# design 1

### Cells by drive strength, design 1

Bar = 20 um.
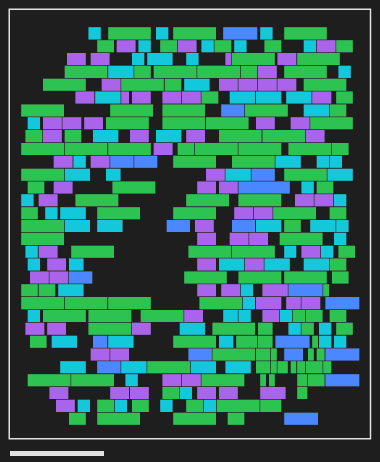

===== src/rtl/pipe_pkg.sv =====
// Shared types and stage bundle widths for the elastic pipeline stages.
// Stage state encoding is fixed at 2 bits so occupancy decodes directly from it.
package pipe_pkg;

   typedef enum logic [1:0] {
      EMPTY = 2'd0,
      ONE   = 2'd1,
      FULL  = 2'd2
   } pipe_state_t;

   localparam int PIPE_IFID_W  = 71;
   localparam int PIPE_IDEX_W  = 158;
   localparam int PIPE_EXMEM_W = 146;

endpackage


===== src/rtl/pipe_skid_stage.sv =====
// Elastic pipeline stage with a two-entry skid buffer; one-cycle latency, full throughput.
// in_ready is a pure decode of the state register, so out_ready never reaches it combinationally.
module pipe_skid_stage
   import pipe_pkg::*;
#(
   parameter int WIDTH = 32
) (
   input  logic             clk,
   input  logic             rst,
   input  logic             in_valid,
   input  logic [WIDTH-1:0] in_data,
   output logic             in_ready,
   output logic             out_valid,
   output logic [WIDTH-1:0] out_data,
   input  logic             out_ready,
   input  logic             flush,
   output logic [1:0]       occupancy
);

   pipe_state_t      state_q, state_d;
   logic [WIDTH-1:0] main_q, main_d;
   logic [WIDTH-1:0] skid_q;
   logic             main_ld, skid_ld;
   logic             in_fire, out_fire;

   always_ff @(posedge clk or posedge rst) begin
      if (rst) begin
         state_q <= EMPTY;
      end else begin
         state_q <= state_d;
      end
   end

   always_ff @(posedge clk or posedge rst) begin
      if (rst) begin
         main_q <= '0;
      end else if (main_ld) begin
         main_q <= main_d;
      end
   end

   always_ff @(posedge clk or posedge rst) begin
      if (rst) begin
         skid_q <= '0;
      end else if (skid_ld) begin
         skid_q <= in_data;
      end
   end

   always_comb begin
      state_d  = state_q;
      main_d   = main_q;
      main_ld  = 1'b0;
      skid_ld  = 1'b0;
      in_fire  = in_valid & in_ready;
      out_fire = out_valid & out_ready;
      // Flush beats every transfer; data registers keep stale words masked by out_valid.
      if (flush) begin
         state_d = EMPTY;
      end else begin
         unique case (state_q)
            EMPTY: begin
               if (in_fire) begin
                  main_d  = in_data;
                  main_ld = 1'b1;
                  state_d = ONE;
               end
            end
            ONE: begin
               if (in_fire && out_fire) begin
                  main_d  = in_data;
                  main_ld = 1'b1;
               end else if (in_fire) begin
                  skid_ld = 1'b1;
                  state_d = FULL;
               end else if (out_fire) begin
                  state_d = EMPTY;
               end
            end
            FULL: begin
               if (out_fire) begin
                  main_d  = skid_q;
                  main_ld = 1'b1;
                  state_d = ONE;
               end
            end
            default: state_d = EMPTY;
         endcase
      end
   end

   always_comb begin
      in_ready  = 1'b1;
      out_valid = 1'b0;
      occupancy = 2'd0;
      unique case (state_q)
         EMPTY: begin
            in_ready  = 1'b1;
            out_valid = 1'b0;
            occupancy = 2'd0;
         end
         ONE: begin
            in_ready  = 1'b1;
            out_valid = 1'b1;
            occupancy = 2'd1;
         end
         FULL: begin
            in_ready  = 1'b0;
            out_valid = 1'b1;
            occupancy = 2'd2;
         end
         default: begin
            in_ready  = 1'b1;
            out_valid = 1'b0;
            occupancy = 2'd0;
         end
      endcase
   end

   assign out_data = main_q;

endmodule


===== config.mk =====
export PLATFORM = sky130hd
export DESIGN_NAME = pipe_skid_stage
export DESIGN_NICKNAME = d
export VERILOG_FILES = /design/src/rtl/pipe_pkg.sv /design/src/rtl/pipe_skid_stage.sv
export SDC_FILE = /design/constraint.sdc
export NUM_CORES = 1
export LEC_CHECK = 0
export CAP_MARGIN = 20
export CORE_ASPECT_RATIO = 1.2
export CORE_MARGIN = 2
export CORE_UTILIZATION = 50
export DETAILED_ROUTE_END_ITERATION = 10
export PLACE_DENSITY = 0.86
export SLEW_MARGIN = 40
export SYNTH_ARGS = -nofsm -noshare
export SYNTH_HDL_FRONTEND = slang
export SYNTH_SLANG_ARGS = --single-unit

===== constraint.sdc =====
create_clock -name clk -period 2.3 [get_ports clk]
set_input_delay 0.46 -clock clk [delete_from_list [all_inputs] [get_ports clk]]
set_output_delay 0.46 -clock clk [all_outputs]
set_load 0.1 [all_outputs]

# design 2

`config.mk`:
```
export PLATFORM = sky130hd
export DESIGN_NAME = alu_arbiter
export DESIGN_NICKNAME = d
export VERILOG_FILES = /design/src/rtl/alu_arbiter.sv
export SDC_FILE = /design/constraint.sdc
export NUM_CORES = 1
export LEC_CHECK = 0
export CAP_MARGIN = 10
export CORE_MARGIN = 5
export CORE_UTILIZATION = 30
export DETAILED_ROUTE_END_ITERATION = 16
export RECOVER_POWER = 100
export SYNTH_ARGS = -nofsm -noshare
export SYNTH_HDL_FRONTEND = slang
export SYNTH_SLANG_ARGS = --single-unit
```
`constraint.sdc`:
```
create_clock -name clk -period 3.4 [get_ports clk]
set_input_delay 0.68 -clock clk [delete_from_list [all_inputs] [get_ports clk]]
set_output_delay 0.68 -clock clk [all_outputs]
set_load 0.02 [all_outputs]
```
`src/rtl/alu_arbiter.sv`:
```
// rtl/alu_arbiter.sv - two-requester arbiter sequencing one shared 16-bit ALU evaluation per transaction
// Optional feature macro: ALU_ARB_FIXED_PRIO_EN (fixed priority, requester 0 always wins ties).
module alu_arbiter #(
  parameter int DATA_W = 16,
  parameter int OP_W   = 2
) (
  input  logic              clk,
  input  logic              reset_n,
  input  logic [1:0]        req_valid,
  output logic [1:0]        req_ready,
  input  logic [DATA_W-1:0] req0_ain,
  input  logic [DATA_W-1:0] req0_bin,
  input  logic [OP_W-1:0]   req0_op,
  input  logic [DATA_W-1:0] req1_ain,
  input  logic [DATA_W-1:0] req1_bin,
  input  logic [OP_W-1:0]   req1_op,
  output logic              rsp_valid,
  input  logic              rsp_ready,
  output logic              rsp_id,
  output logic [DATA_W-1:0] rsp_out,
  output logic [2:0]        rsp_flags,
  output logic [DATA_W-1:0] alu_ain,
  output logic [DATA_W-1:0] alu_bin,
  output logic [OP_W-1:0]   alu_op,
  input  logic [DATA_W-1:0] alu_out,
  input  logic              alu_z,
  input  logic              alu_n,
  input  logic              alu_v,
  output logic              busy,
  output logic [15:0]       ops_done
);

  typedef enum logic [1:0] {
    IDLE = 2'd0,
    EXEC = 2'd1,
    RESP = 2'd2
  } state_e;

  state_e            state_q, state_d;
  logic              last_q, last_d;
  logic              id_q, id_d;
  logic [DATA_W-1:0] ain_q, ain_d;
  logic [DATA_W-1:0] bin_q, bin_d;
  logic [OP_W-1:0]   op_q, op_d;
  logic [DATA_W-1:0] out_q, out_d;
  logic [2:0]        flags_q, flags_d;
  logic [15:0]       ops_done_q, ops_done_d;

  logic [1:0]        grant;
  logic              sel_id;

  // Pick the winning requester from the currently valid set.
  always_comb begin
    grant = 2'b00;
`ifdef ALU_ARB_FIXED_PRIO_EN
    if (req_valid[0]) begin
      grant = 2'b01;
    end else if (req_valid[1]) begin
      grant = 2'b10;
    end
`else
    case (req_valid)
      2'b01:   grant = 2'b01;
      2'b10:   grant = 2'b10;
      // On a tie the requester that did not win last time goes next.
      2'b11:   grant = last_q ? 2'b01 : 2'b10;
      default: grant = 2'b00;
    endcase
`endif
  end

  assign sel_id    = grant[1];
  assign req_ready = (state_q == IDLE) ? grant : 2'b00;

  // Next-state and datapath capture for the accept/evaluate/respond sequence.
  always_comb begin
    state_d    = state_q;
    last_d     = last_q;
    id_d       = id_q;
    ain_d      = ain_q;
    bin_d      = bin_q;
    op_d       = op_q;
    out_d      = out_q;
    flags_d    = flags_q;
    ops_done_d = ops_done_q;
    case (state_q)
      IDLE: begin
        if (grant != 2'b00) begin
          ain_d   = sel_id ? req1_ain : req0_ain;
          bin_d   = sel_id ? req1_bin : req0_bin;
          op_d    = sel_id ? req1_op  : req0_op;
          id_d    = sel_id;
          last_d  = sel_id;
          state_d = EXEC;
        end
      end
      EXEC: begin
        // Operands have been stable on the ALU for the whole cycle; sample its result.
        out_d   = alu_out;
        flags_d = {alu_z, alu_n, alu_v};
        state_d = RESP;
      end
      RESP: begin
        if (rsp_ready) begin
          ops_done_d = ops_done_q + 16'd1;
          state_d    = IDLE;
        end
      end
      default: state_d = IDLE;
    endcase
  end

  // State and captured-data registers; reset discards any transaction in flight.
  always_ff @(posedge clk or negedge reset_n) begin
    if (!reset_n) begin
      state_q    <= IDLE;
      last_q     <= 1'b1;
      id_q       <= 1'b0;
      ain_q      <= '0;
      bin_q      <= '0;
      op_q       <= '0;
      out_q      <= '0;
      flags_q    <= 3'b000;
      ops_done_q <= 16'h0000;
    end else begin
      state_q    <= state_d;
      last_q     <= last_d;
      id_q       <= id_d;
      ain_q      <= ain_d;
      bin_q      <= bin_d;
      op_q       <= op_d;
      out_q      <= out_d;
      flags_q    <= flags_d;
      ops_done_q <= ops_done_d;
    end
  end

  assign rsp_valid = (state_q == RESP);
  assign rsp_id    = id_q;
  assign rsp_out   = out_q;
  assign rsp_flags = flags_q;
  assign alu_ain   = ain_q;
  assign alu_bin   = bin_q;
  assign alu_op    = op_q;
  assign busy      = (state_q != IDLE);
  assign ops_done  = ops_done_q;

endmodule
```
# design 3

**src/rtl/uart_packet_to_tilelink_if.sv**
```systemverilog
// Byte-stream and TileLink-frame signals of the UART packet to TileLink bridge.
// slave is the bridge's view, master the view of the side feeding bytes and taking frames.
interface uart_packet_to_tilelink_if;
   logic        byte_valid;
   logic        byte_ready;
   logic [7:0]  byte_data;
   logic        tl_in_valid;
   logic        tl_in_ready;
   logic [2:0]  tl_in_bits_chanId;
   logic [2:0]  tl_in_bits_opcode;
   logic [2:0]  tl_in_bits_param;
   logic        tl_in_bits_corrupt;
   logic [7:0]  tl_in_bits_size;
   logic [8:0]  tl_in_bits_union;
   logic [7:0]  tl_in_bits_source;
   logic [63:0] tl_in_bits_address;
   logic [63:0] tl_in_bits_data;
   logic [7:0]  packets_dropped;

   modport slave (
      input  byte_valid, byte_data, tl_in_ready,
      output byte_ready, tl_in_valid, tl_in_bits_chanId, tl_in_bits_opcode,
             tl_in_bits_param, tl_in_bits_corrupt, tl_in_bits_size, tl_in_bits_union,
             tl_in_bits_source, tl_in_bits_address, tl_in_bits_data, packets_dropped
   );

   modport master (
      output byte_valid, byte_data, tl_in_ready,
      input  byte_ready, tl_in_valid, tl_in_bits_chanId, tl_in_bits_opcode,
             tl_in_bits_param, tl_in_bits_corrupt, tl_in_bits_size, tl_in_bits_union,
             tl_in_bits_source, tl_in_bits_address, tl_in_bits_data, packets_dropped
   );
endinterface

```
**src/rtl/uart_packet_to_tilelink.sv**
```systemverilog
// Assembles 16-byte little-endian "<BBBBLQ" host packets into one TileLink frame each.
// Optional inter-byte idle timeout that discards partial packets: UART_TL_TIMEOUT_EN.
module uart_packet_to_tilelink #(
   parameter int unsigned TIMEOUT_CYCLES = 1000000,
   parameter logic [7:0]  SOURCE_ID      = 8'h00
) (
   input logic                     clk,
   input logic                     reset_n,
   uart_packet_to_tilelink_if.slave bus
);

   localparam int unsigned PKT_BYTES = 16;
   localparam int unsigned IDX_W     = 4;
   localparam int unsigned BUF_W     = PKT_BYTES * 8;

   typedef enum logic {COLLECT, EMIT} state_t;

   state_t             state;
   logic [IDX_W-1:0]   idx;
   logic [BUF_W-1:0]   buffer;
   logic               byte_ready_q;
   logic               tl_valid_q;
   logic               accept_c;
   logic               timeout_hit_c;

   if (TIMEOUT_CYCLES < 1) begin : g_timeout_range
      $error("TIMEOUT_CYCLES must be at least 1");
   end

   assign accept_c = (state == COLLECT) && bus.byte_valid && byte_ready_q;

   // Packet collection and frame hand-off
   always_ff @(posedge clk or negedge reset_n) begin
      if (!reset_n) begin
         state        <= COLLECT;
         idx          <= '0;
         buffer       <= '0;
         byte_ready_q <= 1'b1;
         tl_valid_q   <= 1'b0;
      end else begin
         case (state)
            COLLECT: begin
               if (accept_c) begin
                  buffer[{idx, 3'b000} +: 8] <= bus.byte_data;
                  idx <= idx + IDX_W'(1);
                  if (idx == IDX_W'(PKT_BYTES - 1)) begin
                     state        <= EMIT;
                     byte_ready_q <= 1'b0;
                     tl_valid_q   <= 1'b1;
                  end
               end else if (timeout_hit_c) begin
                  idx    <= '0;
                  buffer <= '0;
               end
            end
            EMIT: begin
               if (bus.tl_in_ready) begin
                  state        <= COLLECT;
                  byte_ready_q <= 1'b1;
                  tl_valid_q   <= 1'b0;
               end
            end
            default: begin
               state        <= COLLECT;
               byte_ready_q <= 1'b1;
               tl_valid_q   <= 1'b0;
            end
         endcase
      end
   end

`ifdef UART_TL_TIMEOUT_EN
   localparam logic [31:0] TIMEOUT_LIMIT = 32'(TIMEOUT_CYCLES);

   logic [31:0] idle_cnt;
   logic [7:0]  dropped;

   // A byte arriving on the limit cycle wins over the timeout
   assign timeout_hit_c = (state == COLLECT) && !accept_c && (idx != '0) &&
                          ((idle_cnt + 32'd1) == TIMEOUT_LIMIT);

   always_ff @(posedge clk or negedge reset_n) begin
      if (!reset_n) begin
         idle_cnt <= '0;
      end else if (accept_c || timeout_hit_c) begin
         idle_cnt <= '0;
      end else if ((state == COLLECT) && (idx != '0)) begin
         idle_cnt <= idle_cnt + 32'd1;
      end
   end

   always_ff @(posedge clk or negedge reset_n) begin
      if (!reset_n) begin
         dropped <= '0;
      end else if (timeout_hit_c && (dropped != 8'hFF)) begin
         dropped <= dropped + 8'd1;
      end
   end

   assign bus.packets_dropped = dropped;
`else
   assign timeout_hit_c       = 1'b0;
   assign bus.packets_dropped = 8'h00;
`endif

   // Frame fields decoded straight from the registered packet buffer
   assign bus.byte_ready         = byte_ready_q;
   assign bus.tl_in_valid        = tl_valid_q;
   assign bus.tl_in_bits_chanId  = buffer[2:0];
   assign bus.tl_in_bits_opcode  = buffer[10:8];
   assign bus.tl_in_bits_param   = buffer[14:12];
   assign bus.tl_in_bits_corrupt = buffer[15];
   assign bus.tl_in_bits_size    = buffer[23:16];
   assign bus.tl_in_bits_union   = {1'b0, buffer[31:24]};
   assign bus.tl_in_bits_source  = SOURCE_ID;
   assign bus.tl_in_bits_address = {32'h0, buffer[63:32]};
   assign bus.tl_in_bits_data    = buffer[127:64];

   // byte0[7:3] and byte1[3] carry no frame information
   logic unused_bits;
   assign unused_bits = ^{buffer[7:3], buffer[11]};

endmodule

```
**src/flat_wrapper.sv**
```systemverilog
// flat-port wrapper written by rule: the top's interface ports become plain ports
module uart_packet_to_tilelink_flat 
#(
   parameter int unsigned TIMEOUT_CYCLES = 1000000,
   parameter logic [7:0]  SOURCE_ID      = 8'h00
)
  (clk, reset_n, bus_byte_valid, bus_byte_data, bus_tl_in_ready, bus_byte_ready, bus_tl_in_valid, bus_tl_in_bits_chanId, bus_tl_in_bits_opcode, bus_tl_in_bits_param, bus_tl_in_bits_corrupt, bus_tl_in_bits_size, bus_tl_in_bits_union, bus_tl_in_bits_source, bus_tl_in_bits_address, bus_tl_in_bits_data, bus_packets_dropped);
  uart_packet_to_tilelink_if bus_i ();
  input logic clk;
  input logic reset_n;
  input wire logic [$bits(bus_i.byte_valid)-1:0] bus_byte_valid;
  input wire logic [$bits(bus_i.byte_data)-1:0] bus_byte_data;
  input wire logic [$bits(bus_i.tl_in_ready)-1:0] bus_tl_in_ready;
  output wire logic [$bits(bus_i.byte_ready)-1:0] bus_byte_ready;
  output wire logic [$bits(bus_i.tl_in_valid)-1:0] bus_tl_in_valid;
  output wire logic [$bits(bus_i.tl_in_bits_chanId)-1:0] bus_tl_in_bits_chanId;
  output wire logic [$bits(bus_i.tl_in_bits_opcode)-1:0] bus_tl_in_bits_opcode;
  output wire logic [$bits(bus_i.tl_in_bits_param)-1:0] bus_tl_in_bits_param;
  output wire logic [$bits(bus_i.tl_in_bits_corrupt)-1:0] bus_tl_in_bits_corrupt;
  output wire logic [$bits(bus_i.tl_in_bits_size)-1:0] bus_tl_in_bits_size;
  output wire logic [$bits(bus_i.tl_in_bits_union)-1:0] bus_tl_in_bits_union;
  output wire logic [$bits(bus_i.tl_in_bits_source)-1:0] bus_tl_in_bits_source;
  output wire logic [$bits(bus_i.tl_in_bits_address)-1:0] bus_tl_in_bits_address;
  output wire logic [$bits(bus_i.tl_in_bits_data)-1:0] bus_tl_in_bits_data;
  output wire logic [$bits(bus_i.packets_dropped)-1:0] bus_packets_dropped;
  assign bus_i.byte_valid = bus_byte_valid;
  assign bus_i.byte_data = bus_byte_data;
  assign bus_i.tl_in_ready = bus_tl_in_ready;
  assign bus_byte_ready = bus_i.byte_ready;
  assign bus_tl_in_valid = bus_i.tl_in_valid;
  assign bus_tl_in_bits_chanId = bus_i.tl_in_bits_chanId;
  assign bus_tl_in_bits_opcode = bus_i.tl_in_bits_opcode;
  assign bus_tl_in_bits_param = bus_i.tl_in_bits_param;
  assign bus_tl_in_bits_corrupt = bus_i.tl_in_bits_corrupt;
  assign bus_tl_in_bits_size = bus_i.tl_in_bits_size;
  assign bus_tl_in_bits_union = bus_i.tl_in_bits_union;
  assign bus_tl_in_bits_source = bus_i.tl_in_bits_source;
  assign bus_tl_in_bits_address = bus_i.tl_in_bits_address;
  assign bus_tl_in_bits_data = bus_i.tl_in_bits_data;
  assign bus_packets_dropped = bus_i.packets_dropped;
  uart_packet_to_tilelink #(.TIMEOUT_CYCLES(TIMEOUT_CYCLES), .SOURCE_ID(SOURCE_ID)) u_core (.clk(clk), .reset_n(reset_n), .bus(bus_i));
endmodule
```
**config.mk**
```make
export PLATFORM = sky130hd
export DESIGN_NAME = uart_packet_to_tilelink_flat
export DESIGN_NICKNAME = d
export VERILOG_FILES = /design/src/rtl/uart_packet_to_tilelink_if.sv /design/src/rtl/uart_packet_to_tilelink.sv /design/src/flat_wrapper.sv
export SDC_FILE = /design/constraint.sdc
export NUM_CORES = 1
export LEC_CHECK = 0
export CAP_MARGIN = 20
export CORE_MARGIN = 5
export CORE_UTILIZATION = 28
export DETAILED_ROUTE_END_ITERATION = 8
export SLEW_MARGIN = 10
export SYNTH_ARGS = -nofsm -noshare
export SYNTH_HDL_FRONTEND = slang
export SYNTH_SLANG_ARGS = --single-unit
```
**constraint.sdc**
```tcl
create_clock -name clk -period 2.2 [get_ports clk]
set_input_delay 0.33 -clock clk [delete_from_list [all_inputs] [get_ports clk]]
set_output_delay 0.33 -clock clk [all_outputs]
set_load 0.02 [all_outputs]
```
### Routed clock nets over the placement, design 3

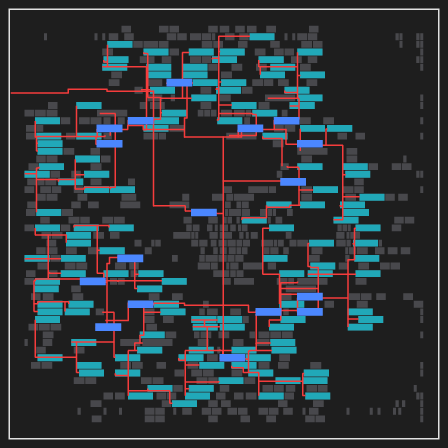
- flip-flops: cyan (count 129)
- clock-net drivers: blue (count 17)
- clock wires: red (length 1690 um)
- routed clock nets: 18
- flops lie: widely spread
clock latency (worst-skew pair): 0.42 ns
Clock Skew: 0.00797 ns

==> metrics.yaml, design 3 <==
global_routing:
  groute.usage.overall: 0.132
  grt_pass1_wl_um: 23800
layout:
  clkCellAreaFrac: 0.0862
  nNetsFinal: 591
yosys:
  yosysWarnings: 0
  synth_top_area_share: 0.565
  synth_cell_types: 43
  ys_area_um2: 5670
  ys_cells: 407
worst_setup_path:
  crit_family: "simple AND/OR/NAND/NOR gates"
  cp.depth: 8
  crit_buf_inv: 2
  crit_required_ns: 2.49
  path_cells: "clkinv_2 > ha_1 > or2_4 > o31ai_2 > o21ai_2 > nor2_2 > buf_12 > mux2_2"
detailed_routing:
  dr_total_vias: 3619
  drt-vias-per-instance: 4.22
timing:
  setup_viol_count_final: 0
status:
  status: "finished clean"
placement:
  numPortBuffers: 135
floorplanning:
  tapCellCount: 270
==> design 3: state kept, by name, summed over array words and instances (netlist names) <==
register                flops
u_core.buffer             122
u_core.bus.tl_in_valid      1
u_core.idx                  4
u_core.bus.byte_ready       1
u_core.state                1
==> design 3: through the flow <==
stage	std cells	worst slack [ns]
2_1_floorplan	455	0.0219
3_3_place_gp	825	-0.0313
3_5_place_dp	825	-0.0553
4_1_cts	858	0.0312
5_1_grt	858	-0.0377
6_report	858	0.0730
==> design 3: per-layer routing <==
layer / vias to the layer above / part of all wire / GRT usage
met5: - / 0 / 0
met4: 0 / 0.012 / 0.0390
met3: 17 / 0.072 / 0.0480
met2: 126 / 0.49 / 0.223
li1: 1647 / - / -
met1: 1829 / 0.43 / 0.158
==> design 3: worst max-delay path by stage <==
stage | from | to | slack, ns
floorplan | u_core.idx[0] | u_core.buffer[24] | 0.02
global placement | bus_byte_valid | u_core.buffer[72] | -0.03
CTS | u_core.idx[0] | u_core.buffer[30] | 0.03
global route | u_core.idx[1] | u_core.buffer[116] | -0.04
detailed placement | bus_byte_valid | u_core.buffer[74] | -0.06
finish | u_core.idx[0] | u_core.buffer[10] | 0.07
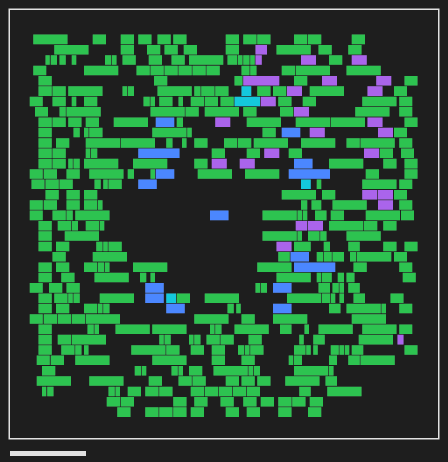
*Cells by drive strength, design 2*
Bar = 20 um.
- x2: purple (cells 26; share 5.9%)
- x3 and x4: cyan (cells 4; share 0.91%)
- x6 and larger: blue (cells 15; share 3.4%)
- x1 and smaller: green (cells 394; share 90%)
Final Cell Area: 5180 um^2
final worst setup slack: 0.386 ns
Signal buffers: 168

==> metrics.yaml, design 2 <==
yosys:
  ys_ff: 73
  synthArstFlopShare: 1.00
  ys_cells: 269
  syn_area_um2: 3150
  ys.flop_type: "dfrtp_1"
  synth_cell_types: 30
  synth_nets: 362
  ys_area_um2: 3150
hold_path:
  holdPathEnd: "ops_done[15]"
layout:
  syn2layout_area_growth_pct: 64.5
  inv_count: 6
  fin_util: 0.504
  comb_area_frac: 0.237
  num-fill-cells: 969
  comb_cells: 176
timing:
  clock.fmax_mhz: 332
  drv_slew: 74
  fin_setup_tns_ns: 0
  clock_skew_ns: 0.00964
  rsz0062_at_grt: "no"
status:
  status: "finished, violations left"
  failed_checks: "max-capacitance violations, max-slew violations"
clock_tree:
  cts-resized-gates: 0
  cts_tree: "yes"
  cts_setup_buffers: 0
  clock-root-buffer: "clkbuf_8"
flow_run:
  cap_violations: 1
  warnings: 26
floorplanning:
  die_x_um: 112
  ios: 166
worst_setup_path:
  critPathCapture: "req_ready[1]"
  setup.worst_path.class: "input pin to output pin"
  path_max_fanout: 4
placement:
  dp_hpwl_um: 6130
  dp_slack_ns: 0.547
global_routing:
  grt_pass1_wl_um: 13400
design 2: routing by layer:
metal  up-vias  track usage  wire length, um
met4         0       0.0449              120
li1       1258            -                -
met1      1167        0.155             3230
met2       101        0.214             3980
met5         -            0                0
met3        11       0.0507              732
design 2: cell families (layout without fill, tap and decap cells):
family | count (synthesis) | after routing | synth area share
xor gates and xnor gates | 15 | 15 | 0.0417
DFF | 73 | 73 | 0.581
AOI/OAI and AO/OA | 41 | 41 | 0.0680
muxes | 54 | 54 | 0.180
and+or+nand+nor | 65 | 65 | 0.0994
buffers and inverters | 20 | 190 | 0.0266
adders and majority gates | 1 | 1 | 0.00397
design 2: critical path: stages:
cell	delay, ns
dlygate4sd3_1	0.61
a21boi_4	0.20
and2_0	0.16
dlygate4sd3_1	0.69
design 2: synth_stat cells, types with 3 or more instances:
master / n / area share
dfrtp_1: 72 / 0.57
nor2_1: 40 / 0.048
a21oi_1: 36 / 0.057
mux2i_1: 34 / 0.11
mux2_2: 20 / 0.072
xnor2_1: 10 / 0.028
buf_2: 7 / 0.011
clkbuf_1: 7 / 0.0083
nand2_1: 7 / 0.0083
inv_1: 6 / 0.0072
nand3_1: 5 / 0.0079
xor2_1: 5 / 0.014
nand4_1: 3 / 0.0060
### Placement view, design 1

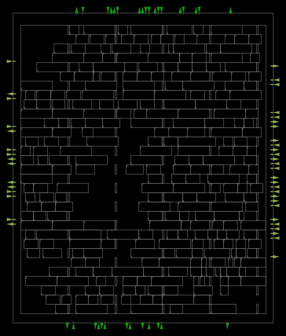
Flop Count: 66
fillcell total: 432
fin util: 0.689

### Routed clock nets over the placement, design 1

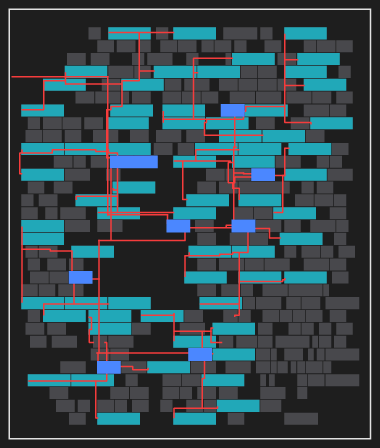
- clock wires: red (length 772 um)
- flip-flops: cyan (count 66)
- clock-net drivers: blue (count 9)
- routed clock nets: 10
- flops lie: widely spread
clock latency (worst-skew pair): 0.34 ns
Clock Skew: 0.0110 ns

About 'Cells by drive strength' of design 1:
- x1 and smaller: green (cells 125; share 43%)
- x2: purple (cells 73; share 25%)
- x3 and x4: cyan (cells 73; share 25%)
- x6 and larger: blue (cells 19; share 6.6%)
Layout area overhead: 33.4%
Final Cell Area: 4170 um^2
final worst setup slack: 0.142 ns
Signal buffers: 83

==> metrics.yaml, design 1 <==
status:
  status: "finished clean"
clock_tree:
  holdBufCountCts: 0
  htree_levels: 3
  cts-buffers-inserted: 9
  clkSlewWorstSetupHoldPaths_ns: 0.08
  cts_tree: "yes"
layout:
  n_antenna_cell: 0
  comb_cells: 120
  mi_logic_area_um2: 1390
  bufAreaShareNonClock: 0.193
  area.sequential_um2: 1650
global_routing:
  grt_use_met1: 0.237
  grtUsageMet3: 0.0590
  grt_pass1_vias: 2068
  grt_pass1_wl_um: 10200
  overflow: 0
worst_setup_path:
  reg2reg_setup_slack_ns: 0.14
  r2r_start: "state_q[0]"
  critPathCapture: "skid_q[25]"
  critPathLaunchType: "register"
  critPathLaunch: "state_q[0]"
  end_kind: "register"
yosys:
  synth_nets: 244
  ys_ff: 66
  synthArstFlopShare: 1.00
  syn_area_um2: 3130
  synth-edff-count: 0
placement:
  dp_cells: 356
timing:
  fin_setup_tns_ns: 0
  finalHoldViolations: 0
flow_run:
  cap_violations: 0
  warnings: 30
floorplanning:
  die_h_um: 90.6
  dieArea_um2: 6900
  tapCellCount: 82
  fp_util: 0.517
detailed_routing:
  firstDrtPassIters: 3
  routed_wl_um: 6110
  drtAntennaViolNets: 0
-- design 1: cell usage after synthesis (all sizes together), types with 2 or more instances --
| cell type | instances | area share |
|---|---|---|
| ha | 5 | 0.020 |
| o22ai | 2 | 0.0040 |
| clkbuf | 2 | 0.0024 |
| a211o | 2 | 0.0056 |
| a21oi | 2 | 0.0032 |
| buf | 9 | 0.022 |
| nand3b | 2 | 0.0048 |
| dfrtp | 66 | 0.53 |
| nor2 | 2 | 0.0024 |
| mux2 | 96 | 0.38 |
| nand2 | 2 | 0.0024 |
| inv | 5 | 0.0060 |
| o41ai | 2 | 0.0056 |
-- design 1: registers in the layout, summed over array words and instances (netlist names) --
register  count
skid_q       32
state_q       2
out_data     32
-- design 1: cell families (layout without fill, tap and decap cells) --
kind of cell	after synthesis	count (layout)	share of synthesized area
mux	96	96	0.382
compound gates	9	9	0.0200
flops	66	66	0.528
buf+inv	16	104	0.0308
simple gates	10	10	0.0192
fa+ha+maj	5	5	0.0200
-- design 1: critical path: cells and delay by family (launching register included) --
kind                     cells  cell delay, ns
flip-flops                   1            0.41
buffers and inverters        2            0.35
multiplexers                 1            0.31
adder cells (fa/ha/maj)      1            0.34
AND/OR/NAND/NOR              2            0.62

# design 4

### Routed clock nets over the placement, design 4

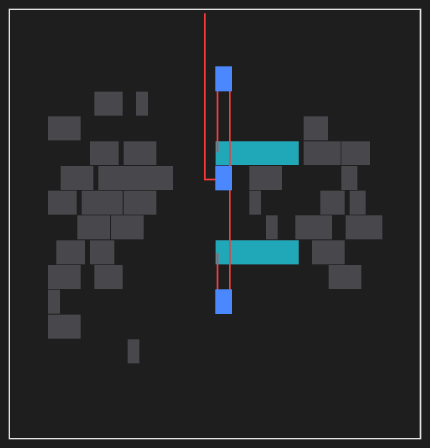

`config.mk`:
```
export PLATFORM = sky130hd
export DESIGN_NAME = muxf_pipe
export DESIGN_NICKNAME = d
export VERILOG_FILES = /design/src/rtl/muxf_pipe.sv
export SDC_FILE = /design/constraint.sdc
export NUM_CORES = 1
export LEC_CHECK = 0
export CAP_MARGIN = 30
export CORE_AREA = 4 4 41 43
export CTS_BUF_LIST = sky130_fd_sc_hd__clkbuf_2
export DETAILED_ROUTE_END_ITERATION = 8
export DIE_AREA = 0 0 45 47
export PLACE_DENSITY = 0.53
export SETUP_SLACK_MARGIN = 0.5
export SYNTH_ARGS = -nofsm -noshare
export SYNTH_HDL_FRONTEND = slang
export SYNTH_SLANG_ARGS = --single-unit
```
`constraint.sdc`:
```
create_clock -name C -period 1.1 [get_ports C]
set_clock_uncertainty 0.1 [all_clocks]
set_input_delay 0.11 -clock C [delete_from_list [all_inputs] [get_ports C]]
set_output_delay 0.11 -clock C [all_outputs]
set_load 0.005 [all_outputs]
```
`src/rtl/muxf_pipe.sv`:
```
// muxf_pipe: parameterised N:1 mux built as a binary tree of 2:1 levels,
// with either a single output register or a register after every level.
//
// Ports
//   C      clock, rising edge
//   CLR    asynchronous active-high clear of all state
//   CE     clock enable; low holds every register
//   I      flat data bus, input k at [k*WIDTH +: WIDTH]
//   I_VLD  sample qualifier, delayed alongside the data to O_VLD
//   S      select (direct mode) or lock-register load value (lock mode)
//   S_LD   load S into the lock register (lock mode only)
//   O, LO  selected data (LO is the same register as O)
//   O_VLD  O/LO carry a valid result
//   S_CUR  lock register contents, 0 in direct mode
module muxf_pipe #(
    parameter int unsigned WIDTH     = 1,
    parameter int unsigned SEL_WIDTH = 3,
    parameter int unsigned PIPE_ALL  = 0,
    parameter int unsigned LOCK_SEL  = 0
) (
    input  logic                                C,
    input  logic                                CLR,
    input  logic                                CE,
    input  logic [(1<<SEL_WIDTH)*WIDTH-1:0]     I,
    input  logic                                I_VLD,
    input  logic [SEL_WIDTH-1:0]                S,
    input  logic                                S_LD,
    output logic [WIDTH-1:0]                    O,
    output logic [WIDTH-1:0]                    LO,
    output logic                                O_VLD,
    output logic [SEL_WIDTH-1:0]                S_CUR
);

    localparam int unsigned N   = 1 << SEL_WIDTH;
    localparam int unsigned LAT = (PIPE_ALL != 0) ? SEL_WIDTH : 1;

    logic [SEL_WIDTH-1:0] se_c;

    // Effective select: direct S, or lock register with same-cycle load bypass
    if (LOCK_SEL != 0) begin : g_lock
        logic [SEL_WIDTH-1:0] lock_q;

        always_ff @(posedge C or posedge CLR) begin
            if (CLR) begin
                lock_q <= '0;
            end else if (CE && S_LD) begin
                lock_q <= S;
            end
        end

        assign se_c  = S_LD ? S : lock_q;
        assign S_CUR = lock_q;
    end else begin : g_direct
        logic unused_s_ld;
        assign unused_s_ld = S_LD;
        assign se_c        = S;
        assign S_CUR       = '0;
    end

    // Tree levels: level j halves the candidate set using select bit j.
    // Remaining select bits ride along with the data so a pipelined level
    // never looks back at S.
    for (genvar j = 0; j < int'(SEL_WIDTH); j++) begin : g_lvl
        localparam int unsigned NI  = N >> j;
        localparam int unsigned NO  = NI >> 1;
        localparam int unsigned SWI = SEL_WIDTH - j;

        logic [NI*WIDTH-1:0] d_in;
        logic [SWI-1:0]      s_in;
        logic [NO*WIDTH-1:0] d_mux_c;

        if (j == 0) begin : g_first
            assign d_in = I;
            assign s_in = se_c;
        end else begin : g_next
            assign d_in = g_lvl[j-1].g_mid.d_out;
            assign s_in = g_lvl[j-1].g_mid.s_out;
        end

        always_comb begin
            d_mux_c = '0;
            for (int unsigned k = 0; k < NO; k++) begin
                d_mux_c[k*WIDTH +: WIDTH] = s_in[0] ? d_in[(2*k+1)*WIDTH +: WIDTH]
                                                    : d_in[(2*k)*WIDTH +: WIDTH];
            end
        end

        // Hand-off to the next level; the last level feeds the output register
        if (j < int'(SEL_WIDTH) - 1) begin : g_mid
            logic [NO*WIDTH-1:0] d_out;
            logic [SWI-2:0]      s_out;

            if (PIPE_ALL != 0) begin : g_reg
                logic [NO*WIDTH-1:0] d_q;
                logic [SWI-2:0]      s_q;

                always_ff @(posedge C or posedge CLR) begin
                    if (CLR) begin
                        d_q <= '0;
                        s_q <= '0;
                    end else if (CE) begin
                        d_q <= d_mux_c;
                        s_q <= s_in[SWI-1:1];
                    end
                end

                assign d_out = d_q;
                assign s_out = s_q;
            end else begin : g_comb
                assign d_out = d_mux_c;
                assign s_out = s_in[SWI-1:1];
            end
        end
    end

    // Output register, shared by O and LO so they can never diverge
    logic [WIDTH-1:0] o_q;

    always_ff @(posedge C or posedge CLR) begin
        if (CLR) begin
            o_q <= '0;
        end else if (CE) begin
            o_q <= g_lvl[SEL_WIDTH-1].d_mux_c;
        end
    end

    assign O  = o_q;
    assign LO = o_q;

    // Valid shift register, same depth and enable as the data path
    logic [LAT-1:0] vld_q;

    if (LAT == 1) begin : g_vld1
        always_ff @(posedge C or posedge CLR) begin
            if (CLR) begin
                vld_q <= '0;
            end else if (CE) begin
                vld_q <= I_VLD;
            end
        end
    end else begin : g_vldn
        always_ff @(posedge C or posedge CLR) begin
            if (CLR) begin
                vld_q <= '0;
            end else if (CE) begin
                vld_q <= {vld_q[LAT-2:0], I_VLD};
            end
        end
    end

    assign O_VLD = vld_q[LAT-1];

endmodule

```
# design 5

File: config.mk
export PLATFORM = sky130hd
export DESIGN_NAME = gpu_bg_line_reader
export DESIGN_NICKNAME = d
export VERILOG_FILES = /design/src/rtl/gpu_bg_line_reader_pkg.sv /design/src/rtl/gpu_bg_line_reader_plane_shifter.sv /design/src/rtl/gpu_bg_line_reader.sv
export SDC_FILE = /design/constraint.sdc
export NUM_CORES = 1
export LEC_CHECK = 0
export CORE_ASPECT_RATIO = 1.2
export CORE_MARGIN = 1.5
export CORE_UTILIZATION = 40
export CTS_CLUSTER_SIZE = 10
export DETAILED_ROUTE_END_ITERATION = 12
export PLACE_DENSITY = 0.69
export SYNTH_ARGS = -nofsm -noshare
export SYNTH_HDL_FRONTEND = slang
export SYNTH_SLANG_ARGS = --single-unit
File: constraint.sdc
create_clock -name iClock -period 2 [get_ports iClock]
set_input_delay 0.4 -clock iClock [delete_from_list [all_inputs] [get_ports iClock]]
set_output_delay 0.4 -clock iClock [all_outputs]
set_load 0.005 [all_outputs]
File: src/rtl/gpu_bg_line_reader_pkg.sv
// ============================================================================
// Module : gpu_bg_line_reader_pkg
// Brief  : Shared state encodings and default sizes for the BG line reader.
// Rev    : 1.0
// ============================================================================
`default_nettype none

package gpu_bg_line_reader_pkg;

    localparam int c_LINE_PIXELS_DEFAULT = 160;
    localparam int c_SEL_W_DEFAULT       = 5;

    localparam logic [1:0] GBR_IDLE  = 2'd0;
    localparam logic [1:0] GBR_FETCH = 2'd1;
    localparam logic [1:0] GBR_RUN   = 2'd2;
    localparam logic [1:0] GBR_DONE  = 2'd3;

endpackage

`default_nettype wire

File: src/rtl/gpu_bg_line_reader_plane_shifter.sv
// ============================================================================
// Module : gpu_bg_line_reader_plane_shifter
// Brief  : bh/bl plane shift pair with pixel count and one-block prefetch hold.
// Rev    : 1.0
// ============================================================================
`default_nettype none

module gpu_bg_line_reader_plane_shifter (
    input  logic       clk,
    input  logic       rst_n,
    input  logic       load,
    input  logic [2:0] fine,
    input  logic       shift,
    input  logic       fill,
    input  logic [7:0] bh,
    input  logic [7:0] bl,
    output logic [1:0] pix_idx,
    output logic       need_block
);

    logic [7:0] r_bh_sr;
    logic [7:0] r_bl_sr;
    logic [3:0] r_cnt;
    logic [7:0] r_hold_bh;
    logic [7:0] r_hold_bl;
    logic       r_hold_full;
    logic       w_reload;

    assign w_reload   = shift && (r_cnt == 4'd1);
    assign pix_idx    = {r_bl_sr[7], r_bh_sr[7]};
    assign need_block = !r_hold_full;

    always_ff @(posedge clk or negedge rst_n) begin
        if (!rst_n) begin
            r_bh_sr     <= 8'd0;
            r_bl_sr     <= 8'd0;
            r_cnt       <= 4'd0;
            r_hold_bh   <= 8'd0;
            r_hold_bl   <= 8'd0;
            r_hold_full <= 1'b0;
        end else begin
            if (load) begin
                r_bh_sr <= bh << fine;
                r_bl_sr <= bl << fine;
                r_cnt   <= 4'd8 - {1'b0, fine};
            end else if (w_reload) begin
                // An empty hold can only coincide with its own fill (fine=7 start),
                // so the incoming block is taken directly in that case.
                r_bh_sr <= r_hold_full ? r_hold_bh : bh;
                r_bl_sr <= r_hold_full ? r_hold_bl : bl;
                r_cnt   <= 4'd8;
            end else if (shift) begin
                r_bh_sr <= {r_bh_sr[6:0], 1'b0};
                r_bl_sr <= {r_bl_sr[6:0], 1'b0};
                r_cnt   <= r_cnt - 4'd1;
            end

            if (fill) begin
                r_hold_bh <= bh;
                r_hold_bl <= bl;
            end

            if (load) begin
                r_hold_full <= 1'b0;
            end else if (w_reload) begin
                r_hold_full <= 1'b0;
            end else if (fill) begin
                r_hold_full <= 1'b1;
            end
        end
    end

endmodule

`default_nettype wire

File: src/rtl/gpu_bg_line_reader.sv
// ============================================================================
// Module : gpu_bg_line_reader
// Brief  : Streams one scrolled, palette-mapped background line to the LCD.
// Rev    : 1.0
// ============================================================================
`default_nettype none

module gpu_bg_line_reader
    import gpu_bg_line_reader_pkg::*;
#(
    parameter int LINE_PIXELS = c_LINE_PIXELS_DEFAULT,
    parameter int SEL_W       = c_SEL_W_DEFAULT
) (
    input  logic             iClock,
    input  logic             iReset_n,
    input  logic             iLineStart,
    input  logic [7:0]       iScx,
    input  logic [7:0]       iBgp,
    output logic [SEL_W-1:0] oBlockSel,
    input  logic [7:0]       iBlockBh,
    input  logic [7:0]       iBlockBl,
    output logic [1:0]       oPixel,
    output logic             oPixelValid,
    input  logic             iPixelReady,
    output logic [7:0]       oPixelX,
    output logic             oBusy,
    output logic             oLineDone
);

    localparam logic [7:0] c_LAST_X = 8'(LINE_PIXELS - 1);

    logic [1:0] r_state;
    logic [1:0] w_next;
    logic [2:0] r_fine;
    logic [7:0] r_bgp;
    logic       w_start;
    logic       w_xfer;
    logic       w_last;
    logic       w_fill;
    logic       w_need_block;
    logic [1:0] w_idx;

    assign w_start = (r_state == GBR_IDLE) && iLineStart;
    assign w_xfer  = oPixelValid && iPixelReady;
    assign w_last  = w_xfer && (oPixelX == c_LAST_X);
    assign w_fill  = (r_state == GBR_RUN) && w_need_block;

    always_ff @(posedge iClock or negedge iReset_n) begin
        if (!iReset_n) begin
            r_state <= GBR_IDLE;
        end else begin
            r_state <= w_next;
        end
    end

    always_comb begin
        w_next = r_state;
        case (r_state)
            GBR_IDLE:  if (iLineStart) w_next = GBR_FETCH;
            GBR_FETCH: w_next = GBR_RUN;
            GBR_RUN:   if (w_last) w_next = GBR_DONE;
            GBR_DONE:  w_next = GBR_IDLE;
            default:   w_next = GBR_IDLE;
        endcase
    end

    always_comb begin
        oPixelValid = (r_state == GBR_RUN);
        oBusy       = (r_state != GBR_IDLE);
        oLineDone   = (r_state == GBR_DONE);
        oPixel      = oPixelValid ? r_bgp[{w_idx, 1'b0} +: 2] : 2'd0;
    end

    always_ff @(posedge iClock or negedge iReset_n) begin
        if (!iReset_n) begin
            r_fine    <= 3'd0;
            r_bgp     <= 8'd0;
            oBlockSel <= '0;
            oPixelX   <= 8'd0;
        end else begin
            if (w_start) begin
                r_fine    <= iScx[2:0];
                r_bgp     <= iBgp;
                oBlockSel <= SEL_W'(iScx[7:3]);
                oPixelX   <= 8'd0;
            end else if ((r_state == GBR_FETCH) || w_fill) begin
                oBlockSel <= oBlockSel + 1'b1;
            end

            if (w_xfer && !w_last) begin
                oPixelX <= oPixelX + 8'd1;
            end
        end
    end

    gpu_bg_line_reader_plane_shifter u_shifter (
        .clk        (iClock),
        .rst_n      (iReset_n),
        .load       (r_state == GBR_FETCH),
        .fine       (r_fine),
        .shift      (w_xfer),
        .fill       (w_fill),
        .bh         (iBlockBh),
        .bl         (iBlockBl),
        .pix_idx    (w_idx),
        .need_block (w_need_block)
    );

endmodule

`default_nettype wire
# design 6

**src/rtl/block_sync_pkg.sv**
```systemverilog
// Shared definitions for the PCS block-lock path: state encoding, default
// window constants and the counter width derivation.
package block_sync_pkg;

  typedef enum logic [1:0] {
    ST_LOCK_INIT = 2'd0,
    ST_TEST_SH   = 2'd1,
    ST_SLIP_WAIT = 2'd2
  } lock_state_e;

  localparam int unsigned DEF_UNLOCKED_WINDOW = 64;
  localparam int unsigned DEF_LOCKED_WINDOW   = 1024;
  localparam int unsigned DEF_MAX_INVALID     = 65;
  localparam int unsigned DEF_SLIP_WAIT       = 2;

  // Counters must be able to hold the full locked window value.
  function automatic int unsigned win_width(input int unsigned locked_window);
    return $clog2(locked_window) + 1;
  endfunction

endpackage

```
**src/rtl/block_lock_if.sv**
```systemverilog
// Per-lane sync-header / block-lock signal bundle.
// Optional BLOCK_LOCK_STATS_EN adds the lock-loss statistics counter.
interface block_lock_if;
  logic i_signal_ok;
  logic i_valid;
  logic i_sh_valid;
  logic o_block_lock;
  logic o_slip;
  logic o_test_sh;
`ifdef BLOCK_LOCK_STATS_EN
  logic [15:0] o_lock_loss_cnt;

  modport master (
    output i_signal_ok, i_valid, i_sh_valid,
    input  o_block_lock, o_slip, o_test_sh, o_lock_loss_cnt
  );

  modport slave (
    input  i_signal_ok, i_valid, i_sh_valid,
    output o_block_lock, o_slip, o_test_sh, o_lock_loss_cnt
  );
`else
  modport master (
    output i_signal_ok, i_valid, i_sh_valid,
    input  o_block_lock, o_slip, o_test_sh
  );

  modport slave (
    input  i_signal_ok, i_valid, i_sh_valid,
    output o_block_lock, o_slip, o_test_sh
  );
`endif
endinterface

```
**src/rtl/sh_window_counter.sv**
```systemverilog
// Sync-header window counter pair (total headers and invalid headers) with
// terminal-count flags that report when the next increment hits a limit.
module sh_window_counter
  import block_sync_pkg::*;
#(
  parameter int unsigned UNLOCKED_WINDOW = DEF_UNLOCKED_WINDOW,
  parameter int unsigned LOCKED_WINDOW   = DEF_LOCKED_WINDOW,
  parameter int unsigned MAX_INVALID     = DEF_MAX_INVALID,
  parameter int unsigned NB_WIN          = win_width(LOCKED_WINDOW)
) (
  input  logic i_clock,
  input  logic i_reset,
  input  logic clear_i,
  input  logic inc_i,
  input  logic inc_invalid_i,
  output logic sh_unlocked_tc_o,
  output logic sh_locked_tc_o,
  output logic invld_tc_o
);

  localparam logic [NB_WIN-1:0] UNL_LAST = NB_WIN'(UNLOCKED_WINDOW - 1);
  localparam logic [NB_WIN-1:0] LCK_LAST = NB_WIN'(LOCKED_WINDOW - 1);
  localparam logic [NB_WIN-1:0] INV_LAST = NB_WIN'(MAX_INVALID - 1);

  logic [NB_WIN-1:0] sh_cnt_q, sh_cnt_d;
  logic [NB_WIN-1:0] invld_cnt_q, invld_cnt_d;

  always_comb begin
    sh_cnt_d    = sh_cnt_q;
    invld_cnt_d = invld_cnt_q;
    if (clear_i) begin
      sh_cnt_d    = '0;
      invld_cnt_d = '0;
    end else begin
      if (inc_i)         sh_cnt_d    = sh_cnt_q + NB_WIN'(1);
      if (inc_invalid_i) invld_cnt_d = invld_cnt_q + NB_WIN'(1);
    end
  end

  always_ff @(posedge i_clock) begin
    if (i_reset) begin
      sh_cnt_q    <= '0;
      invld_cnt_q <= '0;
    end else begin
      sh_cnt_q    <= sh_cnt_d;
      invld_cnt_q <= invld_cnt_d;
    end
  end

  // Flags look one header ahead so the FSM can act on the same edge.
  assign sh_unlocked_tc_o = (sh_cnt_q == UNL_LAST);
  assign sh_locked_tc_o   = (sh_cnt_q == LCK_LAST);
  assign invld_tc_o       = (invld_cnt_q == INV_LAST);

endmodule

```
**src/rtl/block_lock_fsm.sv**
```systemverilog
// 100GbE PCS per-lane block-lock controller: header window testing, lock
// decision and bit-slip sequencing. Optional macro: BLOCK_LOCK_STATS_EN.
module block_lock_fsm
  import block_sync_pkg::*;
#(
  parameter int unsigned UNLOCKED_WINDOW = DEF_UNLOCKED_WINDOW,
  parameter int unsigned LOCKED_WINDOW   = DEF_LOCKED_WINDOW,
  parameter int unsigned MAX_INVALID     = DEF_MAX_INVALID,
  parameter int unsigned SLIP_WAIT       = DEF_SLIP_WAIT,
  parameter int unsigned NB_WIN          = win_width(LOCKED_WINDOW)
) (
  input  logic        i_clock,
  input  logic        i_reset,
  block_lock_if.slave bus
);

  localparam int unsigned WAIT_W = (SLIP_WAIT > 1) ? $clog2(SLIP_WAIT) : 1;
  localparam logic [WAIT_W-1:0] WAIT_LAST = WAIT_W'(SLIP_WAIT - 1);

  lock_state_e       state_q, state_d;
  logic              lock_q, lock_d;
  logic              slip_q, slip_d;
  logic [WAIT_W-1:0] wait_q, wait_d;

  logic cnt_clear, cnt_inc, cnt_inc_invalid;
  logic sh_unlocked_tc, sh_locked_tc, invld_tc;

  sh_window_counter #(
    .UNLOCKED_WINDOW (UNLOCKED_WINDOW),
    .LOCKED_WINDOW   (LOCKED_WINDOW),
    .MAX_INVALID     (MAX_INVALID),
    .NB_WIN          (NB_WIN)
  ) u_win_cnt (
    .i_clock          (i_clock),
    .i_reset          (i_reset),
    .clear_i          (cnt_clear),
    .inc_i            (cnt_inc),
    .inc_invalid_i    (cnt_inc_invalid),
    .sh_unlocked_tc_o (sh_unlocked_tc),
    .sh_locked_tc_o   (sh_locked_tc),
    .invld_tc_o       (invld_tc)
  );

  always_comb begin
    state_d         = state_q;
    lock_d          = lock_q;
    slip_d          = 1'b0;
    wait_d          = wait_q;
    cnt_clear       = 1'b0;
    cnt_inc         = 1'b0;
    cnt_inc_invalid = 1'b0;

    // Loss of PMA signal overrides everything, including a slip about to fire.
    if (!bus.i_signal_ok) begin
      state_d   = ST_LOCK_INIT;
      lock_d    = 1'b0;
      wait_d    = '0;
      cnt_clear = 1'b1;
    end else begin
      unique case (state_q)
        ST_LOCK_INIT: begin
          lock_d    = 1'b0;
          cnt_clear = 1'b1;
          state_d   = ST_TEST_SH;
        end

        ST_TEST_SH: begin
          if (bus.i_valid) begin
            if (!lock_q) begin
              if (!bus.i_sh_valid) begin
                slip_d    = 1'b1;
                cnt_clear = 1'b1;
                wait_d    = '0;
                state_d   = ST_SLIP_WAIT;
              end else if (sh_unlocked_tc) begin
                lock_d    = 1'b1;
                cnt_clear = 1'b1;
              end else begin
                cnt_inc = 1'b1;
              end
            end else begin
              // Invalid limit is checked first so it wins at the window end.
              if (!bus.i_sh_valid && invld_tc) begin
                lock_d    = 1'b0;
                slip_d    = 1'b1;
                cnt_clear = 1'b1;
                wait_d    = '0;
                state_d   = ST_SLIP_WAIT;
              end else if (sh_locked_tc) begin
                cnt_clear = 1'b1;
              end else begin
                cnt_inc         = 1'b1;
                cnt_inc_invalid = ~bus.i_sh_valid;
              end
            end
          end
        end

        ST_SLIP_WAIT: begin
          if (wait_q == WAIT_LAST) begin
            wait_d    = '0;
            cnt_clear = 1'b1;
            state_d   = ST_TEST_SH;
          end else begin
            wait_d = wait_q + WAIT_W'(1);
          end
        end

        default: begin
          state_d   = ST_LOCK_INIT;
          lock_d    = 1'b0;
          wait_d    = '0;
          cnt_clear = 1'b1;
        end
      endcase
    end
  end

  always_ff @(posedge i_clock) begin
    if (i_reset) begin
      state_q <= ST_LOCK_INIT;
      lock_q  <= 1'b0;
      slip_q  <= 1'b0;
      wait_q  <= '0;
    end else begin
      state_q <= state_d;
      lock_q  <= lock_d;
      slip_q  <= slip_d;
      wait_q  <= wait_d;
    end
  end

  assign bus.o_block_lock = lock_q;
  assign bus.o_slip       = slip_q;
  assign bus.o_test_sh    = (state_q == ST_TEST_SH);

`ifdef BLOCK_LOCK_STATS_EN
  // A lock drop that also slips can only come from the invalid-header limit.
  logic        loss_evt;
  logic [15:0] loss_cnt_q, loss_cnt_d;

  assign loss_evt = lock_q & ~lock_d & slip_d;

  always_comb begin
    loss_cnt_d = loss_cnt_q;
    if (loss_evt && (loss_cnt_q != 16'hFFFF)) loss_cnt_d = loss_cnt_q + 16'd1;
  end

  always_ff @(posedge i_clock) begin
    if (i_reset) loss_cnt_q <= '0;
    else         loss_cnt_q <= loss_cnt_d;
  end

  assign bus.o_lock_loss_cnt = loss_cnt_q;
`endif

endmodule
```
**src/flat_wrapper.sv**
```systemverilog
// flat-port wrapper written by rule: the top's interface ports become plain ports
module block_lock_fsm_flat import block_sync_pkg::*;
#(
  parameter int unsigned UNLOCKED_WINDOW = DEF_UNLOCKED_WINDOW,
  parameter int unsigned LOCKED_WINDOW   = DEF_LOCKED_WINDOW,
  parameter int unsigned MAX_INVALID     = DEF_MAX_INVALID,
  parameter int unsigned SLIP_WAIT       = DEF_SLIP_WAIT,
  parameter int unsigned NB_WIN          = win_width(LOCKED_WINDOW)
)
  (i_clock, i_reset, bus_i_signal_ok, bus_i_valid, bus_i_sh_valid, bus_o_block_lock, bus_o_slip, bus_o_test_sh);
  block_lock_if bus_i ();
  input  logic i_clock;
  input  logic i_reset;
  input wire logic [$bits(bus_i.i_signal_ok)-1:0] bus_i_signal_ok;
  input wire logic [$bits(bus_i.i_valid)-1:0] bus_i_valid;
  input wire logic [$bits(bus_i.i_sh_valid)-1:0] bus_i_sh_valid;
  output wire logic [$bits(bus_i.o_block_lock)-1:0] bus_o_block_lock;
  output wire logic [$bits(bus_i.o_slip)-1:0] bus_o_slip;
  output wire logic [$bits(bus_i.o_test_sh)-1:0] bus_o_test_sh;
  assign bus_i.i_signal_ok = bus_i_signal_ok;
  assign bus_i.i_valid = bus_i_valid;
  assign bus_i.i_sh_valid = bus_i_sh_valid;
  assign bus_o_block_lock = bus_i.o_block_lock;
  assign bus_o_slip = bus_i.o_slip;
  assign bus_o_test_sh = bus_i.o_test_sh;
  block_lock_fsm #(.UNLOCKED_WINDOW(UNLOCKED_WINDOW), .LOCKED_WINDOW(LOCKED_WINDOW), .MAX_INVALID(MAX_INVALID), .SLIP_WAIT(SLIP_WAIT), .NB_WIN(NB_WIN)) u_core (.i_clock(i_clock), .i_reset(i_reset), .bus(bus_i));
endmodule
```
**config.mk**
```make
export PLATFORM = sky130hd
export DESIGN_NAME = block_lock_fsm_flat
export DESIGN_NICKNAME = d
export VERILOG_FILES = /design/src/rtl/block_sync_pkg.sv /design/src/rtl/block_lock_if.sv /design/src/rtl/sh_window_counter.sv /design/src/rtl/block_lock_fsm.sv /design/src/flat_wrapper.sv
export SDC_FILE = /design/constraint.sdc
export NUM_CORES = 1
export LEC_CHECK = 0
export ABC_CLOCK_PERIOD_IN_PS = 2850
export CAP_MARGIN = 20
export CORE_AREA = 2 2 60 62
export DETAILED_ROUTE_END_ITERATION = 12
export DIE_AREA = 0 0 62 64
export GPL_TIMING_DRIVEN = 0
export PLACE_DENSITY = 0.66
export SLEW_MARGIN = 10
export SYNTH_ARGS = -nofsm -noshare
export SYNTH_HDL_FRONTEND = slang
export SYNTH_SLANG_ARGS = --single-unit
export TNS_END_PERCENT = 100
```
**constraint.sdc**
```tcl
create_clock -name i_clock -period 2.85 [get_ports i_clock]
set_clock_uncertainty 0.15 [all_clocks]
set_input_delay 0.57 -clock i_clock [delete_from_list [all_inputs] [get_ports i_clock]]
set_output_delay 0.57 -clock i_clock [all_outputs]
set_load 0.01 [all_outputs]
```
# design 7

$ cat src/rtl/pipeline_hazard_ctrl.sv
// -----------------------------------------------------------------------------
// pipeline_hazard_ctrl
//
// Pipeline sequencing controller for the 5-stage RV32 core. It resolves the
// hazards that EX-stage forwarding cannot cover:
//   - load-use stalls (one bubble, the load then forwards from MEM)
//   - taken-branch / jump redirects (two flushed slots)
//   - multi-cycle EX operations (mul/div), occupying EX for MD_LAT cycles
//   - data-memory wait states (whole front end and MEM frozen)
// Controls are combinational from state, cnt and inputs. State, cnt and
// stall_cnt are registers.
//
// Parameters
//   MD_LAT        total EX occupancy of a multi-cycle op, legal 2..255
//
// Ports
//   clk              core clock, rising edge
//   rst_n            asynchronous active-low reset
//   rs1_ID, rs2_ID   source registers of the ID instruction
//   rs1_used_ID,
//   rs2_used_ID      ID instruction really reads rs1 / rs2
//   wr_EX            destination register of the EX instruction
//   we_EX            EX instruction writes the register file
//   mem_read_EX      EX instruction is a load
//   md_start_EX      EX instruction is a multi-cycle op
//   branch_taken_EX  EX redirects the PC
//   mem_wait         data memory not ready, MEM must not advance
//   pc_hold, ifid_hold, idex_hold, exmem_hold    freeze that register
//   ifid_flush                                   load NOP into IF/ID
//   idex_bubble, exmem_bubble, memwb_bubble      load NOP into that register
//   md_busy          multi-cycle op occupying EX
//   md_done          one-cycle pulse, multi-cycle result valid
//   stall_cnt        number of cycles with pc_hold=1 (wraps)
// -----------------------------------------------------------------------------
module pipeline_hazard_ctrl #(
    parameter int MD_LAT = 4
) (
    input  logic        clk,
    input  logic        rst_n,
    input  logic [4:0]  rs1_ID,
    input  logic [4:0]  rs2_ID,
    input  logic        rs1_used_ID,
    input  logic        rs2_used_ID,
    input  logic [4:0]  wr_EX,
    input  logic        we_EX,
    input  logic        mem_read_EX,
    input  logic        md_start_EX,
    input  logic        branch_taken_EX,
    input  logic        mem_wait,
    output logic        pc_hold,
    output logic        ifid_hold,
    output logic        idex_hold,
    output logic        exmem_hold,
    output logic        ifid_flush,
    output logic        idex_bubble,
    output logic        exmem_bubble,
    output logic        memwb_bubble,
    output logic        md_busy,
    output logic        md_done,
    output logic [31:0] stall_cnt
);

    typedef enum logic [0:0] {
        ST_RUN     = 1'b0,
        ST_MD_BUSY = 1'b1
    } state_t;

    // The RUN-state start cycle is the first occupancy cycle and the final
    // cnt==0 cycle is the done cycle, so MD_LAT-2 hold cycles remain.
    localparam logic [7:0] CNT_LOAD = 8'(MD_LAT - 2);

    state_t      state_r;
    state_t      state_nxt_s;
    logic [7:0]  cnt_r;
    logic [7:0]  cnt_nxt_s;
    logic [31:0] stall_cnt_r;
    logic        load_use_s;

    // One source operand collides with the EX destination.
    function automatic logic src_hazard(
        input logic [4:0] rs,
        input logic       used,
        input logic [4:0] rd
    );
        return used & (rs == rd);
    endfunction

    // x0 is never a real producer, so a load targeting it cannot cause a stall.
    assign load_use_s = mem_read_EX & we_EX & (wr_EX != 5'd0) &
                        (src_hazard(rs1_ID, rs1_used_ID, wr_EX) |
                         src_hazard(rs2_ID, rs2_used_ID, wr_EX));

    assign stall_cnt = stall_cnt_r;

    // State, down-counter and stall-cycle counter registers.
    always_ff @(posedge clk or negedge rst_n) begin
        if (!rst_n) begin
            state_r     <= ST_RUN;
            cnt_r       <= 8'd0;
            stall_cnt_r <= 32'd0;
        end else begin
            state_r <= state_nxt_s;
            cnt_r   <= cnt_nxt_s;
            if (pc_hold) begin
                stall_cnt_r <= stall_cnt_r + 32'd1;
            end
        end
    end

    // Next-state and next-count logic; mem_wait freezes everything.
    always_comb begin
        state_nxt_s = state_r;
        cnt_nxt_s   = cnt_r;
        case (state_r)
            ST_RUN: begin
                if (mem_wait) begin
                    state_nxt_s = ST_RUN;
                    cnt_nxt_s   = cnt_r;
                end else if (md_start_EX) begin
                    state_nxt_s = ST_MD_BUSY;
                    cnt_nxt_s   = CNT_LOAD;
                end else begin
                    state_nxt_s = ST_RUN;
                    cnt_nxt_s   = cnt_r;
                end
            end
            ST_MD_BUSY: begin
                if (mem_wait) begin
                    state_nxt_s = ST_MD_BUSY;
                    cnt_nxt_s   = cnt_r;
                end else if (cnt_r != 8'd0) begin
                    state_nxt_s = ST_MD_BUSY;
                    cnt_nxt_s   = cnt_r - 8'd1;
                end else begin
                    state_nxt_s = ST_RUN;
                    cnt_nxt_s   = 8'd0;
                end
            end
            default: begin
                state_nxt_s = ST_RUN;
                cnt_nxt_s   = 8'd0;
            end
        endcase
    end

    // Pipeline control outputs, by priority within each state.
    always_comb begin
        pc_hold      = 1'b0;
        ifid_hold    = 1'b0;
        idex_hold    = 1'b0;
        exmem_hold   = 1'b0;
        ifid_flush   = 1'b0;
        idex_bubble  = 1'b0;
        exmem_bubble = 1'b0;
        memwb_bubble = 1'b0;
        md_busy      = 1'b0;
        md_done      = 1'b0;
        case (state_r)
            ST_RUN: begin
                if (mem_wait) begin
                    // Hazards in EX/ID persist because EX is held; they are
                    // acted on once memory is ready.
                    pc_hold      = 1'b1;
                    ifid_hold    = 1'b1;
                    idex_hold    = 1'b1;
                    exmem_hold   = 1'b1;
                    memwb_bubble = 1'b1;
                end else if (md_start_EX) begin
                    pc_hold      = 1'b1;
                    ifid_hold    = 1'b1;
                    idex_hold    = 1'b1;
                    exmem_bubble = 1'b1;
                    md_busy      = 1'b1;
                end else if (branch_taken_EX) begin
                    ifid_flush   = 1'b1;
                    idex_bubble  = 1'b1;
                end else if (load_use_s) begin
                    pc_hold      = 1'b1;
                    ifid_hold    = 1'b1;
                    idex_bubble  = 1'b1;
                end else begin
                    pc_hold      = 1'b0;
                end
            end
            ST_MD_BUSY: begin
                if (mem_wait) begin
                    pc_hold      = 1'b1;
                    ifid_hold    = 1'b1;
                    idex_hold    = 1'b1;
                    exmem_hold   = 1'b1;
                    memwb_bubble = 1'b1;
                    md_busy      = 1'b1;
                end else if (cnt_r != 8'd0) begin
                    pc_hold      = 1'b1;
                    ifid_hold    = 1'b1;
                    idex_hold    = 1'b1;
                    exmem_bubble = 1'b1;
                    md_busy      = 1'b1;
                end else begin
                    md_done      = 1'b1;
                end
            end
            default: begin
                md_done = 1'b0;
            end
        endcase
    end

endmodule
$ cat config.mk
export PLATFORM = sky130hd
export DESIGN_NAME = pipeline_hazard_ctrl
export DESIGN_NICKNAME = d
export VERILOG_FILES = /design/src/rtl/pipeline_hazard_ctrl.sv
export SDC_FILE = /design/constraint.sdc
export NUM_CORES = 1
export LEC_CHECK = 0
export CAP_MARGIN = 20
export CORE_MARGIN = 2
export CORE_UTILIZATION = 51
export CTS_CLUSTER_DIAMETER = 80
export CTS_CLUSTER_SIZE = 12
export DETAILED_ROUTE_END_ITERATION = 7
export GPL_ROUTABILITY_DRIVEN = 0
export GPL_TIMING_DRIVEN = 0
export PLACE_DENSITY = 0.83
export SETUP_SLACK_MARGIN = 0.5
export SYNTH_ARGS = -nofsm -noshare
export SYNTH_HDL_FRONTEND = slang
export SYNTH_SLANG_ARGS = --single-unit
$ cat constraint.sdc
create_clock -name clk -period 4.3 [get_ports clk]
set_input_delay 1.075 -clock clk [delete_from_list [all_inputs] [get_ports clk]]
set_output_delay 1.075 -clock clk [all_outputs]
set_load 0.03 [all_outputs]
### Signal metal coverage by tile, design 4

The die is cut into 9 by 9 equal tiles; dark blue is low, red is high, scaled to the fullest tile. Values are wire area over tile area, all layers added.
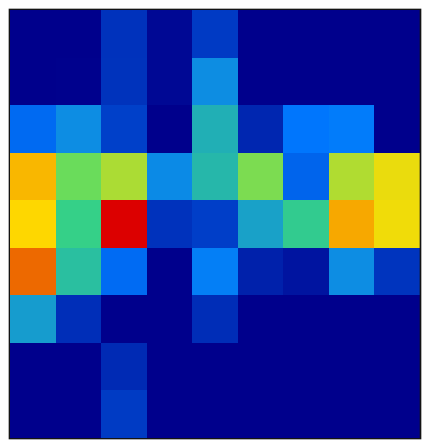
- tiles over half the peak: 14%
- fullest tile: 0.22
- emptiest ninth of the die: bottom right
- nearly empty tiles: 48%
- densest ninth of the die: left middle
DR vias: 190
Routed wire per std cell: 9.37 um
Total Routed Length: 487 um
GRT Util Overall: 0.0514

### M3 wires, design 4

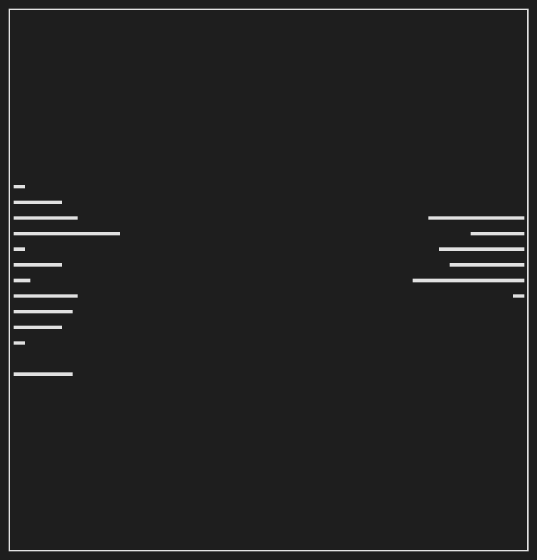
- main direction: horizontal
- wire length on this layer: 80.0 um
- longest straight run: 9.40 um
- nets with wire on the layer: 18
grt met3 use: 0.00383

About 'Routed clock nets over the placement' of design 4:
- flip-flops: cyan (count 2)
- clock wires: red (length 60.6 um)
- clock-net drivers: blue (count 3)
- routed clock nets: 4
power of the clock network: 0.110 mW
clock latency (worst-skew pair): 0.18 ns
clock share of power: 0.334

==> metrics.yaml, design 4 <==
status:
  status: "finished, violations left"
  failed_checks: "negative hold slack"
floorplanning:
  die_x_um: 45
  rows: 13
detailed_routing:
  top_layer: "met3"
  drc: 0
clock_tree:
  cts_tree: "yes"
  cts_setup_buffers: 2
  cts-buffers-inserted: 3
  clkSlewWorstSetupHoldPaths_ns: 0.03
power:
  swShare: 0.246
  totalPowerFinal_mw: 0.328
layout:
  final_common_cell: "dlygate4sd2_1"
  n_antenna_cell: 0
  num-fill-cells: 151
timing:
  finalHoldViolations: 2
  holdWs_ns: -0.00881
  final.setup.worst_slack_ns: 0.112
yosys:
  ys_sh_aoi: 0
  yosysWarnings: 0
  syn_avg_cell_area_um2: 10.6
  ys_ff: 2
  synth_cell_types: 8
global_routing:
  overflow: 0
  antenna_found_initial: 0
placement:
  numPortBuffers: 17
  dp_slack_ns: -0.510
  dp_cells: 47
worst_setup_path:
  setup.worst_path.class: "register to output pin"
  critPathLaunchType: "register"
  cp_data_arrival_time_ns: 0.78
  r2r_start: "LO"
## design 4: cell usage after synthesis (all sizes together)
| cell type | count | area share |
|---|---|---|
| conb | 1 | 0.021 |
| mux4 | 1 | 0.12 |
| clkbuf | 1 | 0.028 |
| dfrtp | 2 | 0.28 |
| mux2i | 5 | 0.28 |
| inv | 2 | 0.042 |
| buf | 4 | 0.17 |
| mux2 | 1 | 0.062 |
## design 4: worst max path at each step
stage               cells past startpoint  end  start  slack, ns
global route                            2    O     LO       0.08
CTS                                     2    O     LO       0.09
global placement                        4   LO   S[0]      -0.46
floorplan                               4   LO   S[0]       0.01
detailed placement                      4   LO   S[0]      -0.51
finish                                  2    O     LO       0.11
## design 4: registers in the layout (all words and copies together), names as in the netlist
| register | count |
|---|---|
| LO | 1 |
| O_VLD | 1 |
## design 4: area by class of cell
class                   instances  area, um^2  area share
repair buffers                 20         180       0.491
multi-input cells              10        95.1       0.259
well taps                      15        18.8      0.0512
inverters                       2        7.51      0.0205
flip-flops and latches          2        50.0       0.137
clock buffers                   3        15.0      0.0410
## design 4: worst max-delay path, cell delays in order, from the launching register on
cell and delay (ns):
dfrtp_1 0.37, buf_6 0.12, buf_6 0.10
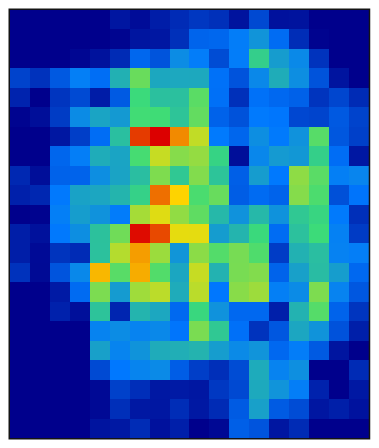
*Signal metal coverage by tile, design 5*
The die is cut into 18 by 22 equal tiles; dark blue is low, red is high, scaled to the fullest tile. Values are wire area over tile area, all layers added.
- tiles over half the peak: 14%
- mean over tiles: 0.14
- emptiest ninth of the die: bottom left
- fullest tile: 0.59
- nearly empty tiles: 18%
Routed wire per std cell: 15.6 um
Total Routed Length: 8930 um
GRT Util Overall: 0.191
DR vias: 3088

==> metrics.yaml, design 5 <==
detailed_routing:
  drtAntennaViolNets: 0
  firstDrtPassIters: 4
worst_setup_path:
  crit_buf_inv: 2
  critPathLaunchType: "register"
  reg2reg_setup_slack_ns: 0.05
  end_kind: "output pin"
  r2r_start: "r_state[0]"
layout:
  lay_top_cells: "nand2_1, dfrtp_1, clkdlybuf4s50_1, nor2_1"
yosys:
  syn_area_um2: 3650
  synthSimpleGateAreaFrac: 0.164
  area_leaders: "dfrtp_1, mux2_2, nand2_1"
  yosysWarnings: 0
  mux_area_frac: 0.134
global_routing:
  top_usage_layer: "met2"
clock_tree:
  cts-buffers-inserted: 9
status:
  status: "finished clean"
power:
  leakagePower_nw: 2.06
  powerSeq_mw: 2.37
## design 5: per-stage QoR
| stage | hold WS [ns] | std cells | setup WS, ns |
|---|---|---|---|
| CTS | 0.0652 | 567 | 0.00108 |
| finish | 0.0463 | 571 | 0.0330 |
| floorplan | 0.104 | 373 | 0.163 |
| global placement | 0.442 | 546 | -0.0313 |
| global route | 0.0684 | 571 | -0.0197 |
| detailed placement | 0.440 | 546 | -0.0620 |
## design 5: routing by layer
layer	up-vias	wire, um
li1	1489	-
met5	-	0
met2	72	4630
met1	1513	3830
met4	0	126
met3	14	350
## design 5: flip-flops by register name (all words and copies together) (netlist names), 4 cells and up
name and count:
u_shifter.r_bl_sr 8, oPixelX 8, u_shifter.r_cnt 4, u_shifter.r_bh_sr 8
u_shifter.r_hold_bl 8, oBlockSel 5, r_bgp 8, u_shifter.r_hold_bh 8
## design 5: final cells by class
cell class,instances,area share
Multi-Input combinational cell,276,0.404
Sequential cell,63,0.333
Timing Repair Buffer,86,0.177
Tap cell,120,0.0317
Clock buffer,9,0.0261
Clock inverter,7,0.0206
Inverter,10,0.00791
### Cells by drive strength, design 6

Bar = 20 um.
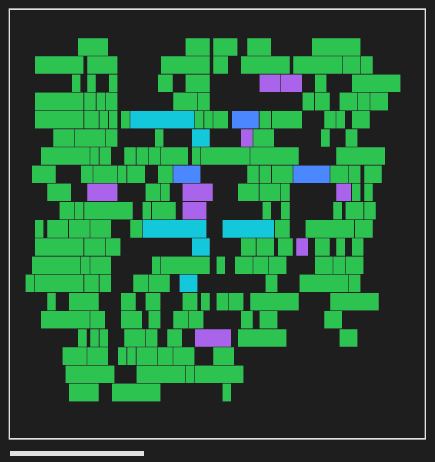
- x1 and smaller: green (cells 172; share 91%)
- x2: purple (cells 9; share 4.7%)
- x3 and x4: cyan (cells 6; share 3.2%)
- x6 and larger: blue (cells 3; share 1.6%)
Signal buffers: 14
Layout area overhead: 9.75%
final worst setup slack: 0.430 ns
Final Cell Area: 1730 um^2

==> metrics.yaml, design 6 <==
global_routing:
  groute.usage.overall: 0.183
  grt_use_met2: 0.284
  grt_use_met1: 0.260
  overflow: 0
layout:
  lay_top_cells: "dfxtp_1, a21oi_1, nor2_1, inv_1"
  inv_count: 11
  area.sequential_um2: 541
  comb_area_frac: 0.543
  clock_buffers: 4
  layout-drive-gt1-share: 0.0947
yosys:
  ys_area_um2: 1580
  synth_nets: 190
  ys.flop_type: "dfxtp_1"
  synthCells: 179
timing:
  drv_slew: 0
  setup_viol_count_final: 0
  clock.fmax_mhz: 413
  maxSlewHeadroom: 0.626
power:
  power_leader: "sequential cells"
  totalPowerFinal_mw: 0.594
  p_int_mw: 0.453
  powerSeq_mw: 0.380
floorplanning:
  tapCellCount: 46
  core_um2: 3280
  fp_util: 0.480
  die_x_um: 62
placement:
  numPortBuffers: 7
  dp_hpwl_um: 2380
worst_setup_path:
  crit_family: "simple AND/OR/NAND/NOR gates"
  critPathLaunchType: "input pin"
  path_cells: "clkdlybuf4s50_1 > nand3_1 > a311oi_4 > nand4_1 > or3_1 > a21oi_1"
  cp.depth: 6
  setup.worst_path.class: "input pin to register"
  r2r_cells: 7
  critPathLaunch: "bus_i_valid"
detailed_routing:
  routedWlPerCell_um: 13.5
  drtAntennaViolNets: 0
  drt-initial-drc-count: 82
clock_tree:
  clkSlewWorstSetupHoldPaths_ns: 0.14
  cts_tree: "yes"
  cts-buffers-inserted: 3
  cts_setup_buffers: 0
hold_path:
  holdPathEnd: "u_core.u_win_cnt.sh_cnt_q[9]"
status:
  status: "finished clean"
## design 6: cell usage after synthesis, types with 3 or more instances
cell type  instances
and3_1             5
ha_1               6
nand2_1           10
nand4b_1           3
nor2_1            15
nand4_1            8
nand3_1           10
or4_1              9
or3_1              3
inv_1             11
and2_1             3
o21ai_0            5
xor2_1             8
dfxtp_1           27
o31ai_1            8
a21oi_1           15
## design 6: logic make-up (layout without fill, tap and decap cells)
| logic type | Yosys count | in the layout | share of synthesized area |
|---|---|---|---|
| AND-OR/OR-AND | 40 | 40 | 0.195 |
| XOR/XNOR | 9 | 9 | 0.0500 |
| multiplexers | 1 | 1 | 0.00634 |
| AND/OR/NAND/NOR | 78 | 78 | 0.297 |
| flip-flops | 27 | 27 | 0.343 |
| buffers and inverters | 18 | 29 | 0.0611 |
| adder cells (fa/ha/maj) | 6 | 6 | 0.0476 |
## design 6: stage by stage
step	instances	area [um^2]	hold slack (ns)	utilization
floorplan	179	1580	0.302	-
global placement	232	1710	0.327	0.519
detailed placement	232	1710	0.335	0.519
CTS	236	1730	0.357	0.527
global route	236	1730	0.384	0.527
finish	236	1730	0.359	0.527
### Cells by drive strength, design 7

Bar = 20 um.
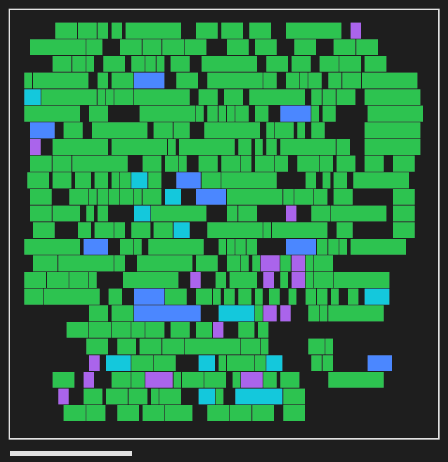
- x3 and x4: cyan (cells 12; share 4.0%)
- x1 and smaller: green (cells 261; share 87%)
- x2: purple (cells 16; share 5.4%)
- x6 and larger: blue (cells 10; share 3.3%)
final worst setup slack: 0.496 ns
Signal buffers: 80
Final Cell Area: 3040 um^2
Layout area overhead: 36.8%

==> metrics.yaml, design 7 <==
clock_tree:
  clk_latency_ns: 0.29
  cts_buffer_depth: 2
yosys:
  ys_ff: 41
  syn_area_um2: 2220
  synthSimpleGateAreaFrac: 0.246
  xor_share: 0.162
  synthAdderAreaFrac: 0.0113
detailed_routing:
  drt-vias-per-instance: 5.53
  routed_wl_um: 5250
  wl_met1_um: 2260
worst_setup_path:
  reg2reg_setup_slack_ns: 1.65
  crit_family: "buffers and inverters"
  r2r_start: "cnt_r[0]"
  crit_buf_inv: 5
  timing.rr.end: "stall_cnt[31]"
timing:
  clock.fmax_mhz: 263
  fin_setup_tns_ns: 0
  worstMarginPinSlew_ns: 0.886
power:
  switching_power_mw: 0.593
global_routing:
  overflow: 0
floorplanning:
  rows: 24
  fp_util: 0.521
layout:
  sh_seq_area: 0.338
  area.sequential_um2: 1030
  largest_class: "multi-input combinational cells"
  nNetsFinal: 325
status:
  status: "finished clean"
design 7: synthesized netlist by cell type, drive strengths merged, types with 6 or more instances:
cell type and instances:
nand2 18, and3 6, xor2 29, dfrtp 41, xnor2 12, buf 7, nor4 13, clkbuf 6
nand3 9, nor2 17, nand4 7, o21ai 10, nor3 11
design 7: what timing repair did:
action                                  4_1_cts  5_1_grt
endpoints found under the setup margin        5        6
setup buffers                                 2        1
gates resized                                34       12
pin swaps                                     4        6
design 7: flip-flops by register name (all words and copies together), names as in the netlist:
signal / flops
stall_cnt: 32
cnt_r: 8
state_r: 1
design 7: how the worst max path moves through the flow:
stage                   from  endpoint  slack [ns]  cells past startpoint
floorplan           mem_wait   pc_hold        0.55                      7
global placement    wr_EX[1]   pc_hold       -0.42                      9
detailed placement  wr_EX[1]   pc_hold       -0.45                      9
CTS                 wr_EX[4]   pc_hold        0.46                      9
global route        wr_EX[1]   pc_hold        0.43                      9
finish              wr_EX[1]   pc_hold        0.50                      9
design 7: cells by family after synthesis:
group	Yosys count
flops	41
xor+xnor	41
mux	1
fa+ha+maj	2
compound gates	23
simple gates	99
buf+inv	18


==> layout pictures side by side <==
Placement view.
(a)
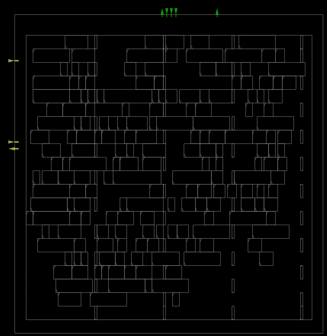
(b)
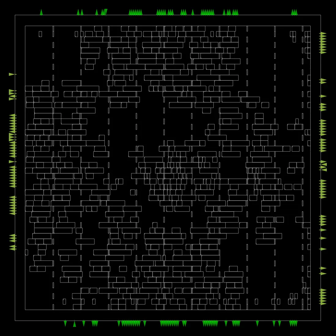
(c)
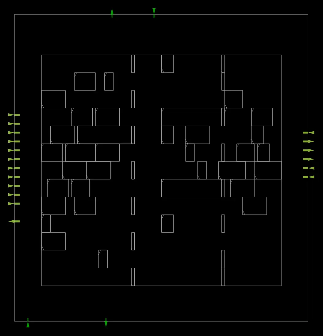
(d)
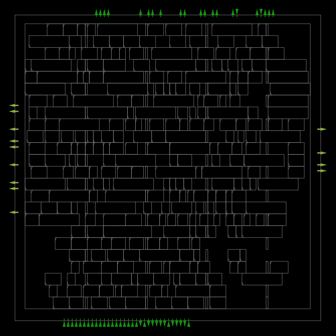
(e)
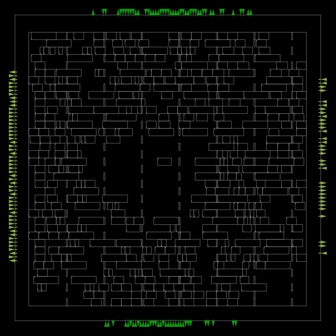
(f)
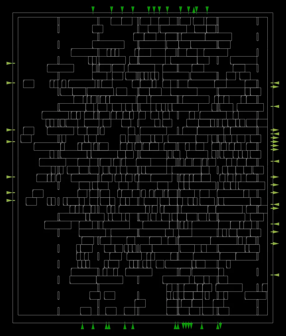
For design 7, see (d).
For design 4, see (c).
For design 2, see (e).
For design 6, see (a).
For design 5, see (f).
For design 3, see (b).
The one with the most cells is (b).


## Gallery

Signal metal coverage by tile.
Plate I
The die is cut into 12 by 13 equal tiles; dark blue is low, red is high, scaled to the fullest tile. Values are wire area over tile area, all layers added.
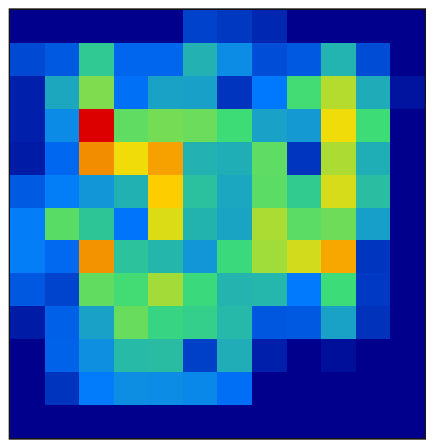
Plate II
The die is cut into 15 by 18 equal tiles; dark blue is low, red is high, scaled to the fullest tile. Values are wire area over tile area, all layers added.
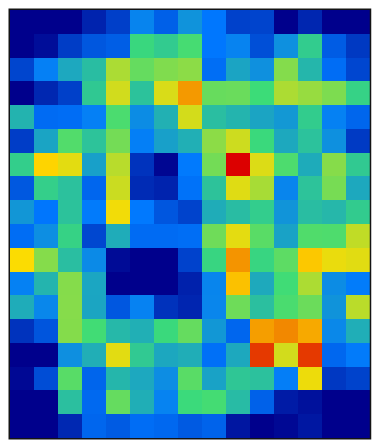
Plate III
The die is cut into 22 by 22 equal tiles; dark blue is low, red is high, scaled to the fullest tile. Values are wire area over tile area, all layers added.
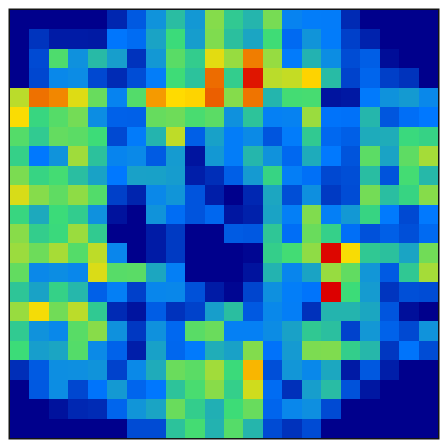
Plate IV
The die is cut into 14 by 14 equal tiles; dark blue is low, red is high, scaled to the fullest tile. Values are wire area over tile area, all layers added.
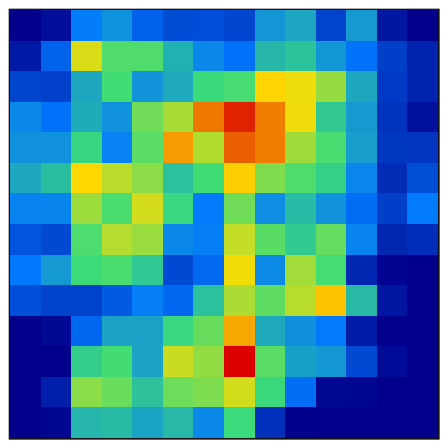
Plate V
The die is cut into 30 by 30 equal tiles; dark blue is low, red is high, scaled to the fullest tile. Values are wire area over tile area, all layers added.
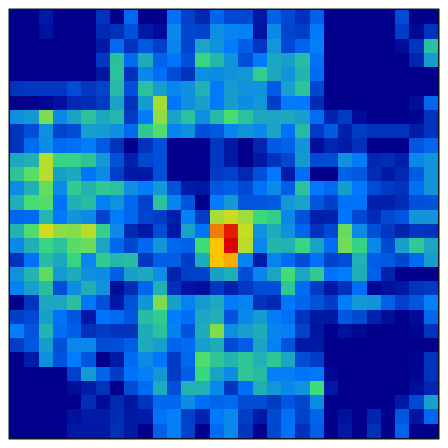
- design 1 = Plate II
- design 6 = Plate I
- design 3 = Plate V
- design 7 = Plate IV
- design 2 = Plate III

Power is estimated from default activity; no workload was simulated.
